######## block 1 ########
Fig. 1: block 1, M3 wires
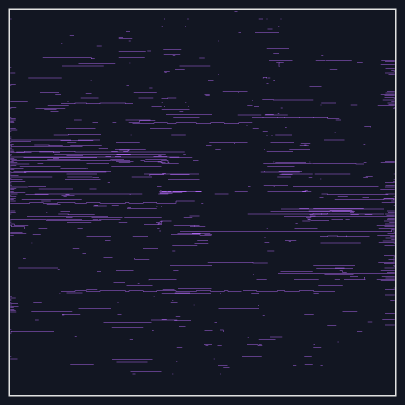

[src/rtl/fetch_queue.sv]
// Instruction fetch queue: splits 64-bit icache blocks into 32-bit entries held
// in a circular buffer and presents up to two entries per cycle to decode.
module fetch_queue #(
  parameter int          DEPTH    = 8,
  parameter logic [31:0] NOP_INST = 32'h03400000
) (
  input  logic        clk,
  input  logic        rst,
  input  logic        flush,
  input  logic        in_valid,
  input  logic [31:0] in_pc,
  input  logic [63:0] in_data,
  input  logic [6:0]  in_exception,
  input  logic [31:0] in_badv,
  output logic        in_ready,
  output logic        out_valid0,
  output logic        out_valid1,
  output logic [31:0] out_pc0,
  output logic [31:0] out_pc1,
  output logic [31:0] out_inst0,
  output logic [31:0] out_inst1,
  output logic [6:0]  out_exception0,
  output logic [6:0]  out_exception1,
  output logic [31:0] out_badv0,
  output logic [31:0] out_badv1,
  input  logic [1:0]  deq_num
);

  localparam int AW = $clog2(DEPTH);

  logic [31:0] pc_mem   [DEPTH];
  logic [31:0] inst_mem [DEPTH];
  logic [6:0]  exc_mem  [DEPTH];
  logic [31:0] badv_mem [DEPTH];

  logic [AW-1:0] head, tail;
  logic [AW-1:0] head_nxt1, tail_nxt1;
  logic [AW:0]   count;

  logic        push_fire, push_two;
  logic [1:0]  push_n, pop_n, deq_eff, avail;
  logic [31:0] first_inst;
  logic [6:0]  first_exc;
  logic [31:0] first_badv;

  assign head_nxt1 = head + 1'b1;
  assign tail_nxt1 = tail + 1'b1;

  // Readiness depends only on the current occupancy so a 2-entry push always fits.
  assign in_ready = (count <= (AW+1)'(DEPTH - 2));

  assign push_fire = in_valid & in_ready & ~flush;
  assign push_two  = (in_exception == 7'd0) & ~in_pc[2];
  assign push_n    = push_fire ? (push_two ? 2'd2 : 2'd1) : 2'd0;

  always_comb begin
    first_inst = in_pc[2] ? in_data[63:32] : in_data[31:0];
    first_exc  = 7'd0;
    first_badv = 32'd0;
    if (in_exception != 7'd0) begin
      first_inst = NOP_INST;
      first_exc  = in_exception;
      first_badv = in_badv;
    end
  end

  // An exception entry at the head is always issued alone so decode sees it precisely.
  always_comb begin
    out_valid0 = (count != '0);
    out_valid1 = (count >= (AW+1)'(2)) && (exc_mem[head] == 7'd0);

    out_pc0        = 32'd0;
    out_inst0      = 32'd0;
    out_exception0 = 7'd0;
    out_badv0      = 32'd0;
    out_pc1        = 32'd0;
    out_inst1      = 32'd0;
    out_exception1 = 7'd0;
    out_badv1      = 32'd0;

    if (out_valid0) begin
      out_pc0        = pc_mem[head];
      out_inst0      = inst_mem[head];
      out_exception0 = exc_mem[head];
      out_badv0      = badv_mem[head];
    end
    if (out_valid1) begin
      out_pc1        = pc_mem[head_nxt1];
      out_inst1      = inst_mem[head_nxt1];
      out_exception1 = exc_mem[head_nxt1];
      out_badv1      = badv_mem[head_nxt1];
    end
  end

  always_comb begin
    deq_eff = (deq_num == 2'd3) ? 2'd2 : deq_num;
    avail   = {1'b0, out_valid0} + {1'b0, out_valid1};
    pop_n   = (deq_eff < avail) ? deq_eff : avail;
    if (flush) pop_n = 2'd0;
  end

  always_ff @(posedge clk or posedge rst) begin
    if (rst) begin
      head  <= '0;
      tail  <= '0;
      count <= '0;
    end else if (flush) begin
      head  <= '0;
      tail  <= '0;
      count <= '0;
    end else begin
      head  <= head + AW'(pop_n);
      tail  <= tail + AW'(push_n);
      count <= count + (AW+1)'(push_n) - (AW+1)'(pop_n);
    end
  end

  // Storage needs no reset: every read is gated by the valid flags.
  always_ff @(posedge clk) begin
    if (push_fire) begin
      pc_mem[tail]   <= in_pc;
      inst_mem[tail] <= first_inst;
      exc_mem[tail]  <= first_exc;
      badv_mem[tail] <= first_badv;
      if (push_two) begin
        pc_mem[tail_nxt1]   <= in_pc + 32'd4;
        inst_mem[tail_nxt1] <= in_data[63:32];
        exc_mem[tail_nxt1]  <= 7'd0;
        badv_mem[tail_nxt1] <= 32'd0;
      end
    end
  end

endmodule

[config.mk]
export PLATFORM = sky130hd
export DESIGN_NAME = fetch_queue
export DESIGN_NICKNAME = d
export VERILOG_FILES = /design/src/rtl/fetch_queue.sv
export SDC_FILE = /design/constraint.sdc
export NUM_CORES = 2
export LEC_CHECK = 0
export CAP_MARGIN = 40
export CORE_MARGIN = 3
export CORE_UTILIZATION = 35
export CTS_CLUSTER_DIAMETER = 100
export DETAILED_ROUTE_END_ITERATION = 6
export GPL_ROUTABILITY_DRIVEN = 0
export PLACE_DENSITY_LB_ADDON = 0.05
export SYNTH_ARGS = -nofsm -noshare
export SYNTH_HDL_FRONTEND = slang
export SYNTH_SLANG_ARGS = --single-unit
export TNS_END_PERCENT = 10
[constraint.sdc]
create_clock -name clk -period 10.15 [get_ports clk]
set_input_delay 3.045 -clock clk [delete_from_list [all_inputs] [get_ports clk]]
set_output_delay 3.045 -clock clk [all_outputs]
set_load 0.005 [all_outputs]
######## block 2 ########
<file path="config.mk">
export PLATFORM = sky130hd
export DESIGN_NAME = cpu_stage4
export DESIGN_NICKNAME = d
export VERILOG_FILES = /design/src/rtl/cpu_stage4.sv
export SDC_FILE = /design/constraint.sdc
export NUM_CORES = 1
export LEC_CHECK = 0
export ABC_AREA = 0
export CORE_MARGIN = 2
export CORE_UTILIZATION = 40
export DETAILED_ROUTE_END_ITERATION = 10
export GPL_TIMING_DRIVEN = 0
export MAX_ROUTING_LAYER = met4
export SLEW_MARGIN = 20
export SYNTH_ARGS = -nofsm -noshare
export SYNTH_HDL_FRONTEND = slang
export SYNTH_SLANG_ARGS = --single-unit
</file>
<file path="constraint.sdc">
create_clock -name clk -period 7.7 [get_ports clk]
set_input_delay 1.54 -clock clk [delete_from_list [all_inputs] [get_ports clk]]
set_output_delay 1.54 -clock clk [all_outputs]
set_load 0.02 [all_outputs]
</file>
<file path="src/rtl/cpu_stage4.sv">
`default_nettype none
// ============================================================================
// Module      : cpu_stage4
// Description : Parametrised accumulator CPU with a writable program RAM,
//               run/halt control, a multi-cycle WAIT instruction and PC/halt
//               status outputs. Each instruction takes FETCH + EXEC; WAIT adds
//               imm stall cycles.
// Ports       : clk        - single clock, rising edge
//               reset      - synchronous, active-high
//               run        - 1 = execute; sampled at instruction boundaries
//               prog_we    - program RAM write strobe (any state)
//               prog_addr  - program RAM write address
//               prog_data  - instruction word {opcode[3:0], imm[DATA_W-1:0]}
//               led        - output register written by OUT
//               pc         - current program counter
//               halted     - high while in the HALTED state
// Revision    : 1.0 - initial release
// ============================================================================
module cpu_stage4 #(
  parameter int DATA_W = 8,
  parameter int PC_W   = 4,
  parameter int OUT_W  = 8
) (
  input  logic                clk,
  input  logic                reset,
  input  logic                run,
  input  logic                prog_we,
  input  logic [PC_W-1:0]     prog_addr,
  input  logic [4+DATA_W-1:0] prog_data,
  output logic [OUT_W-1:0]    led,
  output logic [PC_W-1:0]     pc,
  output logic                halted
);

  localparam int c_IW    = 4 + DATA_W;
  localparam int c_DEPTH = 1 << PC_W;

  localparam logic [3:0] c_OP_NOP  = 4'h0;
  localparam logic [3:0] c_OP_LDI  = 4'h1;
  localparam logic [3:0] c_OP_ADDI = 4'h2;
  localparam logic [3:0] c_OP_SUBI = 4'h3;
  localparam logic [3:0] c_OP_ANDI = 4'h4;
  localparam logic [3:0] c_OP_XORI = 4'h5;
  localparam logic [3:0] c_OP_OUT  = 4'h6;
  localparam logic [3:0] c_OP_JMP  = 4'h7;
  localparam logic [3:0] c_OP_JNZ  = 4'h8;
  localparam logic [3:0] c_OP_JZ   = 4'h9;
  localparam logic [3:0] c_OP_WAIT = 4'hA;
  localparam logic [3:0] c_OP_HALT = 4'hB;

  typedef enum logic [2:0] {
    S_IDLE   = 3'd0,
    S_FETCH  = 3'd1,
    S_EXEC   = 3'd2,
    S_WAIT   = 3'd3,
    S_HALTED = 3'd4
  } state_t;

  // Program RAM: deliberately not reset so programs survive a reset.
  logic [c_IW-1:0]   r_mem [0:c_DEPTH-1];

  state_t            r_state;
  state_t            w_state_nxt;
  logic [PC_W-1:0]   r_pc;
  logic [PC_W-1:0]   w_pc_nxt;
  logic [DATA_W-1:0] r_acc;
  logic [DATA_W-1:0] w_acc_nxt;
  logic [c_IW-1:0]   r_ir;
  logic [c_IW-1:0]   w_ir_nxt;
  logic [DATA_W-1:0] r_wait_cnt;
  logic [DATA_W-1:0] w_wait_nxt;
  logic [OUT_W-1:0]  r_led;
  logic [OUT_W-1:0]  w_led_nxt;

  logic [3:0]        w_op;
  logic [DATA_W-1:0] w_imm;
  logic [PC_W-1:0]   w_target;
  logic [PC_W-1:0]   w_pc_inc;
  state_t            w_after_instr;

  assign w_op     = r_ir[c_IW-1:DATA_W];
  assign w_imm    = r_ir[DATA_W-1:0];
  assign w_target = w_imm[PC_W-1:0];
  assign w_pc_inc = r_pc + PC_W'(1);

  // Where to go once an instruction (including any WAIT stall) is done.
  assign w_after_instr = run ? S_FETCH : S_IDLE;

  // Memory write port; the FETCH read uses the pre-edge contents, so a write
  // to the address being fetched in the same cycle is seen only next visit.
  always_ff @(posedge clk) begin
    if (prog_we) begin
      r_mem[prog_addr] <= prog_data;
    end
  end

  always_ff @(posedge clk) begin
    if (reset) begin
      r_state    <= S_IDLE;
      r_pc       <= '0;
      r_acc      <= '0;
      r_ir       <= '0;
      r_wait_cnt <= '0;
      r_led      <= '0;
    end else begin
      r_state    <= w_state_nxt;
      r_pc       <= w_pc_nxt;
      r_acc      <= w_acc_nxt;
      r_ir       <= w_ir_nxt;
      r_wait_cnt <= w_wait_nxt;
      r_led      <= w_led_nxt;
    end
  end

  always_comb begin
    w_state_nxt = r_state;
    w_pc_nxt    = r_pc;
    w_acc_nxt   = r_acc;
    w_ir_nxt    = r_ir;
    w_wait_nxt  = r_wait_cnt;
    w_led_nxt   = r_led;

    case (r_state)
      S_IDLE: begin
        if (run) begin
          w_state_nxt = S_FETCH;
        end
      end

      S_FETCH: begin
        w_ir_nxt    = r_mem[r_pc];
        w_state_nxt = S_EXEC;
      end

      S_EXEC: begin
        w_pc_nxt    = w_pc_inc;
        w_state_nxt = w_after_instr;
        case (w_op)
          c_OP_NOP:  ;
          c_OP_LDI:  w_acc_nxt = w_imm;
          c_OP_ADDI: w_acc_nxt = r_acc + w_imm;
          c_OP_SUBI: w_acc_nxt = r_acc - w_imm;
          c_OP_ANDI: w_acc_nxt = r_acc & w_imm;
          c_OP_XORI: w_acc_nxt = r_acc ^ w_imm;
          c_OP_OUT:  w_led_nxt = r_acc[OUT_W-1:0];
          c_OP_JMP:  w_pc_nxt  = w_target;
          c_OP_JNZ:  if (r_acc != '0) w_pc_nxt = w_target;
          c_OP_JZ:   if (r_acc == '0) w_pc_nxt = w_target;
          c_OP_WAIT: begin
            // WAIT 0 behaves as a plain two-cycle instruction.
            if (w_imm != '0) begin
              w_wait_nxt  = w_imm - DATA_W'(1);
              w_state_nxt = S_WAIT;
            end
          end
          c_OP_HALT: begin
            // pc stays on the HALT so it reports the halting address.
            w_pc_nxt    = r_pc;
            w_state_nxt = S_HALTED;
          end
          default: ;
        endcase
      end

      S_WAIT: begin
        if (r_wait_cnt == '0) begin
          w_state_nxt = w_after_instr;
        end else begin
          w_wait_nxt = r_wait_cnt - DATA_W'(1);
        end
      end

      S_HALTED: ;

      default: w_state_nxt = S_IDLE;
    endcase
  end

  assign led    = r_led;
  assign pc     = r_pc;
  assign halted = (r_state == S_HALTED);

endmodule
`default_nettype wire

</file>
######## block 3 ########
==> config.mk <==
export PLATFORM = sky130hd
export DESIGN_NAME = pipe_hazard_ctrl_flat
export DESIGN_NICKNAME = d
export VERILOG_FILES = /design/src/rtl/pipe_pkg.sv /design/src/rtl/pipe_hazard_ctrl_if.sv /design/src/rtl/pipe_hazard_ctrl_fwd_sel.sv /design/src/rtl/pipe_hazard_ctrl.sv /design/src/flat_wrapper.sv
export SDC_FILE = /design/constraint.sdc
export NUM_CORES = 1
export LEC_CHECK = 0
export CAP_MARGIN = 20
export CORE_MARGIN = 8
export CORE_UTILIZATION = 49
export DETAILED_ROUTE_END_ITERATION = 10
export PLACE_DENSITY = 0.85
export SLEW_MARGIN = 0
export SYNTH_ARGS = -nofsm -noshare
export SYNTH_HDL_FRONTEND = slang
export SYNTH_SLANG_ARGS = --single-unit
==> constraint.sdc <==
create_clock -name clk -period 3.2 [get_ports clk]
set_input_delay 0.64 -clock clk [delete_from_list [all_inputs] [get_ports clk]]
set_output_delay 0.64 -clock clk [all_outputs]
set_load 0.01 [all_outputs]
==> src/rtl/pipe_pkg.sv <==
// Shared opcode, FSM state and forwarding-source encodings
// for the pipeline hazard control slice.
package pipe_pkg;

  localparam logic [1:0] OP_LI  = 2'b00;
  localparam logic [1:0] OP_SLL = 2'b01;
  localparam logic [1:0] OP_RSV = 2'b10;
  localparam logic [1:0] OP_J   = 2'b11;

  localparam logic [1:0] ST_RUN   = 2'b00;
  localparam logic [1:0] ST_STALL = 2'b01;
  localparam logic [1:0] ST_REDIR = 2'b10;

  localparam logic [1:0] FWD_RF = 2'b00;
  localparam logic [1:0] FWD_EX = 2'b01;
  localparam logic [1:0] FWD_WB = 2'b10;

  function automatic logic op_we(
    input logic [1:0] op
  );
    return (op == OP_LI) || (op == OP_SLL);
  endfunction

endpackage

==> src/rtl/pipe_hazard_ctrl_if.sv <==
// ID-stage instruction fields in, stage enables,
// redirect, forwarding and status out.
interface pipe_hazard_ctrl_if #(
  parameter int REG_AW = 2,
  parameter int CNT_W  = 16
);
  logic              hold;
  logic              if_valid;
  logic [1:0]        id_opcode;
  logic [REG_AW-1:0] id_rd;
  logic [REG_AW-1:0] id_rs1;
  logic [REG_AW-1:0] id_rs2;
  logic              pc_en;
  logic              if_id_en;
  logic              id_ex_en;
  logic              pc_sel;
  logic              flush_if_id;
  logic [1:0]        fwd_a;
  logic [1:0]        fwd_b;
  logic              id_valid;
  logic              ex_valid;
  logic              wb_valid;
  logic              wb_we;
  logic [CNT_W-1:0]  retired;
  logic [1:0]        state;

  modport master (
    output hold, if_valid, id_opcode,
    output id_rd, id_rs1, id_rs2,
    input  pc_en, if_id_en, id_ex_en,
    input  pc_sel, flush_if_id,
    input  fwd_a, fwd_b,
    input  id_valid, ex_valid, wb_valid,
    input  wb_we, retired, state
  );

  modport slave (
    input  hold, if_valid, id_opcode,
    input  id_rd, id_rs1, id_rs2,
    output pc_en, if_id_en, id_ex_en,
    output pc_sel, flush_if_id,
    output fwd_a, fwd_b,
    output id_valid, ex_valid, wb_valid,
    output wb_we, retired, state
  );
endinterface

==> src/rtl/pipe_hazard_ctrl_fwd_sel.sv <==
// Operand bypass select for one ID source register;
// the younger EX result wins over WB.
module fwd_sel
  import pipe_pkg::*;
#(
  parameter int REG_AW = 2
) (
  input  logic              id_valid,
  input  logic [REG_AW-1:0] rs,
  input  logic              ex_valid,
  input  logic              ex_we,
  input  logic [REG_AW-1:0] ex_rd,
  input  logic              wb_valid,
  input  logic              wb_we,
  input  logic [REG_AW-1:0] wb_rd,
  output logic [1:0]        sel
);

  logic hit_ex;
  logic hit_wb;

  assign hit_ex = id_valid & ex_valid
                & ex_we & (ex_rd == rs);
  assign hit_wb = id_valid & wb_valid
                & wb_we & (wb_rd == rs)
                & ~hit_ex;

  always_comb begin
    sel = FWD_RF;
    unique case (1'b1)
      hit_ex:  sel = FWD_EX;
      hit_wb:  sel = FWD_WB;
      default: sel = FWD_RF;
    endcase
  end

endmodule

==> src/rtl/pipe_hazard_ctrl.sv <==
// Stall/redirect FSM, stage tag pipeline, bypass
// selects and retired-instruction counter.
module pipe_hazard_ctrl
  import pipe_pkg::*;
#(
  parameter int REG_AW = 2,
  parameter int CNT_W  = 16
) (
  input logic               clk,
  input logic               rst_n,
  pipe_hazard_ctrl_if.slave bus
);

  logic              id_v;
  logic              ex_v;
  logic              ex_we;
  logic              ex_real;
  logic [REG_AW-1:0] ex_rd;
  logic              wb_v;
  logic              wb_we_t;
  logic              wb_real;
  logic [REG_AW-1:0] wb_rd;
  logic [CNT_W-1:0]  ret;
  logic [1:0]        st;
  logic [1:0]        st_nx;
  logic              frz;
  logic              jmp;
  logic              id_we;
  logic              id_real;

  assign frz     = bus.hold;
  assign jmp     = id_v & (bus.id_opcode == OP_J) & ~frz;
  assign id_we   = op_we(bus.id_opcode);
  assign id_real = (bus.id_opcode != OP_RSV);

  // A taken J squashes whatever IF fetched alongside it.
  always_ff @(posedge clk or negedge rst_n) begin
    if (!rst_n) begin
      id_v    <= 1'b0;
      ex_v    <= 1'b0;
      ex_we   <= 1'b0;
      ex_real <= 1'b0;
      ex_rd   <= '0;
      wb_v    <= 1'b0;
      wb_we_t <= 1'b0;
      wb_real <= 1'b0;
      wb_rd   <= '0;
      ret     <= '0;
    end else if (!frz) begin
      id_v    <= bus.if_valid & ~jmp;
      ex_v    <= id_v;
      ex_we   <= id_we;
      ex_real <= id_real;
      ex_rd   <= bus.id_rd;
      wb_v    <= ex_v;
      wb_we_t <= ex_we;
      wb_real <= ex_real;
      wb_rd   <= ex_rd;
      if (wb_v & wb_real)
        ret <= ret + CNT_W'(1);
    end
  end

  always_comb begin
    st_nx = st;
    unique case (st)
      ST_RUN:
        st_nx = frz ? ST_STALL
              : (jmp ? ST_REDIR : ST_RUN);
      ST_REDIR:
        st_nx = frz ? ST_STALL : ST_RUN;
      ST_STALL:
        st_nx = frz ? ST_STALL : ST_RUN;
      default:
        st_nx = ST_RUN;
    endcase
  end

  always_ff @(posedge clk or negedge rst_n) begin
    if (!rst_n) st <= ST_RUN;
    else        st <= st_nx;
  end

  fwd_sel #(.REG_AW(REG_AW)) u_fwd_a (
    .id_valid (id_v),
    .rs       (bus.id_rs1),
    .ex_valid (ex_v),
    .ex_we    (ex_we),
    .ex_rd    (ex_rd),
    .wb_valid (wb_v),
    .wb_we    (wb_we_t),
    .wb_rd    (wb_rd),
    .sel      (bus.fwd_a)
  );

  fwd_sel #(.REG_AW(REG_AW)) u_fwd_b (
    .id_valid (id_v),
    .rs       (bus.id_rs2),
    .ex_valid (ex_v),
    .ex_we    (ex_we),
    .ex_rd    (ex_rd),
    .wb_valid (wb_v),
    .wb_we    (wb_we_t),
    .wb_rd    (wb_rd),
    .sel      (bus.fwd_b)
  );

  assign bus.pc_en       = ~frz;
  assign bus.if_id_en    = ~frz;
  assign bus.id_ex_en    = ~frz;
  assign bus.pc_sel      = jmp;
  assign bus.flush_if_id = jmp;
  assign bus.id_valid    = id_v;
  assign bus.ex_valid    = ex_v;
  assign bus.wb_valid    = wb_v;
  assign bus.wb_we       = wb_v & wb_we_t & ~frz;
  assign bus.retired     = ret;
  assign bus.state       = st;

endmodule

==> src/flat_wrapper.sv <==
// flat-port wrapper written by rule: the top's interface ports become plain ports
module pipe_hazard_ctrl_flat import pipe_pkg::*;
#(
  parameter int REG_AW = 2,
  parameter int CNT_W  = 16
)
  (clk, rst_n, bus_hold, bus_if_valid, bus_id_opcode, bus_id_rd, bus_id_rs1, bus_id_rs2, bus_pc_en, bus_if_id_en, bus_id_ex_en, bus_pc_sel, bus_flush_if_id, bus_fwd_a, bus_fwd_b, bus_id_valid, bus_ex_valid, bus_wb_valid, bus_wb_we, bus_retired, bus_state);
  pipe_hazard_ctrl_if #(.REG_AW(REG_AW), .CNT_W(CNT_W)) bus_i ();
  input logic clk;
  input logic rst_n;
  input wire logic [$bits(bus_i.hold)-1:0] bus_hold;
  input wire logic [$bits(bus_i.if_valid)-1:0] bus_if_valid;
  input wire logic [$bits(bus_i.id_opcode)-1:0] bus_id_opcode;
  input wire logic [$bits(bus_i.id_rd)-1:0] bus_id_rd;
  input wire logic [$bits(bus_i.id_rs1)-1:0] bus_id_rs1;
  input wire logic [$bits(bus_i.id_rs2)-1:0] bus_id_rs2;
  output wire logic [$bits(bus_i.pc_en)-1:0] bus_pc_en;
  output wire logic [$bits(bus_i.if_id_en)-1:0] bus_if_id_en;
  output wire logic [$bits(bus_i.id_ex_en)-1:0] bus_id_ex_en;
  output wire logic [$bits(bus_i.pc_sel)-1:0] bus_pc_sel;
  output wire logic [$bits(bus_i.flush_if_id)-1:0] bus_flush_if_id;
  output wire logic [$bits(bus_i.fwd_a)-1:0] bus_fwd_a;
  output wire logic [$bits(bus_i.fwd_b)-1:0] bus_fwd_b;
  output wire logic [$bits(bus_i.id_valid)-1:0] bus_id_valid;
  output wire logic [$bits(bus_i.ex_valid)-1:0] bus_ex_valid;
  output wire logic [$bits(bus_i.wb_valid)-1:0] bus_wb_valid;
  output wire logic [$bits(bus_i.wb_we)-1:0] bus_wb_we;
  output wire logic [$bits(bus_i.retired)-1:0] bus_retired;
  output wire logic [$bits(bus_i.state)-1:0] bus_state;
  assign bus_i.hold = bus_hold;
  assign bus_i.if_valid = bus_if_valid;
  assign bus_i.id_opcode = bus_id_opcode;
  assign bus_i.id_rd = bus_id_rd;
  assign bus_i.id_rs1 = bus_id_rs1;
  assign bus_i.id_rs2 = bus_id_rs2;
  assign bus_pc_en = bus_i.pc_en;
  assign bus_if_id_en = bus_i.if_id_en;
  assign bus_id_ex_en = bus_i.id_ex_en;
  assign bus_pc_sel = bus_i.pc_sel;
  assign bus_flush_if_id = bus_i.flush_if_id;
  assign bus_fwd_a = bus_i.fwd_a;
  assign bus_fwd_b = bus_i.fwd_b;
  assign bus_id_valid = bus_i.id_valid;
  assign bus_ex_valid = bus_i.ex_valid;
  assign bus_wb_valid = bus_i.wb_valid;
  assign bus_wb_we = bus_i.wb_we;
  assign bus_retired = bus_i.retired;
  assign bus_state = bus_i.state;
  pipe_hazard_ctrl #(.REG_AW(REG_AW), .CNT_W(CNT_W)) u_core (.clk(clk), .rst_n(rst_n), .bus(bus_i));
endmodule
######## block 4 ########
[config.mk]
export PLATFORM = sky130hd
export DESIGN_NAME = mem_arbiter
export DESIGN_NICKNAME = d
export VERILOG_FILES = /design/src/rtl/mem_arbiter_pkg.sv /design/src/rtl/mem_arb_pick.sv /design/src/rtl/mem_arbiter.sv
export SDC_FILE = /design/constraint.sdc
export NUM_CORES = 1
export LEC_CHECK = 0
export CORE_UTILIZATION = 45
export CTS_CLUSTER_SIZE = 28
export DETAILED_ROUTE_END_ITERATION = 10
export PLACE_DENSITY_LB_ADDON = 0.3
export SLEW_MARGIN = 20
export SYNTH_ARGS = -nofsm -noshare
export SYNTH_HDL_FRONTEND = slang
export SYNTH_SLANG_ARGS = --single-unit
[constraint.sdc]
create_clock -name clk -period 8.2 [get_ports clk]
set_input_delay 2.05 -clock clk [delete_from_list [all_inputs] [get_ports clk]]
set_output_delay 2.05 -clock clk [all_outputs]
set_load 0.02 [all_outputs]
[src/rtl/mem_arbiter_pkg.sv]
// Shared encodings for the I/D memory arbiter: FSM states, owner IDs and
// the width of the starvation streak counter.
package mem_arbiter_pkg;
   typedef enum logic [1:0] {
      S_IDLE   = 2'd0,
      S_ACCESS = 2'd1,
      S_WAIT   = 2'd2,
      S_DONE   = 2'd3
   } state_t;

   localparam logic OWN_I    = 1'b0;
   localparam logic OWN_D    = 1'b1;
   localparam int   STREAK_W = 4;
endpackage

[src/rtl/mem_arb_pick.sv]
// Combinational grant decision: D wins ties unless it has starved fetch for
// STARVE_LIMIT consecutive grants.
module mem_arb_pick
   import mem_arbiter_pkg::*;
#(
   parameter int STARVE_LIMIT = 4
) (
   input  logic                i_req,
   input  logic                d_req,
   input  logic [STREAK_W-1:0] d_streak,
   output logic                grant_i,
   output logic                grant_d,
   output logic [STREAK_W-1:0] next_streak
);
   localparam logic [STREAK_W-1:0] LIM = STREAK_W'(STARVE_LIMIT);

   logic w_starved;
   assign w_starved = (d_streak == LIM);

   always_comb begin
      grant_i     = 1'b0;
      grant_d     = 1'b0;
      next_streak = d_streak;
      if (d_req && !(i_req && w_starved)) grant_d = 1'b1;
      else if (i_req)                     grant_i = 1'b1;

      // Streak only counts D grants that actually made fetch wait.
      if (grant_i)                               next_streak = '0;
      else if (grant_d && i_req && !w_starved)   next_streak = d_streak + 1'b1;
   end
endmodule

[src/rtl/mem_arbiter.sv]
// Arbitrates one single-port synchronous RAM between fetch (I) and load/store (D),
// one transaction in flight: IDLE -> ACCESS -> [WAIT] -> DONE -> IDLE.
module mem_arbiter
   import mem_arbiter_pkg::*;
#(
   parameter int ADDR_W       = 32,
   parameter int DATA_W       = 32,
   parameter int RD_LAT       = 1,
   parameter int STARVE_LIMIT = 4
) (
   input  logic                clk,
   input  logic                rst,
   input  logic                i_req,
   input  logic [ADDR_W-1:0]   i_addr,
   output logic [DATA_W-1:0]   i_rdata,
   output logic                i_ready,
   output logic                i_stall,
   input  logic                d_req,
   input  logic [DATA_W/8-1:0] d_we,
   input  logic [ADDR_W-1:0]   d_addr,
   input  logic [DATA_W-1:0]   d_wdata,
   output logic [DATA_W-1:0]   d_rdata,
   output logic                d_ready,
   output logic                d_stall,
   output logic                mem_en,
   output logic [DATA_W/8-1:0] mem_we,
   output logic [ADDR_W-1:0]   mem_addr,
   output logic [DATA_W-1:0]   mem_wdata,
   input  logic [DATA_W-1:0]   mem_rdata,
   output logic                busy
);
   localparam int BE_W = DATA_W / 8;

   state_t              r_state, w_next;
   logic                r_owner;
   logic [ADDR_W-1:0]   r_addr;
   logic [BE_W-1:0]     r_we;
   logic [DATA_W-1:0]   r_wdata;
   logic [2:0]          r_lat_cnt;
   logic [DATA_W-1:0]   r_i_rdata, r_d_rdata;
   logic [STREAK_W-1:0] r_d_streak, w_next_streak;
   logic                w_grant_i, w_grant_d, w_last;

   mem_arb_pick #(.STARVE_LIMIT(STARVE_LIMIT)) u_pick (
      .i_req       (i_req),
      .d_req       (d_req),
      .d_streak    (r_d_streak),
      .grant_i     (w_grant_i),
      .grant_d     (w_grant_d),
      .next_streak (w_next_streak)
   );

   assign w_last = (r_lat_cnt == 3'd1);

   always_ff @(posedge clk or posedge rst) begin
      if (rst) r_state <= S_IDLE;
      else     r_state <= w_next;
   end

   always_comb begin
      w_next = r_state;
      case (r_state)
         S_IDLE:   if (w_grant_i || w_grant_d) w_next = S_ACCESS;
         S_ACCESS: w_next = (r_we == '0) ? S_WAIT : S_DONE;
         S_WAIT:   if (w_last) w_next = S_DONE;
         S_DONE:   w_next = S_IDLE;
         default:  w_next = S_IDLE;
      endcase
   end

   // Request fields are sampled only at grant, so requester changes mid-flight are ignored.
   always_ff @(posedge clk or posedge rst) begin
      if (rst) begin
         r_owner    <= OWN_I;
         r_addr     <= '0;
         r_we       <= '0;
         r_wdata    <= '0;
         r_lat_cnt  <= '0;
         r_i_rdata  <= '0;
         r_d_rdata  <= '0;
         r_d_streak <= '0;
      end else begin
         case (r_state)
            S_IDLE: if (w_grant_i || w_grant_d) begin
               r_owner    <= w_grant_d ? OWN_D : OWN_I;
               r_addr     <= w_grant_d ? d_addr : i_addr;
               r_we       <= w_grant_d ? d_we : '0;
               r_wdata    <= w_grant_d ? d_wdata : '0;
               r_d_streak <= w_next_streak;
            end
            S_ACCESS: r_lat_cnt <= 3'(RD_LAT);
            S_WAIT: begin
               r_lat_cnt <= r_lat_cnt - 1'b1;
               if (w_last) begin
                  if (r_owner == OWN_D) r_d_rdata <= mem_rdata;
                  else                  r_i_rdata <= mem_rdata;
               end
            end
            default: ;
         endcase
      end
   end

   assign mem_en    = (r_state == S_ACCESS);
   assign mem_we    = mem_en ? r_we : '0;
   assign mem_addr  = r_addr;
   assign mem_wdata = r_wdata;
   assign i_ready   = (r_state == S_DONE) && (r_owner == OWN_I);
   assign d_ready   = (r_state == S_DONE) && (r_owner == OWN_D);
   assign i_rdata   = r_i_rdata;
   assign d_rdata   = r_d_rdata;
   assign i_stall   = i_req & ~i_ready;
   assign d_stall   = d_req & ~d_ready;
   assign busy      = (r_state != S_IDLE);
endmodule

Fig. 2: block 2, port wiring
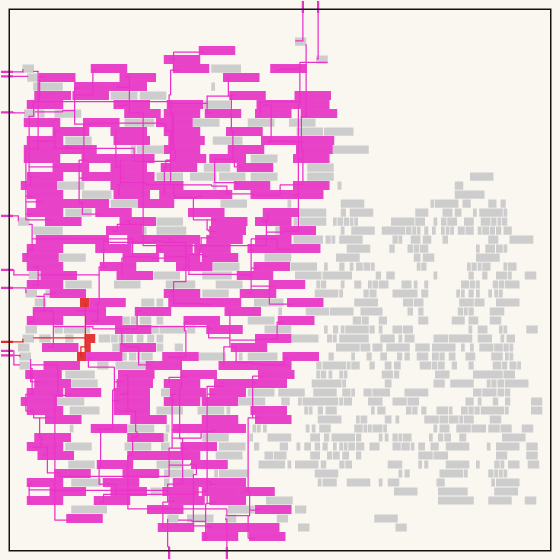
[red] `prog_we` | bits: 1 | direction: input | edge: left | end cells: 4 | buffers: 1 | wire: 37.6 µm
[magenta] `prog_data` | bits: 12 | direction: input | edge: 8 left, 2 bottom, 2 top | end cells: 192 | buffers: 12 | wire: 2210 µm
buffers added on ports: 32
number of top-level pins: 33

==> qor.rpt, block 2 <==
OUTCOME
-------------------------------------------------------------
Run status ..................................... finished, final reports clean

WORST SETUP PATH
-------------------------------------------------------------
Buffers plus inverters on the worst setup path .            2
Max Fanout on Critical Path ....................            8
Critical path required time ....................      6160 ps

PWR
-------------------------------------------------------------
Pwr Density .................................... 253.8 mW/mm²
Seq pwr share ..................................        47.5%

SYNTHESIS
-------------------------------------------------------------
Tally of yosys warning messages ................            0
Most common flop cell mapped by yosys .......... sky130_fd_sc_hd__edfxtp_1
Post-Syn Nets ..................................          688

FINAL TIMING
-------------------------------------------------------------
Tcrit/Tclk final ...............................       47.97%

DRT
-------------------------------------------------------------
DR iter-0 viols ................................          525
Antenna Nets Post-Route ........................            0

HOLD PATH
-------------------------------------------------------------
HP Class .......................................   reg -> reg
Launch point of the worst hold path ............ r_wait_cnt[7]

DIE
-------------------------------------------------------------
Overall chip area ..............................  0.02664 mm²

CTS
-------------------------------------------------------------
CTS max path bufs ..............................            3

CELLS AND AREA
-------------------------------------------------------------
Number of nets in the layout ...................          751

block 2: sequential cells by signal (all words and copies together), names as in the netlist:
register / flops
r_mem: 192
pc: 4
r_state: 3
r_wait_cnt: 8
r_ir: 12
led: 8
r_acc: 8
block 2: metrics by stage:
stage,hold slack [ps],setup slack (ps),utilization (%),cells,cell area (µm²)
detailed placement,450.4,4020,43.76,1015,10960
floorplan,436.7,4386,-,649,10140
global route,487.9,3883,47.11,1061,11800
finish,457.9,4006,47.11,1061,11800
CTS,458.6,4025,47.11,1061,11800
global placement,450.8,3196,43.43,1011,10870
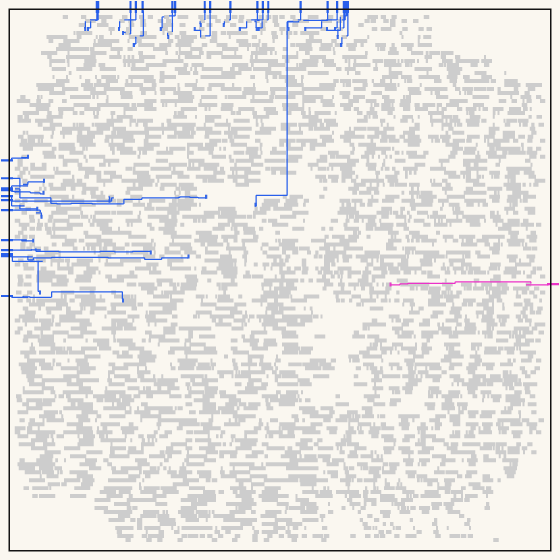
Fig. 3. Port wiring (block 1).
[blue] `out_inst0` | bits: 32 | direction: output | edge: 20 top, 12 left | end cells: 32 | buffers: 32 | wire: 1290 µm
[magenta] `rst` | bits: 1 | direction: input | edge: right | end cells: 1 | buffers: 1 | wire: 115 µm
number of top-level pins: 350
buffers added on ports: 349

## Picture notes: Fig. 1
share of all routed wire: 5.7%
nets with wire on the layer: 385
longest straight run: 202 µm
wire length on this layer: 8950 µm
main direction: horizontal
met3 usage in global routing: 4.225%
Detailed Route WL: 157500 µm
routed vias: 31762

==> qor.rpt, block 1 <==
RUN
-------------------------------------------------------------------------
Maxcap violations ..........................................            0

SYNTHESIS
-------------------------------------------------------------------------
Post-synthesis register bit count ..........................          834
Mapped Avg Cell Area .......................................    11.51 µm²

CELLS AND AREA
-------------------------------------------------------------------------
Total number of sequential cells ...........................          834
Inverters, non-clock .......................................           18
Multi-input gate count .....................................         2616
Post-Route Utilization .....................................       41.54%

WORST SETUP PATH
-------------------------------------------------------------------------
CP startpoint ..............................................      head[0]

DRT
-------------------------------------------------------------------------
Avg WL per Cell ............................................     26.90 µm
Number of design rule violations left after detail routing .            0

PLACE
-------------------------------------------------------------------------
Pre-CTS setup slack ........................................      2466 ps
Placed Cells ...............................................         5661

PWR
-------------------------------------------------------------------------
Fraction of power spent switching nets .....................       31.50%
Top power group ............................................ combinational logic

CTS
-------------------------------------------------------------------------
Htree depth ................................................            3
Clock root buffer .......................................... sky130_fd_sc_hd__clkbuf_16
Number of clock sinks ......................................          834

HOLD PATH
-------------------------------------------------------------------------
Launch point of the worst hold path ........................ badv_mem[3][21]
Worst Hold Path EP ......................................... badv_mem[3][21]

FINAL TIMING
-------------------------------------------------------------------------
Fmax .......................................................    123.2 MHz

OUTCOME
-------------------------------------------------------------------------
Run status ................................................. finished, final reports clean

==> block 1: cells by family after synthesis <==
kind of cell | after synthesis | synth area share [%]
flip-flops | 834 | 47.70
buffers and inverters | 535 | 4.814
multiplexers | 796 | 28.70
AND/OR/NAND/NOR | 1255 | 11.25
AND-OR/OR-AND | 427 | 4.691
adder cells (fa/ha/maj) | 18 | 0.5567
XOR/XNOR | 120 | 2.292
==> block 1: routing by layer <==
layer / track usage (%) / wire length [µm]
met5: 0 / 42
met4: 5.582 / 3574
met3: 4.225 / 8953
met2: 38.01 / 75680
met1: 31.32 / 69280
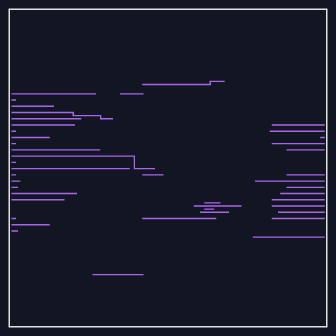
Fig. 4. M3 wires (block 3).
main direction: horizontal
share of all routed wire: 14%
nets with wire on the layer: 40
routed vias: 1057
Detailed Route WL: 3061 µm
met3 usage in global routing: 8.885%

==> qor.rpt, block 3 <==
OUTCOME
---------------------------------------------------------------------------
Run status ................................................... finished, final reports clean

PWR
---------------------------------------------------------------------------
Lkg Pwr ......................................................    0.8262 nW
Fraction of power consumed by the clock network ..............        22.7%
Seq pwr ......................................................     0.481 mW
Total design power ...........................................    0.9309 mW
Fraction of power spent switching nets .......................       31.03%
Maximum ir drop on the vdd rail ..............................  0.0004414 V

CELLS AND AREA
---------------------------------------------------------------------------
Fraction of final layout cells sized beyond drive strength 1 .       12.12%
Clock-cell share .............................................       2.600%
Non-filler cells, final ......................................          196
Repair and plain buffers .....................................           45
Proportion of cell area occupied by multi-input gates ........       32.07%

PLACE
---------------------------------------------------------------------------
Pre-CTS setup slack ..........................................     229.1 ps

WORST SETUP PATH
---------------------------------------------------------------------------
Worst-path cell chain ........................................ clkdlybuf4s50_1 -> xor2_1 -> nor3_1 -> nor4_1 -> clkdlybuf4s50_1
Buffers plus inverters on the worst setup path ...............            2

DIE
---------------------------------------------------------------------------
Vertical die dimension .......................................     68.95 µm
Overall chip area ............................................ 0.004754 mm²
Well-tap cell count ..........................................           31

SYNTHESIS
---------------------------------------------------------------------------
Yosys xor share ..............................................       14.66%
Synth cell types .............................................           27
FFs w/ async S/R, synth ......................................       100.0%
Area contributors post-synth ................................. sky130_fd_sc_hd__dfrtp_1, sky130_fd_sc_hd__xor2_1, sky130_fd_sc_hd__mux2_2
Post-synthesis register bit count ............................           29
Yosys stat chip area ......................................... 0.001374 mm²
Mapped Avg Cell Area .........................................    11.84 µm²

FINAL TIMING
---------------------------------------------------------------------------
Worst-case clock skew ........................................     4.268 ps
Final hold violation count ...................................            0
Transition time of the tightest slew-check pin ...............     361.9 ps
Setup total negative slack ...................................         0 ps

GRT
---------------------------------------------------------------------------
Vias in the first global route ...............................         1117
Initial antenna violation count ..............................            0

DRT
---------------------------------------------------------------------------
Amount of wire on met2 after detailed routing ................      1378 µm
DR iter-0 viols ..............................................           75

HOLD PATH
---------------------------------------------------------------------------
HP Class .....................................................   reg -> reg

CTS
---------------------------------------------------------------------------
CTS tree .....................................................        built

[block 3: worst paths after layout]
path	startpoint	endpoint	slack [ps]	cells past startpoint
setup / recovery	bus_id_rs1[1]	bus_fwd_a[1]	260	5
hold / removal	u_core.bus.retired[15]	u_core.bus.retired[15]	470	1
setup reg to reg	u_core.bus.retired[0]	u_core.bus.retired[12]	1700	5
hold reg to reg	u_core.bus.retired[15]	u_core.bus.retired[15]	470	1
max in group asynchronous	rst_n	u_core.bus.retired[1]	2240	2
min in group asynchronous	rst_n	u_core.bus.retired[7]	690	2
Fig. 5: block 4, cell outlines without signal wires
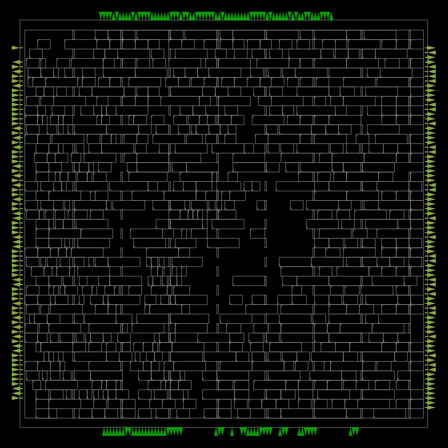
Post-Route Utilization: 74.02%
fraction of standard cell area that is sequential: 37.58%
Placement Rows: 41

==> qor.rpt, block 4 <==
OUTCOME
------------------------------------------------------------------------
Run status ................................................ finished, final reports clean

SYNTHESIS
------------------------------------------------------------------------
Synth Area in Simple Gates ................................       10.55%
Tally of yosys warning messages ...........................            0
Yosys xor share ...........................................           0%
Ao+oa area frac ...........................................       11.26%
Post-synthesis register bit count .........................          142

PWR
------------------------------------------------------------------------
Maximum ir drop on the vdd rail ...........................  0.0001607 V
Clock Power ...............................................     0.885 mW
Logic gate share of total power ...........................        47.5%
Total combinational power .................................      1.91 mW
Fraction of power spent switching nets ....................       35.79%
Fraction of power consumed by the clock network ...........        21.9%

CTS
------------------------------------------------------------------------
CTS tree ..................................................        built
Post-CTS setup buffer count ...............................            0
Number of clock sinks .....................................          142
Clock insertion delay at the later pin of the skew report .       410 ps
Number of clock buffers inserted by TritonCTS .............           17
Post-cts resize count .....................................            0

WORST SETUP PATH
------------------------------------------------------------------------
Crit-path leading delay family ............................ buffers and inverters
Cells on worst reg2reg path ...............................            6
Max Fanout on Critical Path ...............................            9
Critical setup path kind ..................................    in -> out

FINAL TIMING
------------------------------------------------------------------------
Slew Limit Fails ..........................................            0
Post-route worst hold slack ...............................     488.8 ps
Setup total negative slack ................................         0 ps
Tcrit/Tclk final ..........................................       69.35%

DRT
------------------------------------------------------------------------
Uppermost routed layer ....................................         met4
Total length of routed met3 wires .........................      1283 µm

HOLD PATH
------------------------------------------------------------------------
Worst Hold Path EP ........................................  i_rdata[18]
Launch point of the worst hold path .......................  i_rdata[18]

GRT
------------------------------------------------------------------------
Busiest grt layer .........................................         met2
GRT Resource Usage Total ..................................       24.24%

CELLS AND AREA
------------------------------------------------------------------------
Number of nets in the layout ..............................          878
Antenna fix cells .........................................            0

PLACE
------------------------------------------------------------------------
Buffers added on ports ....................................          273

RUN
------------------------------------------------------------------------
Number of warnings in the stage logs ......................           31

## block 4: synthesized netlist by cell type (all sizes together), types with 2 or more instances
cell / instances / area (µm²)
nor2b: 3 / 18.77
inv: 11 / 41.29
o211ai: 32 / 250.2
nand3: 2 / 10.01
mux2: 66 / 743.2
and2: 6 / 37.54
ha: 8 / 100.1
o21ai: 5 / 28.78
dfrtp: 142 / 3553
nand2: 71 / 266.5
clkbuf: 17 / 63.81
a22o: 36 / 315.3
o22ai: 2 / 12.51
nor2: 3 / 11.26
nand4: 34 / 212.7
buf: 20 / 153.9

######## block 5 ########
Fig. 6: block 5, wire density map
The die is cut into 16 by 19 equal tiles; black is low, pale yellow is high, scaled to the fullest tile. Values are wire area over tile area, all layers added.
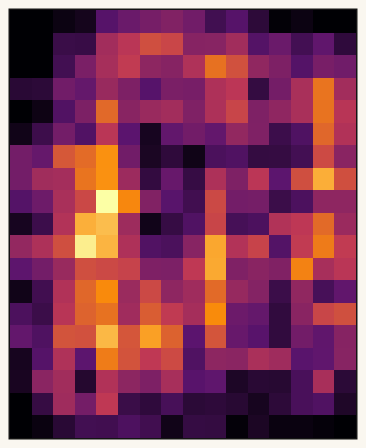

==> src/rtl/img2col_pkg.sv <==
// Shared types and defaults for the img2col PU sequencer.
//   seq_state_e    : sequencer FSM states
//   KS_DEF, DW_DEF : default kernel side and pixel width
//   beats_per_col  : pixel-pair beats needed to fill one KS-pixel column
package img2col_pkg;

  localparam int unsigned KS_DEF = 5;
  localparam int unsigned DW_DEF = 16;

  typedef enum logic [2:0] {
    StIdle,
    StLoad,
    StFire,
    StWait,
    StPresent,
    StDone
  } seq_state_e;

  function automatic int unsigned beats_per_col(input int unsigned ks);
    return (ks + 1) / 2;
  endfunction

endpackage

==> src/rtl/img2col_beat_pack.sv <==
// Packs accepted pixel-pair beats into PU new-register writes.
//   clk, rst       : clock, asynchronous active-high reset
//   pix            : register index of the first pixel of this beat
//   hs             : beat handshake this cycle
//   data1, data2   : beat pixels
//   adrs1/2, new1/2: registered write addresses and data (valid with wr_g)
//   wr_g           : registered per-register write strobes, 0 without a write
//   col_complete   : combinational, this handshake fills the column
module img2col_beat_pack
  import img2col_pkg::*;
#(
  parameter int unsigned DW = DW_DEF,
  parameter int unsigned KS = KS_DEF,
  parameter int unsigned AW = 5
) (
  input  logic          clk,
  input  logic          rst,
  input  logic [AW-1:0] pix,
  input  logic          hs,
  input  logic [DW-1:0] data1,
  input  logic [DW-1:0] data2,
  output logic [AW-1:0] adrs1,
  output logic [AW-1:0] adrs2,
  output logic [DW-1:0] new1,
  output logic [DW-1:0] new2,
  output logic [KS-1:0] wr_g,
  output logic          col_complete
);

  logic          tail;
  logic [KS-1:0] wr_g_d;

  // Odd tail: only one register remains in the column, second pixel is dropped.
  assign tail         = (pix == AW'(KS - 1));
  assign col_complete = hs & (tail | (pix == AW'(KS - 2)));

  always_comb begin
    wr_g_d = '0;
    for (int i = 0; i < KS; i++) begin
      wr_g_d[i] = hs & ((pix == AW'(i)) | (~tail & ((pix + AW'(1)) == AW'(i))));
    end
  end

  always_ff @(posedge clk or posedge rst) begin
    if (rst) begin
      adrs1 <= '0;
      adrs2 <= '0;
      new1  <= '0;
      new2  <= '0;
      wr_g  <= '0;
    end else begin
      wr_g <= wr_g_d;
      if (hs) begin
        adrs1 <= pix;
        new1  <= data1;
        if (!tail) begin
          adrs2 <= pix + AW'(1);
          new2  <= data2;
        end
      end
    end
  end

endmodule

==> src/rtl/img2col_pu_sequencer.sv <==
// Sequences one img2col PU across an image row: loads each KS-pixel column
// from a pixel-pair stream, fires the PU, and offers complete KSxKS windows
// downstream.
//   clk, rst            : clock, asynchronous active-high reset
//   go, cfg_cols        : start a row of cfg_cols columns (cfg_cols >= KS)
//   busy, cfg_err       : row in progress; pulse on a rejected go
//   s_valid/ready/data* : pixel-pair input stream
//   pu_new*/adrs*/wr_g  : PU new-register write port
//   pu_start/round/nbr  : PU fire pulse, column index, neighbour-valid flag
//   win_valid/win_ready : window handshake to the MAC stage
//   row_done            : pulse after the last column
module img2col_pu_sequencer
  import img2col_pkg::*;
#(
  parameter int unsigned DW     = DW_DEF,
  parameter int unsigned KS     = KS_DEF,
  parameter int unsigned AW     = 5,
  parameter int unsigned PU_LAT = 2
) (
  input  logic          clk,
  input  logic          rst,
  input  logic          go,
  input  logic [5:0]    cfg_cols,
  output logic          busy,
  output logic          cfg_err,
  input  logic          s_valid,
  output logic          s_ready,
  input  logic [DW-1:0] s_data1,
  input  logic [DW-1:0] s_data2,
  output logic [DW-1:0] pu_new1,
  output logic [DW-1:0] pu_new2,
  output logic [AW-1:0] pu_adrs1,
  output logic [AW-1:0] pu_adrs2,
  output logic [KS-1:0] pu_wr_g,
  output logic          pu_start,
  output logic [5:0]    pu_round,
  output logic          pu_nbr_flag,
  output logic          win_valid,
  input  logic          win_ready,
  output logic          row_done
);

  localparam int unsigned LatW = (PU_LAT > 1) ? $clog2(PU_LAT) : 1;

  seq_state_e    state_q;
  logic [5:0]    col_q;
  logic [5:0]    cols_q;
  logic [AW-1:0] pix_q;
  logic [LatW-1:0] lat_q;

  logic       hs;
  logic       col_complete;
  logic       last_col;
  seq_state_e adv_state;

  // s_ready is only ever high in LOAD, so no beat is accepted elsewhere.
  assign hs        = s_valid & s_ready;
  assign last_col  = (col_q == (cols_q - 6'd1));
  assign adv_state = last_col ? StDone : StLoad;

  img2col_beat_pack #(
    .DW (DW),
    .KS (KS),
    .AW (AW)
  ) u_pack (
    .clk          (clk),
    .rst          (rst),
    .pix          (pix_q),
    .hs           (hs),
    .data1        (s_data1),
    .data2        (s_data2),
    .adrs1        (pu_adrs1),
    .adrs2        (pu_adrs2),
    .new1         (pu_new1),
    .new2         (pu_new2),
    .wr_g         (pu_wr_g),
    .col_complete (col_complete)
  );

  always_ff @(posedge clk or posedge rst) begin
    if (rst) begin
      state_q     <= StIdle;
      col_q       <= '0;
      cols_q      <= '0;
      pix_q       <= '0;
      lat_q       <= '0;
      busy        <= 1'b0;
      cfg_err     <= 1'b0;
      s_ready     <= 1'b0;
      pu_start    <= 1'b0;
      pu_round    <= '0;
      pu_nbr_flag <= 1'b0;
      win_valid   <= 1'b0;
      row_done    <= 1'b0;
    end else begin
      cfg_err  <= 1'b0;
      pu_start <= 1'b0;
      row_done <= 1'b0;
      unique case (state_q)
        StIdle: begin
          if (go) begin
            if (cfg_cols < 6'(KS)) begin
              cfg_err <= 1'b1;
            end else begin
              cols_q  <= cfg_cols;
              busy    <= 1'b1;
              col_q   <= '0;
              pix_q   <= '0;
              s_ready <= 1'b1;
              state_q <= StLoad;
            end
          end
        end
        StLoad: begin
          if (hs) begin
            if (col_complete) begin
              s_ready <= 1'b0;
              state_q <= StFire;
            end else begin
              pix_q <= pix_q + AW'(2);
            end
          end
        end
        StFire: begin
          pu_start    <= 1'b1;
          pu_round    <= col_q;
          pu_nbr_flag <= (col_q != 6'd0);
          lat_q       <= '0;
          state_q     <= StWait;
        end
        StWait: begin
          if (lat_q == LatW'(PU_LAT - 1)) begin
            if (col_q < 6'(KS - 1)) begin
              // Priming column: window not yet complete, advance directly.
              col_q    <= col_q + 6'd1;
              pix_q    <= '0;
              state_q  <= adv_state;
              s_ready  <= ~last_col;
              busy     <= ~last_col;
              row_done <= last_col;
            end else begin
              win_valid <= 1'b1;
              state_q   <= StPresent;
            end
          end else begin
            lat_q <= lat_q + LatW'(1);
          end
        end
        StPresent: begin
          if (win_ready) begin
            win_valid <= 1'b0;
            col_q     <= col_q + 6'd1;
            pix_q     <= '0;
            state_q   <= adv_state;
            s_ready   <= ~last_col;
            busy      <= ~last_col;
            row_done  <= last_col;
          end
        end
        StDone: begin
          state_q <= StIdle;
        end
        default: begin
          state_q <= StIdle;
        end
      endcase
    end
  end

endmodule

==> config.mk <==
export PLATFORM = sky130hd
export DESIGN_NAME = img2col_pu_sequencer
export DESIGN_NICKNAME = d
export VERILOG_FILES = /design/src/rtl/img2col_pkg.sv /design/src/rtl/img2col_beat_pack.sv /design/src/rtl/img2col_pu_sequencer.sv
export SDC_FILE = /design/constraint.sdc
export NUM_CORES = 1
export LEC_CHECK = 0
export CORE_ASPECT_RATIO = 1.25
export CORE_MARGIN = 2
export CORE_UTILIZATION = 50
export DETAILED_ROUTE_END_ITERATION = 6
export GPL_TIMING_DRIVEN = 0
export PLACE_DENSITY = 0.8
export SLEW_MARGIN = 0
export SYNTH_ARGS = -nofsm -noshare
export SYNTH_HDL_FRONTEND = slang
export SYNTH_SLANG_ARGS = --single-unit
==> constraint.sdc <==
create_clock -name clk -period 6.5 [get_ports clk]
set_input_delay 1.625 -clock clk [delete_from_list [all_inputs] [get_ports clk]]
set_output_delay 1.625 -clock clk [all_outputs]
set_load 0.005 [all_outputs]
######## block 6 ########
`src/rtl/fifo_delay_sched.sv`:
```
// Delay-change scheduler for the channelizer delay FIFO: passes samples straight through
// and applies a requested delay only at a frame boundary, then stalls input while it settles.
module fifo_delay_sched #(
  parameter int DATA_WIDTH      = 32,
  parameter int FRAME_LEN_WIDTH = 16,
  parameter int SETTLE_CYCLES   = 3
) (
  input  logic                       clk,
  input  logic                       async_reset_n,
  input  logic                       cfg_tvalid,
  input  logic [8:0]                 cfg_tdata,
  output logic                       cfg_tready,
  input  logic [FRAME_LEN_WIDTH-1:0] frame_len,
  input  logic                       s_axis_tvalid,
  input  logic [DATA_WIDTH-1:0]      s_axis_tdata,
  output logic                       s_axis_tready,
  output logic                       fifo_tvalid,
  output logic [DATA_WIDTH-1:0]      fifo_tdata,
  input  logic                       fifo_tready,
  output logic [8:0]                 fifo_delay,
  output logic                       delay_applied,
  output logic                       busy,
  output logic [1:0]                 dbg_state,
  output logic [FRAME_LEN_WIDTH-1:0] dbg_beat_cnt
);

  // Handshakes: a transfer happens on a rising clk edge where valid & ready are both 1.
  // Valid never waits on ready; the fifo side ready/valid are combinational copies of the
  // upstream side, masked only while the FIFO's delay adder settles.

  localparam int SW = (SETTLE_CYCLES > 1) ? $clog2(SETTLE_CYCLES) : 1;

  typedef enum logic [1:0] {
    ST_RUN     = 2'd0,
    ST_PENDING = 2'd1,
    ST_SETTLE  = 2'd2
  } state_t;

  state_t                     state_q, state_d;
  logic [FRAME_LEN_WIDTH-1:0] beat_cnt_q, beat_cnt_d;
  logic [8:0]                 delay_q, delay_d;
  logic [8:0]                 pending_q, pending_d;
  logic [SW-1:0]              settle_cnt_q, settle_cnt_d;

  logic                       gate;
  logic                       beat;
  logic                       last_beat;
  logic                       cfg_accept;
  logic [FRAME_LEN_WIDTH-1:0] last_idx;

  // Zero-latency datapath.
  always_comb begin
    gate          = (state_q == ST_SETTLE);
    fifo_tdata    = s_axis_tdata;
    fifo_tvalid   = s_axis_tvalid & ~gate;
    s_axis_tready = fifo_tready & ~gate;
    beat          = fifo_tvalid & fifo_tready;
  end

  // frame_len of 0 behaves as 1; >= lets a mid-frame shrink end the frame on the next beat.
  always_comb begin
    last_idx  = (frame_len == '0) ? '0 : frame_len - FRAME_LEN_WIDTH'(1);
    last_beat = beat & (beat_cnt_q >= last_idx);
  end

  always_comb begin
    beat_cnt_d = beat_cnt_q;
    if (beat) begin
      beat_cnt_d = last_beat ? '0 : beat_cnt_q + FRAME_LEN_WIDTH'(1);
    end
  end

  // Next state and outputs.
  always_comb begin
    state_d       = state_q;
    delay_d       = delay_q;
    pending_d     = pending_q;
    settle_cnt_d  = settle_cnt_q;
    cfg_tready    = 1'b0;
    delay_applied = 1'b0;
    busy          = 1'b0;
    cfg_accept    = 1'b0;
    unique case (state_q)
      ST_RUN: begin
        cfg_tready = 1'b1;
        cfg_accept = cfg_tvalid;
        // A request equal to the live delay would only cost a stall, so drop it.
        if (cfg_accept && (cfg_tdata != delay_q)) begin
          pending_d = cfg_tdata;
          state_d   = ST_PENDING;
        end
      end
      ST_PENDING: begin
        busy = 1'b1;
        if (last_beat) begin
          delay_d      = pending_q;
          settle_cnt_d = SW'(SETTLE_CYCLES - 1);
          state_d      = ST_SETTLE;
        end
      end
      ST_SETTLE: begin
        busy = 1'b1;
        if (settle_cnt_q == '0) begin
          delay_applied = 1'b1;
          state_d       = ST_RUN;
        end else begin
          settle_cnt_d = settle_cnt_q - SW'(1);
        end
      end
      default: begin
        state_d = ST_RUN;
      end
    endcase
  end

  always_ff @(posedge clk or negedge async_reset_n) begin
    if (!async_reset_n) begin
      state_q      <= ST_RUN;
      beat_cnt_q   <= '0;
      delay_q      <= '0;
      pending_q    <= '0;
      settle_cnt_q <= '0;
    end else begin
      state_q      <= state_d;
      beat_cnt_q   <= beat_cnt_d;
      delay_q      <= delay_d;
      pending_q    <= pending_d;
      settle_cnt_q <= settle_cnt_d;
    end
  end

  assign fifo_delay   = delay_q;
  assign dbg_state    = state_q;
  assign dbg_beat_cnt = beat_cnt_q;

endmodule
```
`config.mk`:
```
export PLATFORM = sky130hd
export DESIGN_NAME = fifo_delay_sched
export DESIGN_NICKNAME = d
export VERILOG_FILES = /design/src/rtl/fifo_delay_sched.sv
export SDC_FILE = /design/constraint.sdc
export NUM_CORES = 1
export LEC_CHECK = 0
export ABC_AREA = 1
export ABC_CLOCK_PERIOD_IN_PS = 2400
export CAP_MARGIN = 20
export CELL_PAD_IN_SITES_DETAIL_PLACEMENT = 2
export CELL_PAD_IN_SITES_GLOBAL_PLACEMENT = 2
export CORE_AREA = 2 2 118 120
export DETAILED_ROUTE_END_ITERATION = 6
export DIE_AREA = 0 0 120 122
export GPL_TIMING_DRIVEN = 0
export PLACE_DENSITY_LB_ADDON = 0.12
export SLEW_MARGIN = 20
export SYNTH_ARGS = -nofsm -noshare
export SYNTH_HDL_FRONTEND = slang
export SYNTH_SLANG_ARGS = --single-unit
```
`constraint.sdc`:
```
create_clock -name clk -period 2.4 [get_ports clk]
set_clock_uncertainty 0.2 [all_clocks]
set_input_delay 0.72 -clock clk [delete_from_list [all_inputs] [get_ports clk]]
set_output_delay 0.72 -clock clk [all_outputs]
set_load 0.005 [all_outputs]
```
######## block 7 ########
===== config.mk =====
export PLATFORM = sky130hd
export DESIGN_NAME = rf_wb_arbiter
export DESIGN_NICKNAME = d
export VERILOG_FILES = /design/src/rtl/rf_wb_arbiter.sv
export SDC_FILE = /design/constraint.sdc
export NUM_CORES = 1
export LEC_CHECK = 0
export ABC_AREA = 0
export CAP_MARGIN = 20
export CORE_ASPECT_RATIO = 0.8
export CORE_MARGIN = 4
export CORE_UTILIZATION = 25
export CTS_BUF_LIST = sky130_fd_sc_hd__clkbuf_8
export DETAILED_ROUTE_END_ITERATION = 6
export PLACE_DENSITY = 0.6
export SLEW_MARGIN = 5
export SYNTH_ARGS = -nofsm -noshare
export SYNTH_HDL_FRONTEND = slang
export SYNTH_SLANG_ARGS = --single-unit

===== constraint.sdc =====
create_clock -name i_clk -period 2.8 [get_ports i_clk]
set_input_delay 0.42 -clock i_clk [delete_from_list [all_inputs] [get_ports i_clk]]
set_output_delay 0.42 -clock i_clk [all_outputs]
set_load 0.05 [all_outputs]

===== src/rtl/rf_wb_arbiter.sv =====
// Writeback arbiter for the register file's single write port.
// Two requesters (ALU and load unit) compete for one write per cycle.
// Contention is resolved round-robin against the last granted requester.
// The winning write is registered once before it reaches the register file.
// Writes to x0 are accepted but never reach the write port.
// Cycles in which both requesters are valid and the pipeline is not held
// are counted by a saturating contention counter.
module rf_wb_arbiter #(
    parameter int DATA_WIDTH = 32,
    parameter int ADDR_WIDTH = 5
) (
    input  logic                  i_clk,
    input  logic                  i_rst,
    input  logic                  i_hold,
    input  logic                  i_alu_valid,
    input  logic [ADDR_WIDTH-1:0] i_alu_rd_addr,
    input  logic [DATA_WIDTH-1:0] i_alu_rd_data,
    output logic                  o_alu_ready,
    input  logic                  i_lsu_valid,
    input  logic [ADDR_WIDTH-1:0] i_lsu_rd_addr,
    input  logic [DATA_WIDTH-1:0] i_lsu_rd_data,
    output logic                  o_lsu_ready,
    output logic                  o_rf_wr_en,
    output logic [ADDR_WIDTH-1:0] o_rf_rd_addr,
    output logic [DATA_WIDTH-1:0] o_rf_rd_data,
    output logic                  o_last_grant,
    output logic [15:0]           o_conflict_cnt
);

    localparam logic [15:0] CNT_MAX = 16'hFFFF;

    // Increment that sticks at the top value instead of wrapping.
    function automatic logic [15:0] sat_inc(input logic [15:0] val);
        if (val == CNT_MAX) begin
            return CNT_MAX;
        end
        return val + 16'd1;
    endfunction

    logic                  alu_gnt;
    logic                  lsu_gnt;
    logic                  xfer;
    logic                  contend;
    logic [ADDR_WIDTH-1:0] sel_addr;
    logic [DATA_WIDTH-1:0] sel_data;

    logic                  last_grant_q, last_grant_d;
    logic                  wr_en_q,      wr_en_d;
    logic [ADDR_WIDTH-1:0] rd_addr_q,    rd_addr_d;
    logic [DATA_WIDTH-1:0] rd_data_q,    rd_data_d;
    logic [15:0]           cnt_q,        cnt_d;

    // Grant decision: held or resetting pipeline grants nothing; a lone
    // requester always wins; under contention the one not granted last wins.
    always_comb begin
        alu_gnt = 1'b0;
        lsu_gnt = 1'b0;
        contend = 1'b0;
        if (!i_rst && !i_hold) begin
            if (i_alu_valid && i_lsu_valid) begin
                contend = 1'b1;
                if (last_grant_q) begin
                    alu_gnt = 1'b1;
                end else begin
                    lsu_gnt = 1'b1;
                end
            end else begin
                alu_gnt = i_alu_valid;
                lsu_gnt = i_lsu_valid;
            end
        end
    end

    assign xfer     = alu_gnt | lsu_gnt;
    assign sel_addr = lsu_gnt ? i_lsu_rd_addr : i_alu_rd_addr;
    assign sel_data = lsu_gnt ? i_lsu_rd_data : i_alu_rd_data;

    // Next-state: capture the winning write, drop x0 writes, track the
    // last winner and count contention cycles.
    always_comb begin
        last_grant_d = last_grant_q;
        wr_en_d      = 1'b0;
        rd_addr_d    = rd_addr_q;
        rd_data_d    = rd_data_q;
        cnt_d        = cnt_q;
        if (xfer) begin
            last_grant_d = lsu_gnt;
            wr_en_d      = (sel_addr != '0);
            rd_addr_d    = sel_addr;
            rd_data_d    = sel_data;
        end
        if (contend) begin
            cnt_d = sat_inc(cnt_q);
        end
    end

    // State registers; asynchronous reset discards any in-flight transfer.
    always_ff @(posedge i_clk or posedge i_rst) begin
        if (i_rst) begin
            last_grant_q <= 1'b1;
            wr_en_q      <= 1'b0;
            rd_addr_q    <= '0;
            rd_data_q    <= '0;
            cnt_q        <= '0;
        end else begin
            last_grant_q <= last_grant_d;
            wr_en_q      <= wr_en_d;
            rd_addr_q    <= rd_addr_d;
            rd_data_q    <= rd_data_d;
            cnt_q        <= cnt_d;
        end
    end

    assign o_alu_ready    = alu_gnt;
    assign o_lsu_ready    = lsu_gnt;
    assign o_rf_wr_en     = wr_en_q;
    assign o_rf_rd_addr   = rd_addr_q;
    assign o_rf_rd_data   = rd_data_q;
    assign o_last_grant   = last_grant_q;
    assign o_conflict_cnt = cnt_q;

endmodule


######## block 8 ########
$ cat src/rtl/guess_engine.sv
// Number-guessing engine: free-running LFSR supplies the secret, FSM scores guesses.
// Optional macro GUESS_HINT_EN enables the red (too high) / blue (too low) hint LEDs.
module guess_engine #(
  parameter int               WIDTH     = 4,
  parameter int               MAX_TRIES = 8,
  parameter logic [WIDTH-1:0] SEED      = {{(WIDTH-1){1'b0}}, 1'b1}
) (
  input  logic             clk,
  input  logic             reset_n,
  input  logic             new_game,
  input  logic [WIDTH-1:0] guess,
  input  logic             guess_valid,
  output logic             led_red,
  output logic             led_green,
  output logic             led_blue,
  output logic [7:0]       tries_left,
  output logic             win,
  output logic             lose,
  output logic [WIDTH-1:0] secret_out
);

  localparam logic [WIDTH-1:0] ONE       = {{(WIDTH-1){1'b0}}, 1'b1};
  localparam logic [WIDTH-1:0] LFSR_INIT = (SEED == '0) ? ONE : SEED;
  localparam logic [7:0]       TRY_INIT  = MAX_TRIES[7:0];
  // Maximal-length tap masks, one bit per zero-based tap position.
  localparam logic [7:0] TAPS = (WIDTH == 4) ? 8'b0000_1100 :
                                (WIDTH == 5) ? 8'b0001_0100 :
                                (WIDTH == 6) ? 8'b0011_0000 :
                                (WIDTH == 7) ? 8'b0110_0000 :
                                               8'b1011_1000;

  typedef enum logic [1:0] {IDLE, PLAY, WIN, LOSE} state_t;

  state_t           r_state, w_state_nxt;
  logic [WIDTH-1:0] r_lfsr, r_secret;
  logic [7:0]       r_tries;
  logic             r_red, r_green, r_blue;
  logic             w_fb, w_accept, w_gt, w_eq, w_lt;
  logic [WIDTH-1:0] w_lfsr_nxt, w_draw;

  assign w_fb       = ^(r_lfsr & TAPS[WIDTH-1:0]);
  // An all-zero register would lock up; recover to the seed instead.
  assign w_lfsr_nxt = (r_lfsr == '0) ? LFSR_INIT : {r_lfsr[WIDTH-2:0], w_fb};
  assign w_draw     = (r_lfsr == '0) ? LFSR_INIT : r_lfsr;

  assign w_accept = guess_valid && (r_state == PLAY) && !new_game;
  assign w_eq     = (guess == r_secret);
`ifdef GUESS_HINT_EN
  assign w_gt     = (guess >  r_secret);
  assign w_lt     = (guess <  r_secret);
`else
  assign w_gt     = 1'b0;
  assign w_lt     = 1'b0;
`endif

  always_ff @(posedge clk or negedge reset_n) begin
    if (!reset_n) r_lfsr <= LFSR_INIT;
    else          r_lfsr <= w_lfsr_nxt;
  end

  always_ff @(posedge clk or negedge reset_n) begin
    if (!reset_n) r_state <= IDLE;
    else          r_state <= w_state_nxt;
  end

  always_comb begin
    w_state_nxt = r_state;
    if (new_game) begin
      w_state_nxt = PLAY;
    end else if (w_accept) begin
      if (w_eq)              w_state_nxt = WIN;
      else if (r_tries == 8'd1) w_state_nxt = LOSE;
    end
  end

  always_ff @(posedge clk or negedge reset_n) begin
    if (!reset_n) begin
      r_secret <= '0;
      r_tries  <= '0;
      r_red    <= 1'b0;
      r_green  <= 1'b0;
      r_blue   <= 1'b0;
    end else if (new_game) begin
      r_secret <= w_draw;
      r_tries  <= TRY_INIT;
      r_red    <= 1'b0;
      r_green  <= 1'b0;
      r_blue   <= 1'b0;
    end else if (w_accept) begin
      r_tries  <= r_tries - 8'd1;
      r_red    <= w_gt;
      r_green  <= w_eq;
      r_blue   <= w_lt;
    end
  end

  assign led_red    = r_red;
  assign led_green  = r_green;
  assign led_blue   = r_blue;
  assign tries_left = r_tries;
  assign win        = (r_state == WIN);
  assign lose       = (r_state == LOSE);
  assign secret_out = (r_state == WIN || r_state == LOSE) ? r_secret : '0;

endmodule

$ cat config.mk
export PLATFORM = sky130hd
export DESIGN_NAME = guess_engine
export DESIGN_NICKNAME = d
export VERILOG_FILES = /design/src/rtl/guess_engine.sv
export SDC_FILE = /design/constraint.sdc
export NUM_CORES = 1
export LEC_CHECK = 0
export ABC_AREA = 1
export CORE_MARGIN = 4
export CORE_UTILIZATION = 48
export DETAILED_ROUTE_END_ITERATION = 8
export PLACE_DENSITY = 0.74
export SYNTH_ARGS = -nofsm -noshare
export SYNTH_HDL_FRONTEND = slang
export SYNTH_SLANG_ARGS = --single-unit
$ cat constraint.sdc
create_clock -name clk -period 1.5 [get_ports clk]
set_input_delay 0.45 -clock clk [delete_from_list [all_inputs] [get_ports clk]]
set_output_delay 0.45 -clock clk [all_outputs]
set_load 0.01 [all_outputs]

## Gallery

Cell outlines without signal wires.
image #1
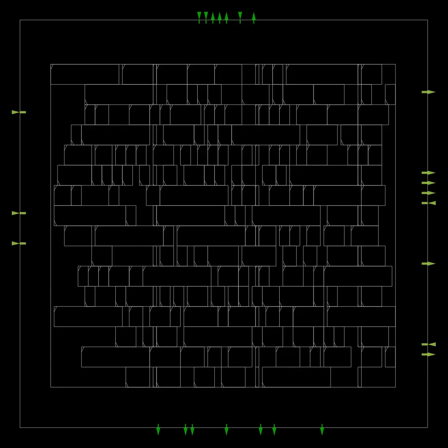
image #2
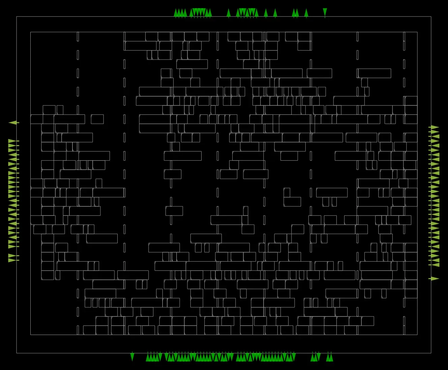
image #3
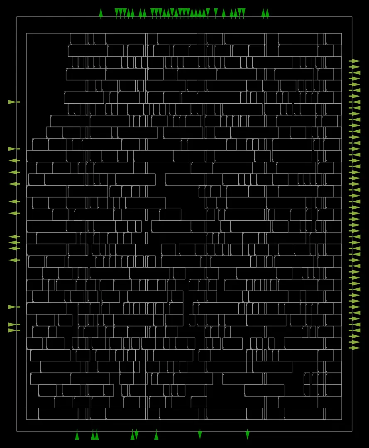
image #4
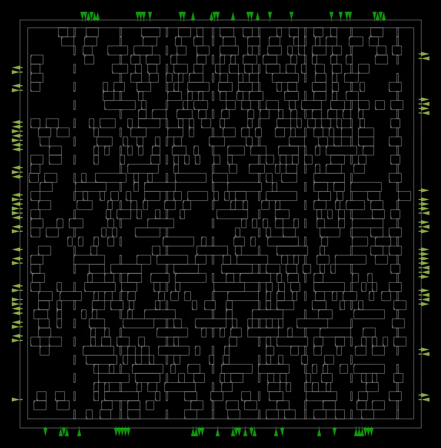
- fewest sequential cells: image #1
Image #1 is block 8.
Image #4 is block 6.
Image #3 is block 5.
Image #2 is block 7.

Fig. 7: block 6, port wiring
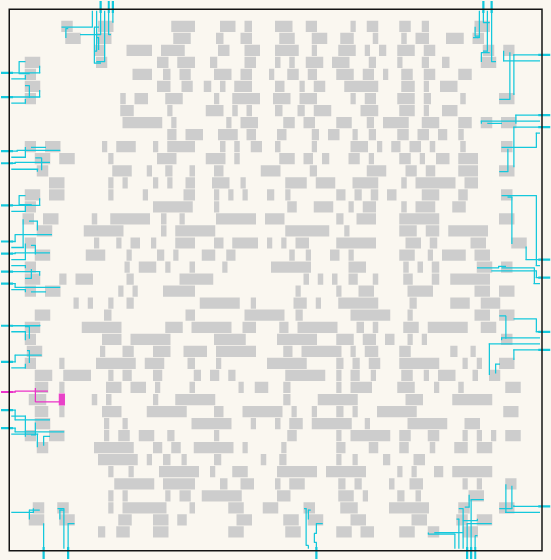
[magenta] `s_axis_tready` | bits: 1 | direction: output | edge: left | end cells: 1 | buffers: 1 | wire: 16.8 µm
[cyan] `fifo_tdata` | bits: 32 | direction: output | edge: 13 left, 8 right, 6 bottom, 5 top | end cells: 0 | buffers: 64 | wire: 722 µm
buffers added on ports: 93
number of top-level pins: 126

==> qor.rpt, block 6 <==
OUTCOME
---------------------------------------------------------------------------
Run status ................................................... finished, violations left
Violations in the final reports .............................. negative setup slack

FINAL TIMING
---------------------------------------------------------------------------
Unrepaired setup endpoints after global routing ..............         true
Least setup slack across all paths after layout ..............    -774.2 ps
Final period demand of the worst path ........................      3174 ps
Final hold violation count ...................................            0
Slew Limit Fails .............................................            0
Number of endpoints failing setup at the final stage .........           29

GRT
---------------------------------------------------------------------------
Met1 usage ...................................................       18.54%
Global Route met2 Usage ......................................       26.42%

WORST SETUP PATH
---------------------------------------------------------------------------
Startpoint of the lowest-slack register-to-register path ..... dbg_beat_cnt[7]
Capture point of the critical path ........................... dbg_state[1]
Most used cell, CP ........................................... sky130_fd_sc_hd__nand2_2

CELLS AND AREA
---------------------------------------------------------------------------
Fraction of final layout cells sized beyond drive strength 1 .       36.76%

SYNTHESIS
---------------------------------------------------------------------------
Yosys cell count .............................................          412

DRT
---------------------------------------------------------------------------
Number of design rule violations left after detail routing ...            0

DIE
---------------------------------------------------------------------------
Die X-Extent .................................................       120 µm

==> block 6: registers in the layout (all words and copies together), names as in the netlist <==
| name | flops |
|---|---|
| pending_q | 9 |
| dbg_beat_cnt | 16 |
| fifo_delay | 9 |
| dbg_state | 2 |
| settle_cnt_q | 2 |
==> block 6: how the worst min path moves through the flow <==
stage	to	slack [ps]	cells after the start
floorplan	dbg_beat_cnt[0]	220	0
global placement	fifo_delay[3]	250	2
detailed placement	fifo_delay[4]	260	2
CTS	dbg_beat_cnt[1]	220	1
global route	dbg_beat_cnt[1]	240	1
finish	dbg_state[1]	210	1
Fig. 8: block 5, port wiring
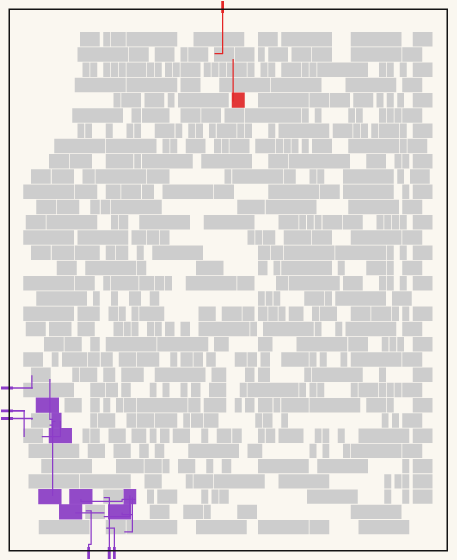
[purple] `cfg_cols` | bits: 6 | direction: input | edge: 3 left, 3 bottom | end cells: 8 | buffers: 6 | wire: 100 µm
[red] `rst` | bits: 1 | direction: input | edge: top | end cells: 1 | buffers: 1 | wire: 16.4 µm
number of top-level pins: 103
buffers added on ports: 101

## Picture notes: Fig. 6
tiles over half the peak: 21%
nearly empty tiles: 4.9%
densest ninth of the die: middle left
mean over tiles: 0.16
routed vias: 2833
GRT Resource Usage Total: 21.64%
Detailed Route WL: 7725 µm
Avg WL per Cell: 13.87 µm

==> qor.rpt, block 5 <==
CELLS AND AREA
-------------------------------------------------------------------------
Share of final layout cell area taken by non-clock buffers .       23.50%
Fraction of standard cell area that is sequential ..........       41.63%
Total number of sequential cells ...........................           79
Total of clock buffers placed in the layout ................           11

DRT
-------------------------------------------------------------------------
Amount of wire on met2 after detailed routing ..............      3824 µm
Number of design rule violations left after detail routing .            0

SYNTHESIS
-------------------------------------------------------------------------
Area contributors post-synth ............................... sky130_fd_sc_hd__dfrtp_1, sky130_fd_sc_hd__nand2_1, sky130_fd_sc_hd__mux2_2
Most numerous cell types in the synthesized netlist ........ sky130_fd_sc_hd__nand2_1, sky130_fd_sc_hd__dfrtp_1, sky130_fd_sc_hd__mux2_2, sky130_fd_sc_hd__nor2_1, sky130_fd_sc_hd__o21ai_0
Top-area cell type share of the netlist area ...............       57.96%

PWR
-------------------------------------------------------------------------
Clock Power ................................................     0.355 mW
Maximum ir drop on the vdd rail ............................  0.0002702 V

DIE
-------------------------------------------------------------------------
Well-tap cell count ........................................           87

WORST SETUP PATH
-------------------------------------------------------------------------
Critical setup path kind ...................................    in -> reg

HOLD PATH
-------------------------------------------------------------------------
Worst hold stages ..........................................            2
Worst Hold Path EP ......................................... u_pack.adrs1[2]

OUTCOME
-------------------------------------------------------------------------
Run status ................................................. finished, final reports clean

==> block 5: critical path, cell delays in order <==
cell                              delay (ps)
sky130_fd_sc_hd__clkdlybuf4s50_1         420
sky130_fd_sc_hd__nor4_1                  390
sky130_fd_sc_hd__a21boi_0                170
sky130_fd_sc_hd__o21ai_2                 170
sky130_fd_sc_hd__nand2b_1                120
sky130_fd_sc_hd__clkbuf_1                280
sky130_fd_sc_hd__mux2_2                  380
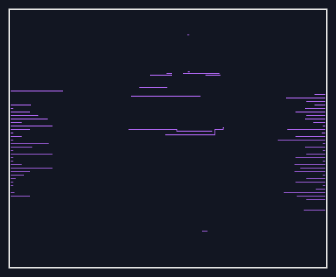
Fig. 9. M3 wires (block 7).
main direction: horizontal
longest straight run: 26.7 µm
Detailed Route WL: 7613 µm
routed vias: 2406
met3 usage in global routing: 2.986%

==> qor.rpt, block 7 <==
WORST SETUP PATH
----------------------------------------------------------------
CP Capture Type ...................................  output port
Reg-to-reg slack, setup ...........................      1060 ps
Max Fanout on Critical Path .......................            7
Instance count on the critical path ...............            5
Cells on worst reg2reg path .......................            5
Buffers plus inverters on the worst setup path ....            3

GRT
----------------------------------------------------------------
Largest net degree at the start of global routing .           51
Wire length of the first global-routing pass ......     12190 µm

DIE
----------------------------------------------------------------
Die X-Extent ......................................     122.8 µm
Std-Cell Core Area ................................  0.01028 mm²
Number of top-level pins ..........................          136
Overall chip area .................................  0.01225 mm²
Starting density of the core ......................       25.62%

DRT
----------------------------------------------------------------
Antenna Nets Post-Route ...........................            0

SYNTHESIS
----------------------------------------------------------------
Tally of yosys warning messages ...................            0
Area fraction in mux cells ........................       14.63%
Yosys stat chip area .............................. 0.002634 mm²
Synth cell types ..................................           35
Yosys xor share ...................................       1.330%
Ao+oa area frac ...................................       12.40%
Count of library flops with an enable pin .........            0

FINAL TIMING
----------------------------------------------------------------
Post-route worst hold slack .......................     528.7 ps
Final period demand of the worst path .............      2156 ps
Least setup slack across all paths after layout ...     644.0 ps
Tcrit/Tclk final ..................................       77.00%

PWR
----------------------------------------------------------------
Seq pwr share .....................................        38.9%
Clock Power .......................................     0.546 mW

CELLS AND AREA
----------------------------------------------------------------
Final design instance area without fill ........... 0.004283 mm²

CTS
----------------------------------------------------------------
Hold buffer count at cts ..........................            0
Post-CTS setup buffer count .......................            0
Clock root buffer ................................. sky130_fd_sc_hd__clkbuf_8
Post-cts resize count .............................            0
Number of clock sinks .............................           55
Number of clock buffers inserted by TritonCTS .....            5
CTS max path bufs .................................            2

RUN
----------------------------------------------------------------
Number of warnings in the stage logs ..............           26

PLACE
----------------------------------------------------------------
Pre-CTS setup slack ...............................     568.9 ps
Detailed placement HPWL ...........................      5893 µm

OUTCOME
----------------------------------------------------------------
Run status ........................................ finished, final reports clean

HOLD PATH
----------------------------------------------------------------
Worst Hold Path EP ................................ o_rf_rd_data[27]

## block 7: layer usage
metal	wire length [µm]	up-vias	track usage, %
met5	0	-	0
met4	14	0	2.668
met3	542	2	2.986
met2	3610	82	20.41
met1	3447	1130	16.39
li1	-	1192	-
## block 7: cell type report
type	count	area (µm²)	share of cell area, %
Clock inverter	2	35.03	0.8180
Sequential cell	55	1378	32.16
Tap cell	140	175.2	4.090
Multi-Input combinational cell	186	1181	27.58
Clock buffer	6	82.58	1.928
Timing Repair Buffer	141	1416	33.07
Inverter	4	15.01	0.3506
Fig. 10: block 8, sequential cells grouped by signal name
Other sequential cells in the stronger gray, the rest of the logic in the fainter gray.
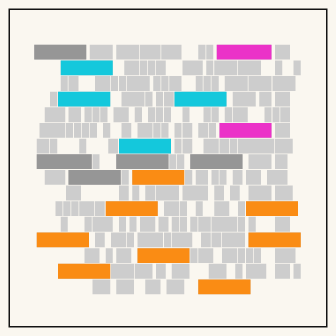
[orange] `tries_left` | flops: 8
[magenta] `r_state` | flops: 2
[cyan] `r_secret` | flops: 4
area taken by flip-flops and latches: 478.0 µm²
seq pwr: 0.576 mW
Post-Route Utilization: 75.43%

==> qor.rpt, block 8 <==
SYNTHESIS
------------------------------------------------------------------------
Yosys stat chip area ...................................... 0.001057 mm²
Area fraction in mux cells ................................           0%
Top-area cell type share of the netlist area ..............       42.60%
Most numerous cell types in the synthesized netlist ....... sky130_fd_sc_hd__nand2_1, sky130_fd_sc_hd__inv_1, sky130_fd_sc_hd__dfrtp_1, sky130_fd_sc_hd__nor2_1, sky130_fd_sc_hd__o21ai_0
Yosys xor share ...........................................           0%

OUTCOME
------------------------------------------------------------------------
Run status ................................................ finished, violations left
Violations in the final reports ........................... negative setup slack

DIE
------------------------------------------------------------------------
Vertical die dimension ....................................     54.93 µm

CELLS AND AREA
------------------------------------------------------------------------
Final design instance area without fill ................... 0.001525 mm²
Clock-cell share ..........................................       1.805%
Most instantiated logic cell after routing ................ sky130_fd_sc_hd__nand2_1
Total of clock buffers placed in the layout ...............            3
Biggest Area Class ........................................  logic gates

FINAL TIMING
------------------------------------------------------------------------
Number of endpoints failing setup at the final stage ......            6
Worst-case clock skew .....................................     3.589 ps
Least setup slack across all paths after layout ...........    -65.02 ps
Tcrit/Tclk final ..........................................       104.3%
Final hold violation count ................................            0

WORST SETUP PATH
------------------------------------------------------------------------
Instance count on the critical path .......................            4
CP Capture Type ...........................................  output port
Buffers plus inverters on the worst setup path ............            3
CP startpoint .............................................   r_state[1]
Worst-path cell chain ..................................... buf_6 -> nand2_4 -> inv_2 -> buf_6

CTS
------------------------------------------------------------------------
CTS max path bufs .........................................            2
Hold buffer count at cts ..................................            0
CTS tree ..................................................        built
Clock insertion delay at the later pin of the skew report .       310 ps
Number of clock buffers inserted by TritonCTS .............            3

PWR
------------------------------------------------------------------------
Top power group ........................................... sequential cells
Lkg Pwr ...................................................    0.8446 nW
Net load switching power ..................................    0.4308 mW
Fraction of power spent switching nets ....................       33.38%

HOLD PATH
------------------------------------------------------------------------
Worst Hold Path EP ........................................    r_lfsr[1]
Launch point of the worst hold path .......................    r_lfsr[0]

PLACE
------------------------------------------------------------------------
Detailed placement HPWL ...................................      1717 µm
Buffers added on ports ....................................           22

RUN
------------------------------------------------------------------------
Maxcap violations .........................................            0
Number of warnings in the stage logs ......................           29

GRT
------------------------------------------------------------------------
Busiest grt layer .........................................         met2

DRT
------------------------------------------------------------------------
DR iter-0 viols ...........................................           13

-- block 8: registers in the layout, indices dropped and copies added, names as in the netlist --
name,count
r_state,2
led_green,1
r_lfsr,4
tries_left,8
r_secret,4
-- block 8: kinds of logic after synthesis --
family,count (synthesis)
other,1
and+or+nand+nor,71
DFF,19
adders and majority gates,3
buffers and inverters,31
AOI/OAI and AO/OA,14
-- block 8: metrics by stage --
| step | cells | utilization [%] |
|---|---|---|
| finish | 211 | 75.43 |
| global route | 211 | 75.43 |
| CTS | 211 | 72.96 |
| detailed placement | 200 | 69.43 |
| global placement | 200 | 69.43 |
| floorplan | 140 | - |

######## block 9 ########
Fig. 11: block 9, M3 wires
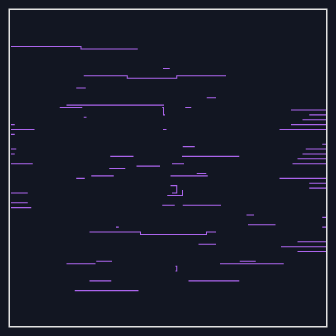

--- src/rtl/sc_et_pkg.sv ---
// Shared definitions for the early-terminating stochastic bitstream counter
// sequencer.
//   state_t      : sequencer states
//   DRAIN_TO_DEF : default number of cycles to wait for the counter's final strobe
//   clamp_len()  : limits a requested stream-length exponent to 1..width-1
package sc_et_pkg;

  typedef enum logic [2:0] {
    IDLE,
    CLEAR,
    RUN,
    DRAIN,
    OUT
  } state_t;

  localparam int unsigned DRAIN_TO_DEF = 16;

  // A zero exponent would give a one-bit stream, which cannot terminate early
  // in any useful way. The upper cap keeps N = 2^len representable in width bits.
  function automatic int unsigned clamp_len(input int unsigned len,
                                            input int unsigned width);
    if (len == 0) return 1;
    if (len > width - 1) return width - 1;
    return len;
  endfunction

endpackage

--- src/rtl/et_bound_cmp.sv ---
// Early-termination bound comparator (purely combinational).
//   bz         : counter value covering 'seen' stream bits
//   seen       : stream bits already reflected in bz
//   n          : total stream length
//   thr        : decision threshold
//   decided_hi : bz has already reached thr, so the decision is "ge"
//   decided_lo : even if every remaining bit were 1, bz cannot reach thr
module et_bound_cmp #(
  parameter int unsigned WIDTH = 8
) (
  input  logic [WIDTH-1:0] bz,
  input  logic [WIDTH-1:0] seen,
  input  logic [WIDTH-1:0] n,
  input  logic [WIDTH-1:0] thr,
  output logic             decided_hi,
  output logic             decided_lo
);

  // Best-case final count; one extra bit so bz + remaining never wraps.
  logic [WIDTH:0] reach;

  always_comb begin
    reach      = {1'b0, bz} + {1'b0, n - seen};
    decided_hi = bz >= thr;
    decided_lo = reach < {1'b0, thr};
  end

endmodule

--- src/rtl/ret_sbc_ctrl.sv ---
// Sequencer for one early-terminating stochastic bitstream counter and its SNG.
// For each request it clears the counter, loads the SNG seed, streams up to
// N = 2^len bits, stops early once the threshold decision can no longer
// change, hands done to the counter, waits for done_p2 and then presents the
// result on a valid/ready port.
//   clk, rst            : clock, asynchronous active-high reset
//   start               : request pulse, accepted in IDLE only
//   len_log2/et_en/thr  : request parameters, captured with start
//   busy                : high in every state except IDLE
//   cnt_clr, sng_load   : one-cycle counter clear / seed load
//   sng_en              : one stream bit per high cycle
//   done / done_p2      : end-of-stream level to counter / counter final strobe
//   bz                  : counter running value
//   res_valid/res_ready : result handshake
//   res_bz, res_ge, res_et, res_cycles, res_err : result fields
module ret_sbc_ctrl
  import sc_et_pkg::*;
#(
  parameter  int unsigned WIDTH    = 8,
  parameter  int unsigned DRAIN_TO = DRAIN_TO_DEF,
  localparam int unsigned LW       = $clog2(WIDTH)
) (
  input  logic             clk,
  input  logic             rst,
  input  logic             start,
  input  logic [LW-1:0]    len_log2,
  input  logic             et_en,
  input  logic [WIDTH-1:0] thr,
  output logic             busy,
  output logic             cnt_clr,
  output logic             sng_load,
  output logic             sng_en,
  output logic             done,
  input  logic             done_p2,
  input  logic [WIDTH-1:0] bz,
  output logic             res_valid,
  input  logic             res_ready,
  output logic [WIDTH-1:0] res_bz,
  output logic             res_ge,
  output logic             res_et,
  output logic [WIDTH-1:0] res_cycles,
  output logic             res_err
);

  localparam int unsigned TW = $clog2(DRAIN_TO + 1);

  state_t           state;
  logic [WIDTH-1:0] n_q;
  logic [WIDTH-1:0] thr_q;
  logic             et_en_q;
  logic [WIDTH-1:0] issued;
  logic [TW-1:0]    timer;
  logic             et_stop_q;

  logic             full;
  logic             stop;
  logic             decided_hi;
  logic             decided_lo;

  // issued is a register bumped on each sng_en edge, so its current value is
  // the one-cycle-delayed bit count, i.e. exactly the bits bz already covers.
  et_bound_cmp #(
    .WIDTH (WIDTH)
  ) u_bound (
    .bz         (bz),
    .seen       (issued),
    .n          (n_q),
    .thr        (thr_q),
    .decided_hi (decided_hi),
    .decided_lo (decided_lo)
  );

  // sng_en must react to the bz of this very cycle, so it is the one output
  // left combinational; everything else is registered in the FSM below.
  always_comb begin
    full   = issued == n_q;
    stop   = full | (et_en_q & (issued != '0) & (decided_hi | decided_lo));
    sng_en = (state == RUN) & ~stop;
  end

  always_ff @(posedge clk or posedge rst) begin
    if (rst) begin
      state      <= IDLE;
      n_q        <= '0;
      thr_q      <= '0;
      et_en_q    <= 1'b0;
      issued     <= '0;
      timer      <= '0;
      et_stop_q  <= 1'b0;
      busy       <= 1'b0;
      cnt_clr    <= 1'b0;
      sng_load   <= 1'b0;
      done       <= 1'b0;
      res_valid  <= 1'b0;
      res_bz     <= '0;
      res_ge     <= 1'b0;
      res_et     <= 1'b0;
      res_cycles <= '0;
      res_err    <= 1'b0;
    end else begin
      case (state)
        IDLE: begin
          if (start) begin
            state    <= CLEAR;
            busy     <= 1'b1;
            cnt_clr  <= 1'b1;
            sng_load <= 1'b1;
            n_q      <= WIDTH'(32'd1 << clamp_len(32'(len_log2), WIDTH));
            thr_q    <= thr;
            et_en_q  <= et_en;
          end
        end
        CLEAR: begin
          cnt_clr  <= 1'b0;
          sng_load <= 1'b0;
          issued   <= '0;
          state    <= RUN;
        end
        RUN: begin
          if (stop) begin
            state     <= DRAIN;
            done      <= 1'b1;
            timer     <= '0;
            et_stop_q <= ~full;
          end else begin
            issued <= issued + WIDTH'(1);
          end
        end
        DRAIN: begin
          timer <= timer + TW'(1);
          // done_p2 in the last allowed cycle still counts as a clean finish.
          if (done_p2 || (timer == TW'(DRAIN_TO - 1))) begin
            state      <= OUT;
            done       <= 1'b0;
            res_valid  <= 1'b1;
            res_bz     <= bz;
            res_ge     <= decided_hi;
            res_et     <= et_stop_q;
            res_cycles <= issued;
            res_err    <= ~done_p2;
          end
        end
        OUT: begin
          if (res_ready) begin
            state     <= IDLE;
            res_valid <= 1'b0;
            busy      <= 1'b0;
          end
        end
        default: state <= IDLE;
      endcase
    end
  end

endmodule
--- config.mk ---
export PLATFORM = sky130hd
export DESIGN_NAME = ret_sbc_ctrl
export DESIGN_NICKNAME = d
export VERILOG_FILES = /design/src/rtl/sc_et_pkg.sv /design/src/rtl/et_bound_cmp.sv /design/src/rtl/ret_sbc_ctrl.sv
export SDC_FILE = /design/constraint.sdc
export NUM_CORES = 1
export LEC_CHECK = 0
export ABC_AREA = 1
export CAP_MARGIN = 5
export CORE_MARGIN = 4
export CORE_UTILIZATION = 55
export CTS_CLUSTER_DIAMETER = 100
export CTS_CLUSTER_SIZE = 25
export DETAILED_ROUTE_END_ITERATION = 16
export MAX_ROUTING_LAYER = met4
export PLACE_DENSITY = 0.8
export SYNTH_ARGS = -nofsm -noshare
export SYNTH_HDL_FRONTEND = slang
export SYNTH_SLANG_ARGS = --single-unit
--- constraint.sdc ---
create_clock -name clk -period 5.02 [get_ports clk]
set_input_delay 1.255 -clock clk [delete_from_list [all_inputs] [get_ports clk]]
set_output_delay 1.255 -clock clk [all_outputs]
set_load 0.01 [all_outputs]
######## block 10 ########
--- config.mk ---
export PLATFORM = sky130hd
export DESIGN_NAME = ladner_adder_pipe
export DESIGN_NICKNAME = d
export VERILOG_FILES = /design/src/rtl/ladner_pkg.sv /design/src/rtl/ladner_level.sv /design/src/rtl/ladner_adder_pipe.sv
export SDC_FILE = /design/constraint.sdc
export NUM_CORES = 1
export LEC_CHECK = 0
export CORE_MARGIN = 1
export CORE_UTILIZATION = 39
export DETAILED_ROUTE_END_ITERATION = 7
export PLACE_DENSITY = 0.6
export SETUP_SLACK_MARGIN = 0.15
export SYNTH_ARGS = -nofsm -noshare
export SYNTH_HDL_FRONTEND = slang
export SYNTH_SLANG_ARGS = --single-unit
--- constraint.sdc ---
create_clock -name clk -period 12.7 [get_ports clk]
set_input_delay 1.905 -clock clk [delete_from_list [all_inputs] [get_ports clk]]
set_output_delay 1.905 -clock clk [all_outputs]
set_load 0.03 [all_outputs]
--- src/rtl/ladner_pkg.sv ---
// ============================================================================
// Module      : ladner_pkg
// Description : Shared types and elaboration helpers for the Ladner-Fischer
//               pipelined prefix adder.
// Revision    : 1.0 - initial release
// ============================================================================
`default_nettype none

package ladner_pkg;

  typedef struct packed {
    logic g;
    logic p;
  } gp_t;

  function automatic int clog2(input int n);
    int r;
    r = 0;
    for (int k = 0; k < 31; k++) begin
      if ((1 << k) < n) r = k + 1;
    end
    return r;
  endfunction

  function automatic int num_stages(input int width, input int lps);
    return (clog2(width) + lps - 1) / lps;
  endfunction

  // Last bit of the lower half of the 2^(l+1)-aligned block holding bit i.
  function automatic int partner_idx(input int i, input int l);
    return ((i >> l) << l) - 1;
  endfunction

endpackage

`default_nettype wire

--- src/rtl/ladner_level.sv ---
// ============================================================================
// Module      : ladner_level
// Description : One combinational Sklansky prefix level (group g/p combine).
// Revision    : 1.0 - initial release
// ============================================================================
`default_nettype none

module ladner_level
  import ladner_pkg::*;
#(
  parameter int WIDTH = 16,
  parameter int LEVEL = 0
) (
  input  gp_t [WIDTH-1:0] gp_i,
  output gp_t [WIDTH-1:0] gp_o
);

  for (genvar i = 0; i < WIDTH; i++) begin : g_bit
    if (((i >> LEVEL) & 1) == 1) begin : g_op
      localparam int c_J = partner_idx(i, LEVEL);
      assign gp_o[i].g = gp_i[i].g | (gp_i[i].p & gp_i[c_J].g);
      assign gp_o[i].p = gp_i[i].p & gp_i[c_J].p;
    end else begin : g_pass
      assign gp_o[i] = gp_i[i];
    end
  end

endmodule

`default_nettype wire

--- src/rtl/ladner_adder_pipe.sv ---
// ============================================================================
// Module      : ladner_adder_pipe
// Description : Pipelined Ladner-Fischer prefix adder, sum = a + b + cin, with
//               valid/ready flow control. Define LADNER_OVF_EN for the ovf port.
// Revision    : 1.0 - initial release
// ============================================================================
`default_nettype none

module ladner_adder_pipe
  import ladner_pkg::*;
#(
  parameter int WIDTH            = 16,
  parameter int LEVELS_PER_STAGE = 2
) (
  input  logic             clk,
  input  logic             rst,
  input  logic             in_valid,
  output logic             in_ready,
  input  logic [WIDTH-1:0] a,
  input  logic [WIDTH-1:0] b,
  input  logic             cin,
  output logic             out_valid,
  input  logic             out_ready,
  output logic [WIDTH-1:0] sum,
  output logic             cout
`ifdef LADNER_OVF_EN
  ,
  output logic             ovf
`endif
);

  localparam int c_L    = clog2(WIDTH);
  localparam int c_S    = num_stages(WIDTH, LEVELS_PER_STAGE);
  // Register slots: 0 = stage G, 1..c_S = prefix stages, c_S+1 = stage O.
  localparam int c_NREG = c_S + 2;

  logic [c_NREG-1:0] v_q;
  logic [c_NREG-1:0] v_d;
  logic [c_NREG-1:0] w_load;

  gp_t  [WIDTH-1:0]  gp_q      [c_S+1];
  gp_t  [WIDTH-1:0]  w_gp_in;
  gp_t  [WIDTH-1:0]  w_gp_tree [c_S];
  logic [WIDTH-1:0]  porig_q   [c_S+1];
  logic [c_S:0]      cin_q;

  logic [WIDTH-1:0]  w_g_last;
  logic [WIDTH-1:0]  w_unused_p;
  logic [WIDTH-1:0]  w_sum;
  logic [WIDTH-1:0]  sum_q;
  logic              cout_q;

  // A stage loads when empty or when its successor loads, so bubbles collapse.
  always_comb begin
    logic ld;
    ld = !v_q[c_NREG-1] || out_ready;
    w_load[c_NREG-1] = ld;
    for (int k = c_NREG - 2; k >= 0; k--) begin
      ld = !v_q[k] || ld;
      w_load[k] = ld;
    end
  end

  assign v_d      = {v_q[c_NREG-2:0], in_valid};
  assign in_ready = w_load[0];

  always_comb begin
    for (int i = 0; i < WIDTH; i++) begin
      w_gp_in[i].g = a[i] & b[i];
      w_gp_in[i].p = a[i] ^ b[i];
    end
    w_gp_in[0].g = (a[0] & b[0]) | ((a[0] ^ b[0]) & cin);
  end

  for (genvar s = 0; s < c_S; s++) begin : g_stage
    localparam int c_FIRST = s * LEVELS_PER_STAGE;
    localparam int c_NLV   = ((c_L - c_FIRST) < LEVELS_PER_STAGE) ? (c_L - c_FIRST)
                                                                  : LEVELS_PER_STAGE;
    gp_t [WIDTH-1:0] w_lv [c_NLV+1];

    assign w_lv[0] = gp_q[s];
    for (genvar k = 0; k < c_NLV; k++) begin : g_level
      ladner_level #(
        .WIDTH (WIDTH),
        .LEVEL (c_FIRST + k)
      ) u_level (
        .gp_i (w_lv[k]),
        .gp_o (w_lv[k+1])
      );
    end
    assign w_gp_tree[s] = w_lv[c_NLV];
  end

  always_comb begin
    for (int i = 0; i < WIDTH; i++) begin
      w_g_last[i]   = gp_q[c_S][i].g;
      w_unused_p[i] = gp_q[c_S][i].p;
    end
  end

  assign w_sum = porig_q[c_S] ^ {w_g_last[WIDTH-2:0], cin_q[c_S]};

  always_ff @(posedge clk or posedge rst) begin
    if (rst) begin
      v_q <= '0;
    end else begin
      v_q <= (w_load & v_d) | (~w_load & v_q);
    end
  end

  always_ff @(posedge clk or posedge rst) begin
    if (rst) begin
      for (int s = 0; s <= c_S; s++) begin
        gp_q[s]    <= '0;
        porig_q[s] <= '0;
      end
      cin_q  <= '0;
      sum_q  <= '0;
      cout_q <= 1'b0;
    end else begin
      if (w_load[0]) begin
        gp_q[0]    <= w_gp_in;
        porig_q[0] <= a ^ b;
        cin_q[0]   <= cin;
      end
      for (int s = 0; s < c_S; s++) begin
        if (w_load[s+1]) begin
          gp_q[s+1]    <= w_gp_tree[s];
          porig_q[s+1] <= porig_q[s];
          cin_q[s+1]   <= cin_q[s];
        end
      end
      if (w_load[c_NREG-1]) begin
        sum_q  <= w_sum;
        cout_q <= w_g_last[WIDTH-1];
      end
    end
  end

  assign out_valid = v_q[c_NREG-1];
  assign sum       = sum_q;
  assign cout      = cout_q;

`ifdef LADNER_OVF_EN
  logic [c_S:0] sa_q;
  logic [c_S:0] sb_q;
  logic         ovf_q;
  logic         w_ovf;

  assign w_ovf = (sa_q[c_S] == sb_q[c_S]) && (w_sum[WIDTH-1] != sa_q[c_S]);

  always_ff @(posedge clk or posedge rst) begin
    if (rst) begin
      sa_q  <= '0;
      sb_q  <= '0;
      ovf_q <= 1'b0;
    end else begin
      if (w_load[0]) begin
        sa_q[0] <= a[WIDTH-1];
        sb_q[0] <= b[WIDTH-1];
      end
      for (int s = 0; s < c_S; s++) begin
        if (w_load[s+1]) begin
          sa_q[s+1] <= sa_q[s];
          sb_q[s+1] <= sb_q[s];
        end
      end
      if (w_load[c_NREG-1]) ovf_q <= w_ovf;
    end
  end

  assign ovf = ovf_q;
`endif

endmodule

`default_nettype wire
######## block 11 ########
<file path="src/rtl/ray_prim_batch_issuer.sv">
// ray_prim_batch_issuer: streams leaf primitives into WIDTH-wide ray-unit batches and reduces hits; RAY_PRIM_ANY_HIT_EN enables any-hit early exit
`ifndef AABB_TEST_UNIT_SIZE
`define AABB_TEST_UNIT_SIZE 4
`endif
package ray_prim_pkg;
  typedef logic signed [31:0] Fixed;
  localparam Fixed FIXED_INF = 32'sh7fff_ffff;
  function automatic Fixed FixedInf();
    return FIXED_INF;
  endfunction
  typedef struct packed {
    Fixed ox, oy, oz, dx, dy, dz;
  } Ray;
  typedef struct packed {
    logic [15:0] idx;
    Fixed min_x, min_y, min_z, max_x, max_y, max_z;
  } BVH_Primitive_AABB;
  typedef struct packed {
    logic bHit;
    Fixed T;
    logic [15:0] PI;
  } HitData;
endpackage

module ray_prim_batch_issuer
  import ray_prim_pkg::*;
#(
  parameter int WIDTH = `AABB_TEST_UNIT_SIZE,
  parameter int IDX_W = 16,
  parameter int CNT_W = 8
) (
  input  logic clk,
  input  logic reset,
  input  logic req_valid,
  output logic req_ready,
  input  Ray req_ray,
  input  logic [IDX_W-1:0] req_start,
  input  logic [CNT_W-1:0] req_count,
  input  logic req_any,
  output logic mem_rd_en,
  output logic [IDX_W-1:0] mem_rd_addr,
  input  BVH_Primitive_AABB mem_rd_data,
  output Ray unit_ray,
  output BVH_Primitive_AABB [WIDTH-1:0] unit_p,
  input  HitData unit_hit,
  output logic res_valid,
  input  logic res_ready,
  output HitData res_hit,
  output logic res_any_hit
);
  localparam int SW = WIDTH > 1 ? $clog2(WIDTH) : 1;
  localparam HitData NO_HIT = '{bHit: 1'b0, T: FIXED_INF, PI: '0};
  typedef enum logic [1:0] {IDLE, FETCH, EVAL, DONE} state_t;
  state_t state, state_nx;
  logic [IDX_W-1:0] base;
  logic [CNT_W-1:0] remaining, k, n;
  logic cap;
  logic [SW-1:0] cap_slot;
  logic early;
  HitData best;
  assign n = remaining < CNT_W'(WIDTH) ? remaining : CNT_W'(WIDTH);
`ifdef RAY_PRIM_ANY_HIT_EN
  logic any;
  assign early = any & unit_hit.bHit;
  always_ff @(posedge clk)
    if (reset) any <= 1'b0;
    else if (state == IDLE && req_valid) any <= req_any;
`else
  logic unused_any;
  assign unused_any = req_any;
  assign early = 1'b0;
`endif
  always_ff @(posedge clk)
    if (reset) state <= IDLE;
    else state <= state_nx;
  always_comb begin
    state_nx = state;
    case (state)
      IDLE:    state_nx = req_valid ? (req_count == '0 ? DONE : FETCH) : IDLE;
      FETCH:   state_nx = k == n ? EVAL : FETCH;
      EVAL:    state_nx = (remaining == n || early) ? DONE : FETCH;
      default: state_nx = res_ready ? IDLE : DONE;
    endcase
  end
  always_comb begin
    req_ready = !reset && state == IDLE;
    mem_rd_en = !reset && state == FETCH && k < n;
    mem_rd_addr = base + IDX_W'(k);
    res_valid = !reset && state == DONE;
    res_any_hit = res_valid && best.bHit;
    res_hit = best;
  end
  // Read k returns one cycle later; pad unused slots with slot 0 once the last read lands.
  always_ff @(posedge clk)
    if (reset) begin
      base <= '0;
      remaining <= '0;
      k <= '0;
      cap <= 1'b0;
      cap_slot <= '0;
      best <= NO_HIT;
      unit_ray <= '0;
      unit_p <= '0;
    end else begin
      cap <= mem_rd_en;
      cap_slot <= k[SW-1:0];
      if (cap) unit_p[cap_slot] <= mem_rd_data;
      case (state)
        IDLE: if (req_valid) begin
          unit_ray <= req_ray;
          base <= req_start;
          remaining <= req_count;
          best <= NO_HIT;
          k <= '0;
        end
        FETCH: begin
          k <= k + 1'b1;
          if (k == n)
            for (int j = 0; j < WIDTH; j++)
              if (CNT_W'(j) >= n) unit_p[j] <= n == CNT_W'(1) ? mem_rd_data : unit_p[0];
        end
        EVAL: begin
          if (unit_hit.bHit && unit_hit.T < best.T) best <= unit_hit;
          base <= base + IDX_W'(n);
          remaining <= remaining - n;
          k <= '0;
        end
        default: ;
      endcase
    end
endmodule
</file>
<file path="config.mk">
export PLATFORM = sky130hd
export DESIGN_NAME = ray_prim_batch_issuer
export DESIGN_NICKNAME = d
export VERILOG_FILES = /design/src/rtl/ray_prim_batch_issuer.sv
export SDC_FILE = /design/constraint.sdc
export NUM_CORES = 2
export LEC_CHECK = 0
export CAP_MARGIN = 20
export CORE_AREA = 2 2 620 622
export CTS_CLUSTER_DIAMETER = 120
export CTS_CLUSTER_SIZE = 40
export DETAILED_ROUTE_END_ITERATION = 12
export DIE_AREA = 0 0 622 624
export PLACE_DENSITY = 0.36
export REMOVE_ABC_BUFFERS = 1
export SLEW_MARGIN = 20
export SYNTH_ARGS = -nofsm -noshare
export SYNTH_HDL_FRONTEND = slang
export SYNTH_SLANG_ARGS = --single-unit
export TNS_END_PERCENT = 50
</file>
<file path="constraint.sdc">
create_clock -name clk -period 3.2 [get_ports clk]
set_input_delay 0.64 -clock clk [delete_from_list [all_inputs] [get_ports clk]]
set_output_delay 0.64 -clock clk [all_outputs]
set_load 0.02 [all_outputs]
</file>
######## block 12 ########
### config.mk
export PLATFORM = sky130hd
export DESIGN_NAME = sync_fifo_ctrl
export DESIGN_NICKNAME = d
export VERILOG_FILES = /design/src/rtl/sync_fifo_ctrl.sv
export SDC_FILE = /design/constraint.sdc
export NUM_CORES = 1
export LEC_CHECK = 0
export ABC_AREA = 1
export CELL_PAD_IN_SITES_DETAIL_PLACEMENT = 0
export CELL_PAD_IN_SITES_GLOBAL_PLACEMENT = 1
export CORE_ASPECT_RATIO = 0.7
export CORE_MARGIN = 5
export CORE_UTILIZATION = 35
export CTS_CLUSTER_SIZE = 28
export DETAILED_ROUTE_END_ITERATION = 8
export PLACE_DENSITY = 0.8
export SYNTH_ARGS = -nofsm -noshare
export SYNTH_HDL_FRONTEND = slang
export SYNTH_SLANG_ARGS = --single-unit
### constraint.sdc
create_clock -name clk -period 5.28 [get_ports clk]
set_input_delay 1.056 -clock clk [delete_from_list [all_inputs] [get_ports clk]]
set_output_delay 1.056 -clock clk [all_outputs]
set_load 0.1 [all_outputs]
### src/rtl/sync_fifo_ctrl.sv
// Pointer/flag controller for a synchronous FIFO driving an external register file.
// Optional sticky overflow/underflow flags are built when SYNC_FIFO_ERR_FLAGS_EN is defined.
module sync_fifo_ctrl #(
    parameter int ADD_WIDTH = 4,
    parameter int AF_LEVEL  = (2 ** ADD_WIDTH) - 2,
    parameter int AE_LEVEL  = 2
) (
    input  logic                 clk,
    input  logic                 rst_n,
    input  logic                 wr_en,
    input  logic                 rd_en,
    output logic                 mem_w_en,
    output logic [ADD_WIDTH-1:0] w_addr,
    output logic [ADD_WIDTH-1:0] r_addr,
    output logic                 full,
    output logic                 empty,
    output logic                 almost_full,
    output logic                 almost_empty,
    output logic [ADD_WIDTH:0]   count,
    output logic                 overflow,
    output logic                 underflow
);

    localparam logic [ADD_WIDTH:0] AF_LVL = (ADD_WIDTH + 1)'(AF_LEVEL);
    localparam logic [ADD_WIDTH:0] AE_LVL = (ADD_WIDTH + 1)'(AE_LEVEL);

    // One extra wrap bit on each pointer separates full from empty.
    logic [ADD_WIDTH:0] wr_ptr_reg, wr_ptr_next;
    logic [ADD_WIDTH:0] rd_ptr_reg, rd_ptr_next;
    logic               wr_acc;
    logic               rd_acc;

    // Status is decoded from the registered pointers only.
    assign empty        = (wr_ptr_reg == rd_ptr_reg);
    assign full         = (wr_ptr_reg[ADD_WIDTH-1:0] == rd_ptr_reg[ADD_WIDTH-1:0]) &&
                          (wr_ptr_reg[ADD_WIDTH] != rd_ptr_reg[ADD_WIDTH]);
    assign count        = wr_ptr_reg - rd_ptr_reg;
    assign almost_full  = (count >= AF_LVL);
    assign almost_empty = (count <= AE_LVL);
    assign w_addr       = wr_ptr_reg[ADD_WIDTH-1:0];
    assign r_addr       = rd_ptr_reg[ADD_WIDTH-1:0];

    // A write into a full FIFO is still taken when the head leaves in the same cycle.
    assign wr_acc   = wr_en & (~full | rd_en);
    assign rd_acc   = rd_en & ~empty;
    assign mem_w_en = wr_acc;

    always_comb begin
        wr_ptr_next = wr_ptr_reg;
        rd_ptr_next = rd_ptr_reg;
        if (wr_acc) begin
            wr_ptr_next = wr_ptr_reg + 1'b1;
        end
        if (rd_acc) begin
            rd_ptr_next = rd_ptr_reg + 1'b1;
        end
    end

    always_ff @(posedge clk or negedge rst_n) begin
        if (!rst_n) begin
            wr_ptr_reg <= '0;
            rd_ptr_reg <= '0;
        end else begin
            wr_ptr_reg <= wr_ptr_next;
            rd_ptr_reg <= rd_ptr_next;
        end
    end

`ifdef SYNC_FIFO_ERR_FLAGS_EN
    logic overflow_reg;
    logic underflow_reg;

    always_ff @(posedge clk or negedge rst_n) begin
        if (!rst_n) begin
            overflow_reg  <= 1'b0;
            underflow_reg <= 1'b0;
        end else begin
            overflow_reg  <= overflow_reg | (wr_en & full & ~rd_en);
            underflow_reg <= underflow_reg | (rd_en & empty);
        end
    end

    assign overflow  = overflow_reg;
    assign underflow = underflow_reg;
`else
    assign overflow  = 1'b0;
    assign underflow = 1'b0;
`endif

endmodule


==> screenshots <==
Cell outlines without signal wires.
shot_01.png
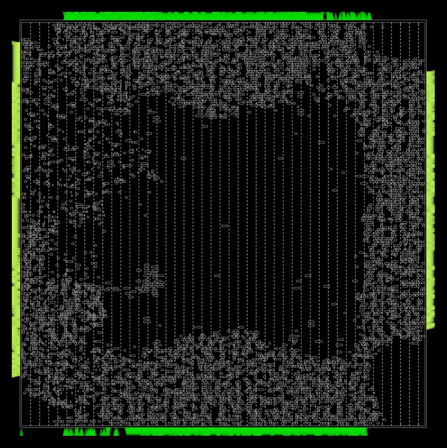
shot_02.png
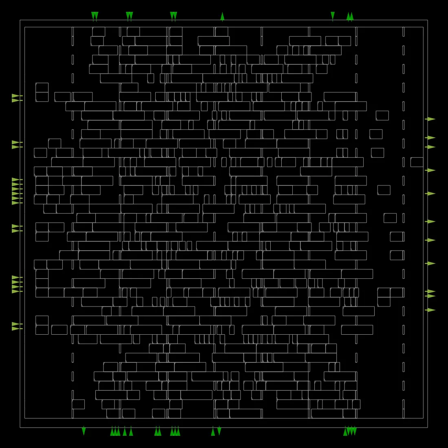
shot_03.png
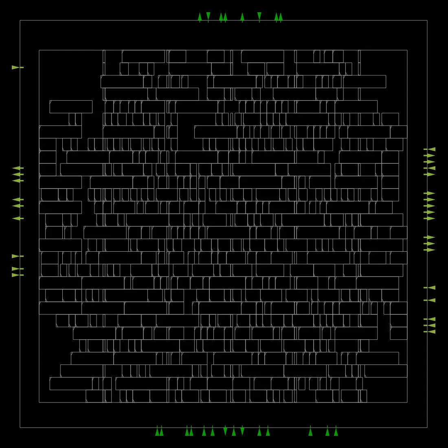
shot_04.png
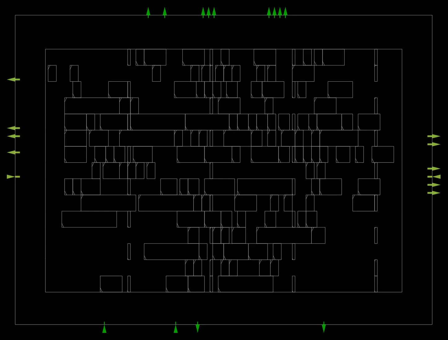
shot_03.png: block 9
shot_04.png: block 12
shot_02.png: block 10
shot_01.png: block 11
The one with the most cells is shot_01.png.
The one with the fewest sequential cells is shot_04.png.

Fig. 12: block 9, wire density map
The die is cut into 18 by 18 equal tiles; black is low, pale yellow is high, scaled to the fullest tile. Values are wire area over tile area, all layers added.
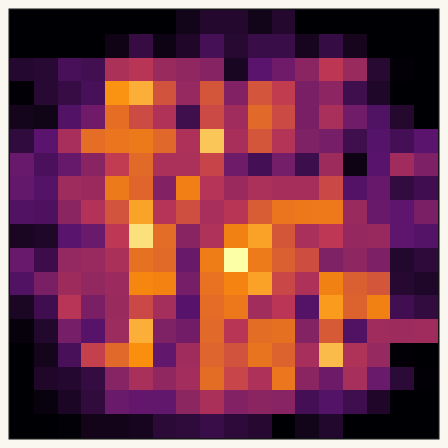
nearly empty tiles: 13%
densest ninth of the die: center
mean over tiles: 0.18
Avg WL per Cell: 14.41 µm
GRT Resource Usage Total: 24.43%

About Fig. 11:
nets with wire on the layer: 54
wire length on this layer: 476 µm
main direction: horizontal
longest straight run: 26.9 µm
share of all routed wire: 5.4%
routed vias: 3268
met3 usage in global routing: 5.268%
Detailed Route WL: 8864 µm

==> qor.rpt, block 9 <==
OUTCOME
------------------------------------------------------------------------------
Violations in the final reports ................................. negative setup slack
Run status ...................................................... finished, violations left

FINAL TIMING
------------------------------------------------------------------------------
Max_slew headroom ...............................................       62.28%
Post-route worst hold slack .....................................     475.9 ps
Setup total negative slack ......................................    -28.69 ps
Number of endpoints failing setup at the final stage ............            1
Least setup slack across all paths after layout .................    -28.69 ps
Final period demand of the worst path ...........................      5049 ps

GRT
------------------------------------------------------------------------------
Initial antenna violation count .................................            0
Overflow after GRT ..............................................            0

CTS
------------------------------------------------------------------------------
Number of clock sinks ...........................................           57
CTS max path bufs ...............................................            2
Post-cts resize count ...........................................           14
Clock root buffer ............................................... sky130_fd_sc_hd__clkbuf_8
Htree depth .....................................................            3
Clock insertion delay at the later pin of the skew report .......       350 ps

CELLS AND AREA
------------------------------------------------------------------------------
Biggest Area Class ..............................................  logic gates
Non-filler cells, final .........................................          615
Total of clock buffers placed in the layout .....................           11

WORST SETUP PATH
------------------------------------------------------------------------------
Highest-delay cell along the critical path ...................... sky130_fd_sc_hd__clkdlybuf4s50_1
Critical setup path kind ........................................    in -> out
Instance count on the critical path .............................           20
Critical path's largest stage delay .............................       480 ps
Data arrival, critical path .....................................      3790 ps
Worst flop-to-flop path endpoint ................................    issued[4]
Nature of the critical path startpoint ..........................   input port

SYNTHESIS
------------------------------------------------------------------------------
Post-synthesis register bit count ...............................           57
Top-area cell type share of the netlist area ....................       40.48%
Cell area after synthesis ....................................... 0.003523 mm²
Post-Syn Nets ...................................................          516

DIE
------------------------------------------------------------------------------
Starting density of the core ....................................       58.13%
Placement Rows ..................................................           28

PLACE
------------------------------------------------------------------------------
Placed Cells ....................................................          595
Instance area after placement ................................... 0.004252 mm²

HOLD PATH
------------------------------------------------------------------------------
Worst hold stages ...............................................            2
Worst Hold Path EP ..............................................         done

DRT
------------------------------------------------------------------------------
Number of detailed-routing iterations run before antenna repair .            5
Amount of wire on met2 after detailed routing ...................      4275 µm

==> block 9: cell families (layout without fill, tap and decap cells) <==
logic type / count (synthesis) / in the layout / share of synthesized area [%]
XOR/XNOR: 14 / 14 / 3.480
flip-flops: 57 / 57 / 40.48
AND-OR/OR-AND: 59 / 59 / 9.127
AND/OR/NAND/NOR: 208 / 208 / 24.54
buffers and inverters: 79 / 165 / 8.806
adder cells (fa/ha/maj): 37 / 37 / 13.57
==> block 9: sequential cells by signal, summed over array words and instances (netlist names), 3 cells and up <==
name,cells
issued,8
n_q,8
res_bz,8
res_cycles,8
thr_q,8
timer,5
state,3
Fig. 13: block 12, port wiring
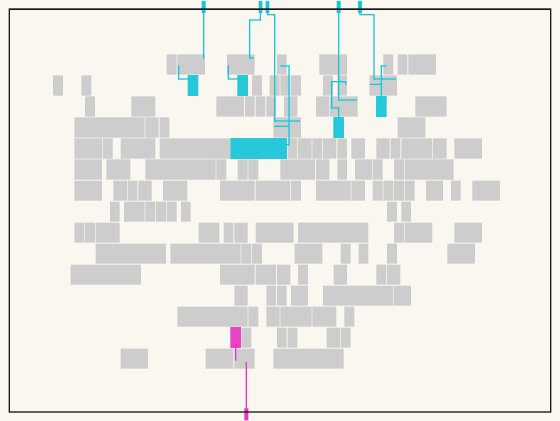
[cyan] `count` | bits: 5 | direction: output | edge: top | end cells: 5 | buffers: 5 | wire: 94.8 µm
[magenta] `mem_w_en` | bits: 1 | direction: output | edge: bottom | end cells: 1 | buffers: 1 | wire: 8.20 µm
number of top-level pins: 24
buffers added on ports: 21

==> qor.rpt, block 12 <==
PLACE
-------------------------------------------------------------------------
Instance area after placement .............................. 0.001059 mm²

SYNTHESIS
-------------------------------------------------------------------------
Top-area cell type share of the netlist area ...............       28.45%

DRT
-------------------------------------------------------------------------
Uppermost routed layer .....................................         met3
Number of design rule violations left after detail routing .            0

FINAL TIMING
-------------------------------------------------------------------------
Least setup slack across all paths after layout ............      1207 ps
Unrepaired setup endpoints after global routing ............        false
Post-route worst hold slack ................................     552.0 ps
Final hold violation count .................................            0
Final period demand of the worst path ......................      4073 ps

WORST SETUP PATH
-------------------------------------------------------------------------
CP Capture Type ............................................  output port
Worst-path cell chain ...................................... inv_1 -> ha_1 -> inv_1 -> fa_1 -> inv_1 -> nor2_1 -> a21oi_1 -> nand3_1 -> nor2_1 -> clkdlybuf4s50_1
Nature of the critical path startpoint .....................         flop

DIE
-------------------------------------------------------------------------
Vertical die dimension .....................................     51.95 µm

CTS
-------------------------------------------------------------------------
Clock insertion delay at the later pin of the skew report ..       260 ps

CELLS AND AREA
-------------------------------------------------------------------------
Layout overhead on the synthesized area ....................       24.47%
Non-filler cells, final ....................................          174

OUTCOME
-------------------------------------------------------------------------
Run status ................................................. finished, final reports clean

-- block 12: cell type report --
class                           instances  share of cell area (%)
Clock buffer                            4                   3.314
Timing Repair Buffer                   21                   18.97
Sequential cell                        10                   22.86
Inverter                               19                   6.514
Tap cell                               34                   3.886
Multi-Input combinational cell         86                   44.46
-- block 12: logic make-up after synthesis --
kind of cell	Yosys count	synth area share, %
xor gates and xnor gates	5	4.980
and+or+nand+nor	68	36.41
AOI/OAI and AO/OA	4	2.275
buffers and inverters	29	16.64
DFF	10	28.45
adders and majority gates	7	10.81
other	1	0.4263
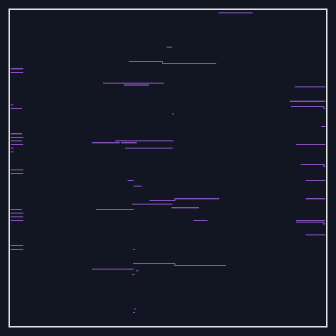
Fig. 14. M3 wires (block 10).
main direction: horizontal
wire length on this layer: 431 µm
nets with wire on the layer: 41
share of all routed wire: 4.6%
met3 usage in global routing: 4.933%
routed vias: 3273
Detailed Route WL: 9382 µm

==> qor.rpt, block 10 <==
CTS
----------------------------------------------------------------
CTS tree ..........................................        built
Clock slew at reported path FFs ...................        50 ps

RUN
----------------------------------------------------------------
Number of warnings in the stage logs ..............           26

CELLS AND AREA
----------------------------------------------------------------
Total of clock buffers placed in the layout .......           24
Non-filler cells, final ...........................          682
Largest Register ..................................      porig_q
Number of nets in the layout ......................          548
Clock-cell share ..................................       8.439%
Footprint of the multi-input gates ................ 0.001994 mm²
Final design instance area without fill ........... 0.006598 mm²

PLACE
----------------------------------------------------------------
Placed Cells ......................................          652

DIE
----------------------------------------------------------------
Overall chip area .................................  0.01417 mm²
Vertical die dimension ............................     119.0 µm
Starting density of the core ......................       40.18%

FINAL TIMING
----------------------------------------------------------------
Max_slew headroom .................................       29.71%
Slew Limit Fails ..................................            0
Fmax ..............................................    155.4 MHz
Unrepaired setup endpoints after global routing ...        false
Transition time of the tightest slew-check pin ....      1051 ps

SYNTHESIS
----------------------------------------------------------------
Yosys stat chip area .............................. 0.005341 mm²
Synth cell types ..................................           24
Most common flop cell mapped by yosys ............. sky130_fd_sc_hd__dfrtp_1
Area contributors post-synth ...................... sky130_fd_sc_hd__dfrtp_1, sky130_fd_sc_hd__mux2_4, sky130_fd_sc_hd__mux2_2

OUTCOME
----------------------------------------------------------------
Run status ........................................ finished, final reports clean

GRT
----------------------------------------------------------------
Largest net degree at the start of global routing .           76
Wire length of the first global-routing pass ......     15920 µm
Initial antenna violation count ...................            0

DRT
----------------------------------------------------------------
Avg WL per Cell ...................................     13.76 µm

HOLD PATH
----------------------------------------------------------------
Worst Hold Path EP ................................  porig_q[22]

WORST SETUP PATH
----------------------------------------------------------------
Worst flop-to-flop path endpoint .................. g_stage[0].w_lv[93]

block 10: critical path, cell delays in order:
cell and delay [ps]:
sky130_fd_sc_hd__clkdlybuf4s50_1 500, sky130_fd_sc_hd__and4b_1 210, sky130_fd_sc_hd__buf_4 250, sky130_fd_sc_hd__nand2_2 810
sky130_fd_sc_hd__clkdlybuf4s50_1 830
block 10: routing by layer:
layer | track usage [%] | vias to the layer above | part of all wire (%)
met5 | 0 | - | 0
met4 | 6.408 | 0 | 1.7
met3 | 4.933 | 15 | 4.6
met2 | 20.13 | 67 | 42
met1 | 20.38 | 1594 | 52
li1 | - | 1597 | -
Fig. 15: block 11, wire density map
The die is cut into 31 by 31 equal tiles; black is low, pale yellow is high, scaled to the fullest tile. Values are wire area over tile area, all layers added.
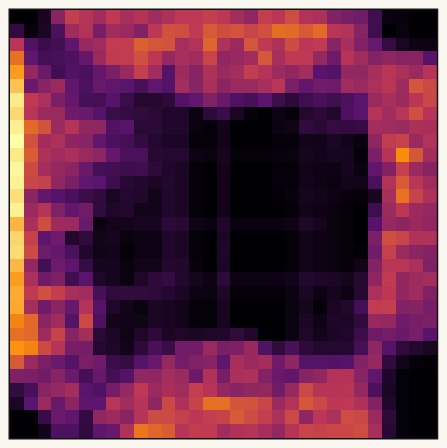
tiles over half the peak: 14%
mean over tiles: 0.15
densest ninth of the die: upper left
emptiest ninth of the die: center
fullest tile: 0.56
nearly empty tiles: 13%
GRT Resource Usage Total: 16.69%
Detailed Route WL: 348900 µm

Fig. 16: block 11, M3 wires
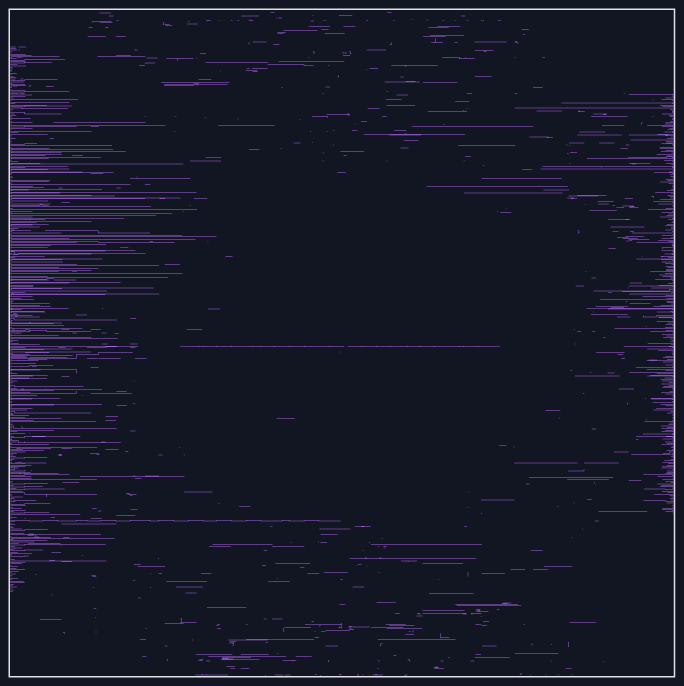
share of all routed wire: 6.7%
longest straight run: 192 µm
met3 usage in global routing: 4.737%
routed vias: 49284

==> qor.rpt, block 11 <==
CTS
-------------------------------------------------------------------
Post-CTS setup buffer count ..........................           73
CTS tree .............................................        built
Clock root buffer .................................... sky130_fd_sc_hd__clkbuf_16

SYNTHESIS
-------------------------------------------------------------------
Count of library flops with an enable pin ............            0
Synth Area in Simple Gates ...........................       13.52%
Part of the Yosys area used for sequential elements ..       44.98%
Post-synthesis register bit count ....................         1110
Most numerous cell types in the synthesized netlist .. sky130_fd_sc_hd__dfxtp_1, sky130_fd_sc_hd__nand2_1, sky130_fd_sc_hd__nor2_1, sky130_fd_sc_hd__mux2_2, sky130_fd_sc_hd__a211oi_1
Yosys stat chip area .................................  0.04940 mm²
Yosys xor share ......................................      0.2837%
Largest family of logic cells by area ................ multiplexers
Top-area cell type share of the netlist area .........       44.98%

WORST SETUP PATH
-------------------------------------------------------------------
Critical path required time ..........................      2560 ps
Reg-to-reg slack, setup ..............................      -280 ps
Worst flop-to-flop path endpoint .....................  unit_p[541]
CP startpoint ........................................ remaining[3]
Critical setup path kind .............................   reg -> out

PLACE
-------------------------------------------------------------------
Instance area after placement ........................  0.07270 mm²
Detailed placement HPWL ..............................    255600 µm
GP Congestion ........................................       0.9600

FINAL TIMING
-------------------------------------------------------------------
Fmax .................................................    277.0 MHz
Least setup slack across all paths after layout ......    -410.6 ps
Final period demand of the worst path ................      3611 ps
Tcrit/Tclk final .....................................       112.8%
Number of endpoints failing setup at the final stage .          522

HOLD PATH
-------------------------------------------------------------------
HP Class .............................................    in -> reg
Worst hold stages ....................................            3

CELLS AND AREA
-------------------------------------------------------------------
Number of nets in the layout .........................         7683
Largest Register .....................................       unit_p
Fraction of standard cell area that is sequential ....       26.69%
Antenna fix cells ....................................           25
Footprint of the multi-input gates ...................  0.02803 mm²

OUTCOME
-------------------------------------------------------------------
Run status ........................................... finished, violations left
Violations in the final reports ...................... negative setup slack

DRT
-------------------------------------------------------------------
Avg WL per Cell ......................................     28.45 µm

DIE
-------------------------------------------------------------------
Starting density of the core .........................       12.96%
Std-Cell Core Area ...................................   0.3812 mm²

[block 11: routing by layer]
metal	vias to the layer above	global-route usage, %	part of all wire (%)	routed length, µm
li1	22554	-	-	-
met2	1569	30.21	50	175100
met1	24632	17.94	38	131000
met4	86	7.436	5.4	18880
met3	443	4.737	6.7	23410
met5	-	0	0.15	513


==> screenshots <==
Port wiring.
panel A
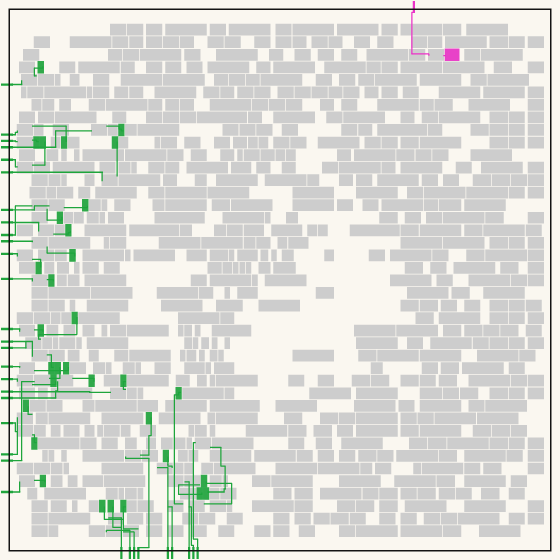
panel B
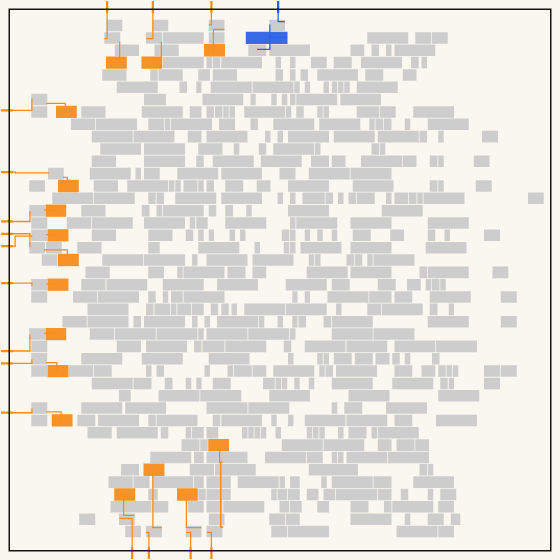
panel C
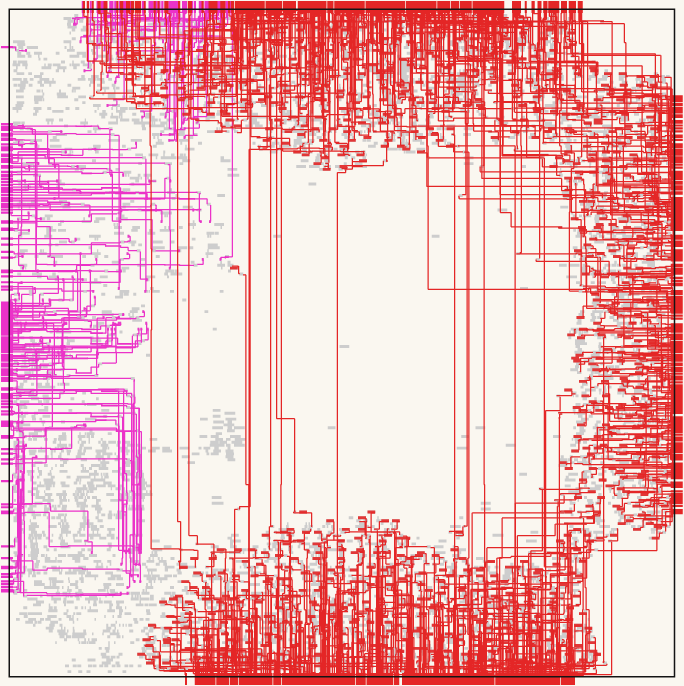
panel D
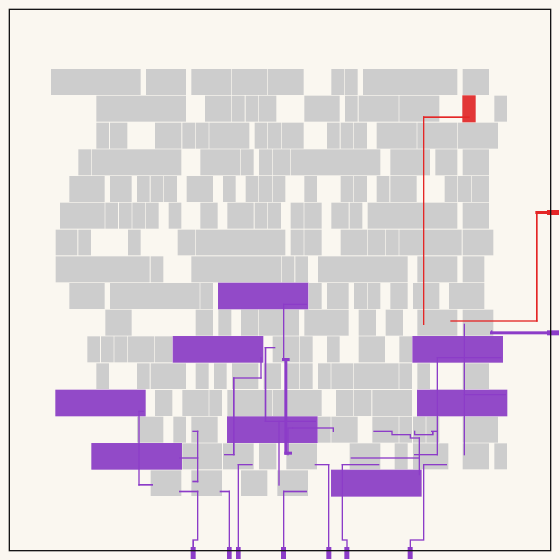
panel E
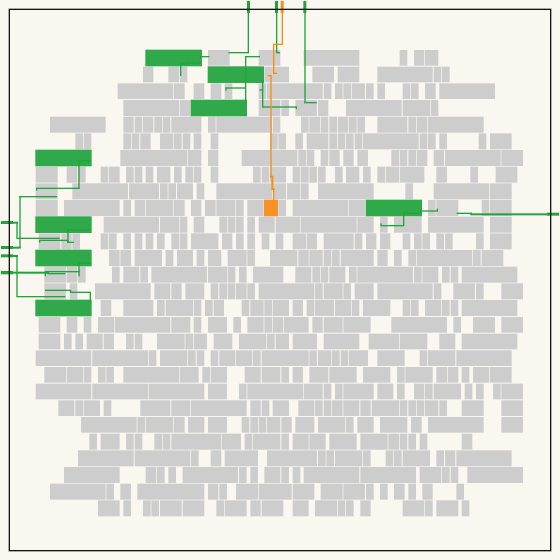
panel F
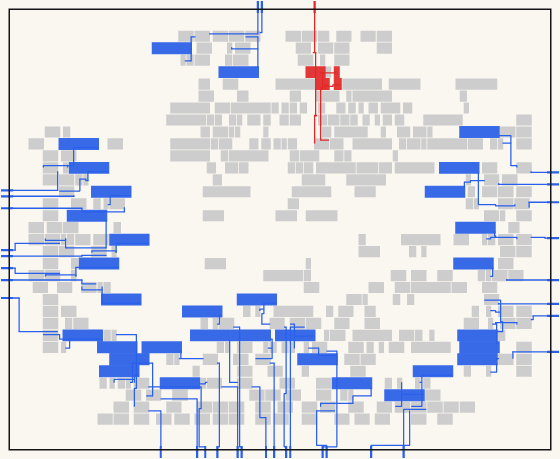
panel A -> block 4
panel B -> block 10
panel D -> block 8
panel C -> block 11
panel E -> block 9
panel F -> block 7
- fewest cells: panel D
- most cells: panel C


==> gallery <==
Sequential cells grouped by signal name.
Other sequential cells in the stronger gray, the rest of the logic in the fainter gray.
picture 1
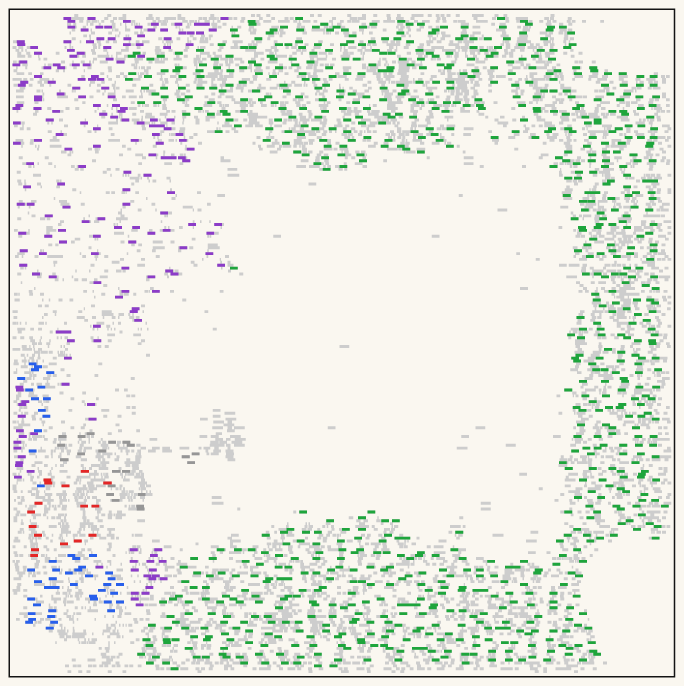
picture 2
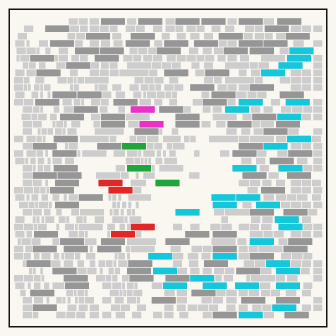
picture 3
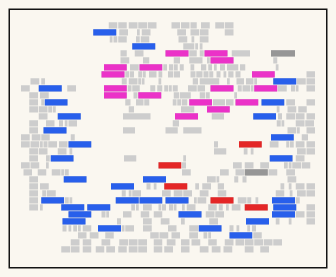
picture 4
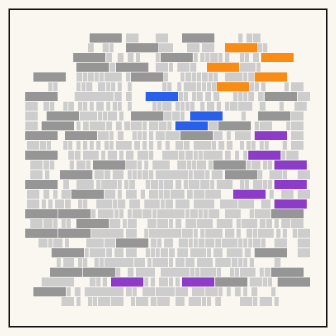
picture 5
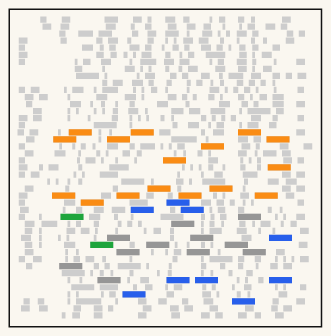
picture 6
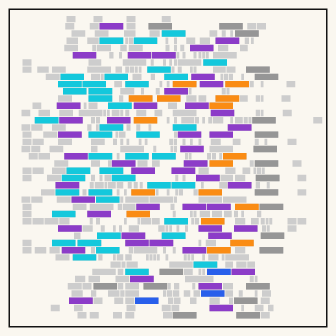
- picture 6 = block 10
- picture 2 = block 4
- picture 5 = block 6
- picture 4 = block 9
- picture 1 = block 11
- picture 3 = block 7
Of these, most sequential cells: picture 1
Of these, most cells: picture 1

Key to picture 1:
[purple] `unit_ray` | flops: 192 | where: a column on the left
[red] `base` | flops: 16 | where: lower left
[blue] `res_hit` | flops: 49 | where: lower left
[green] `unit_p` | flops: 832 | where: widely spread

Power figures rest on the tool's default switching activity, not on a simulated workload.
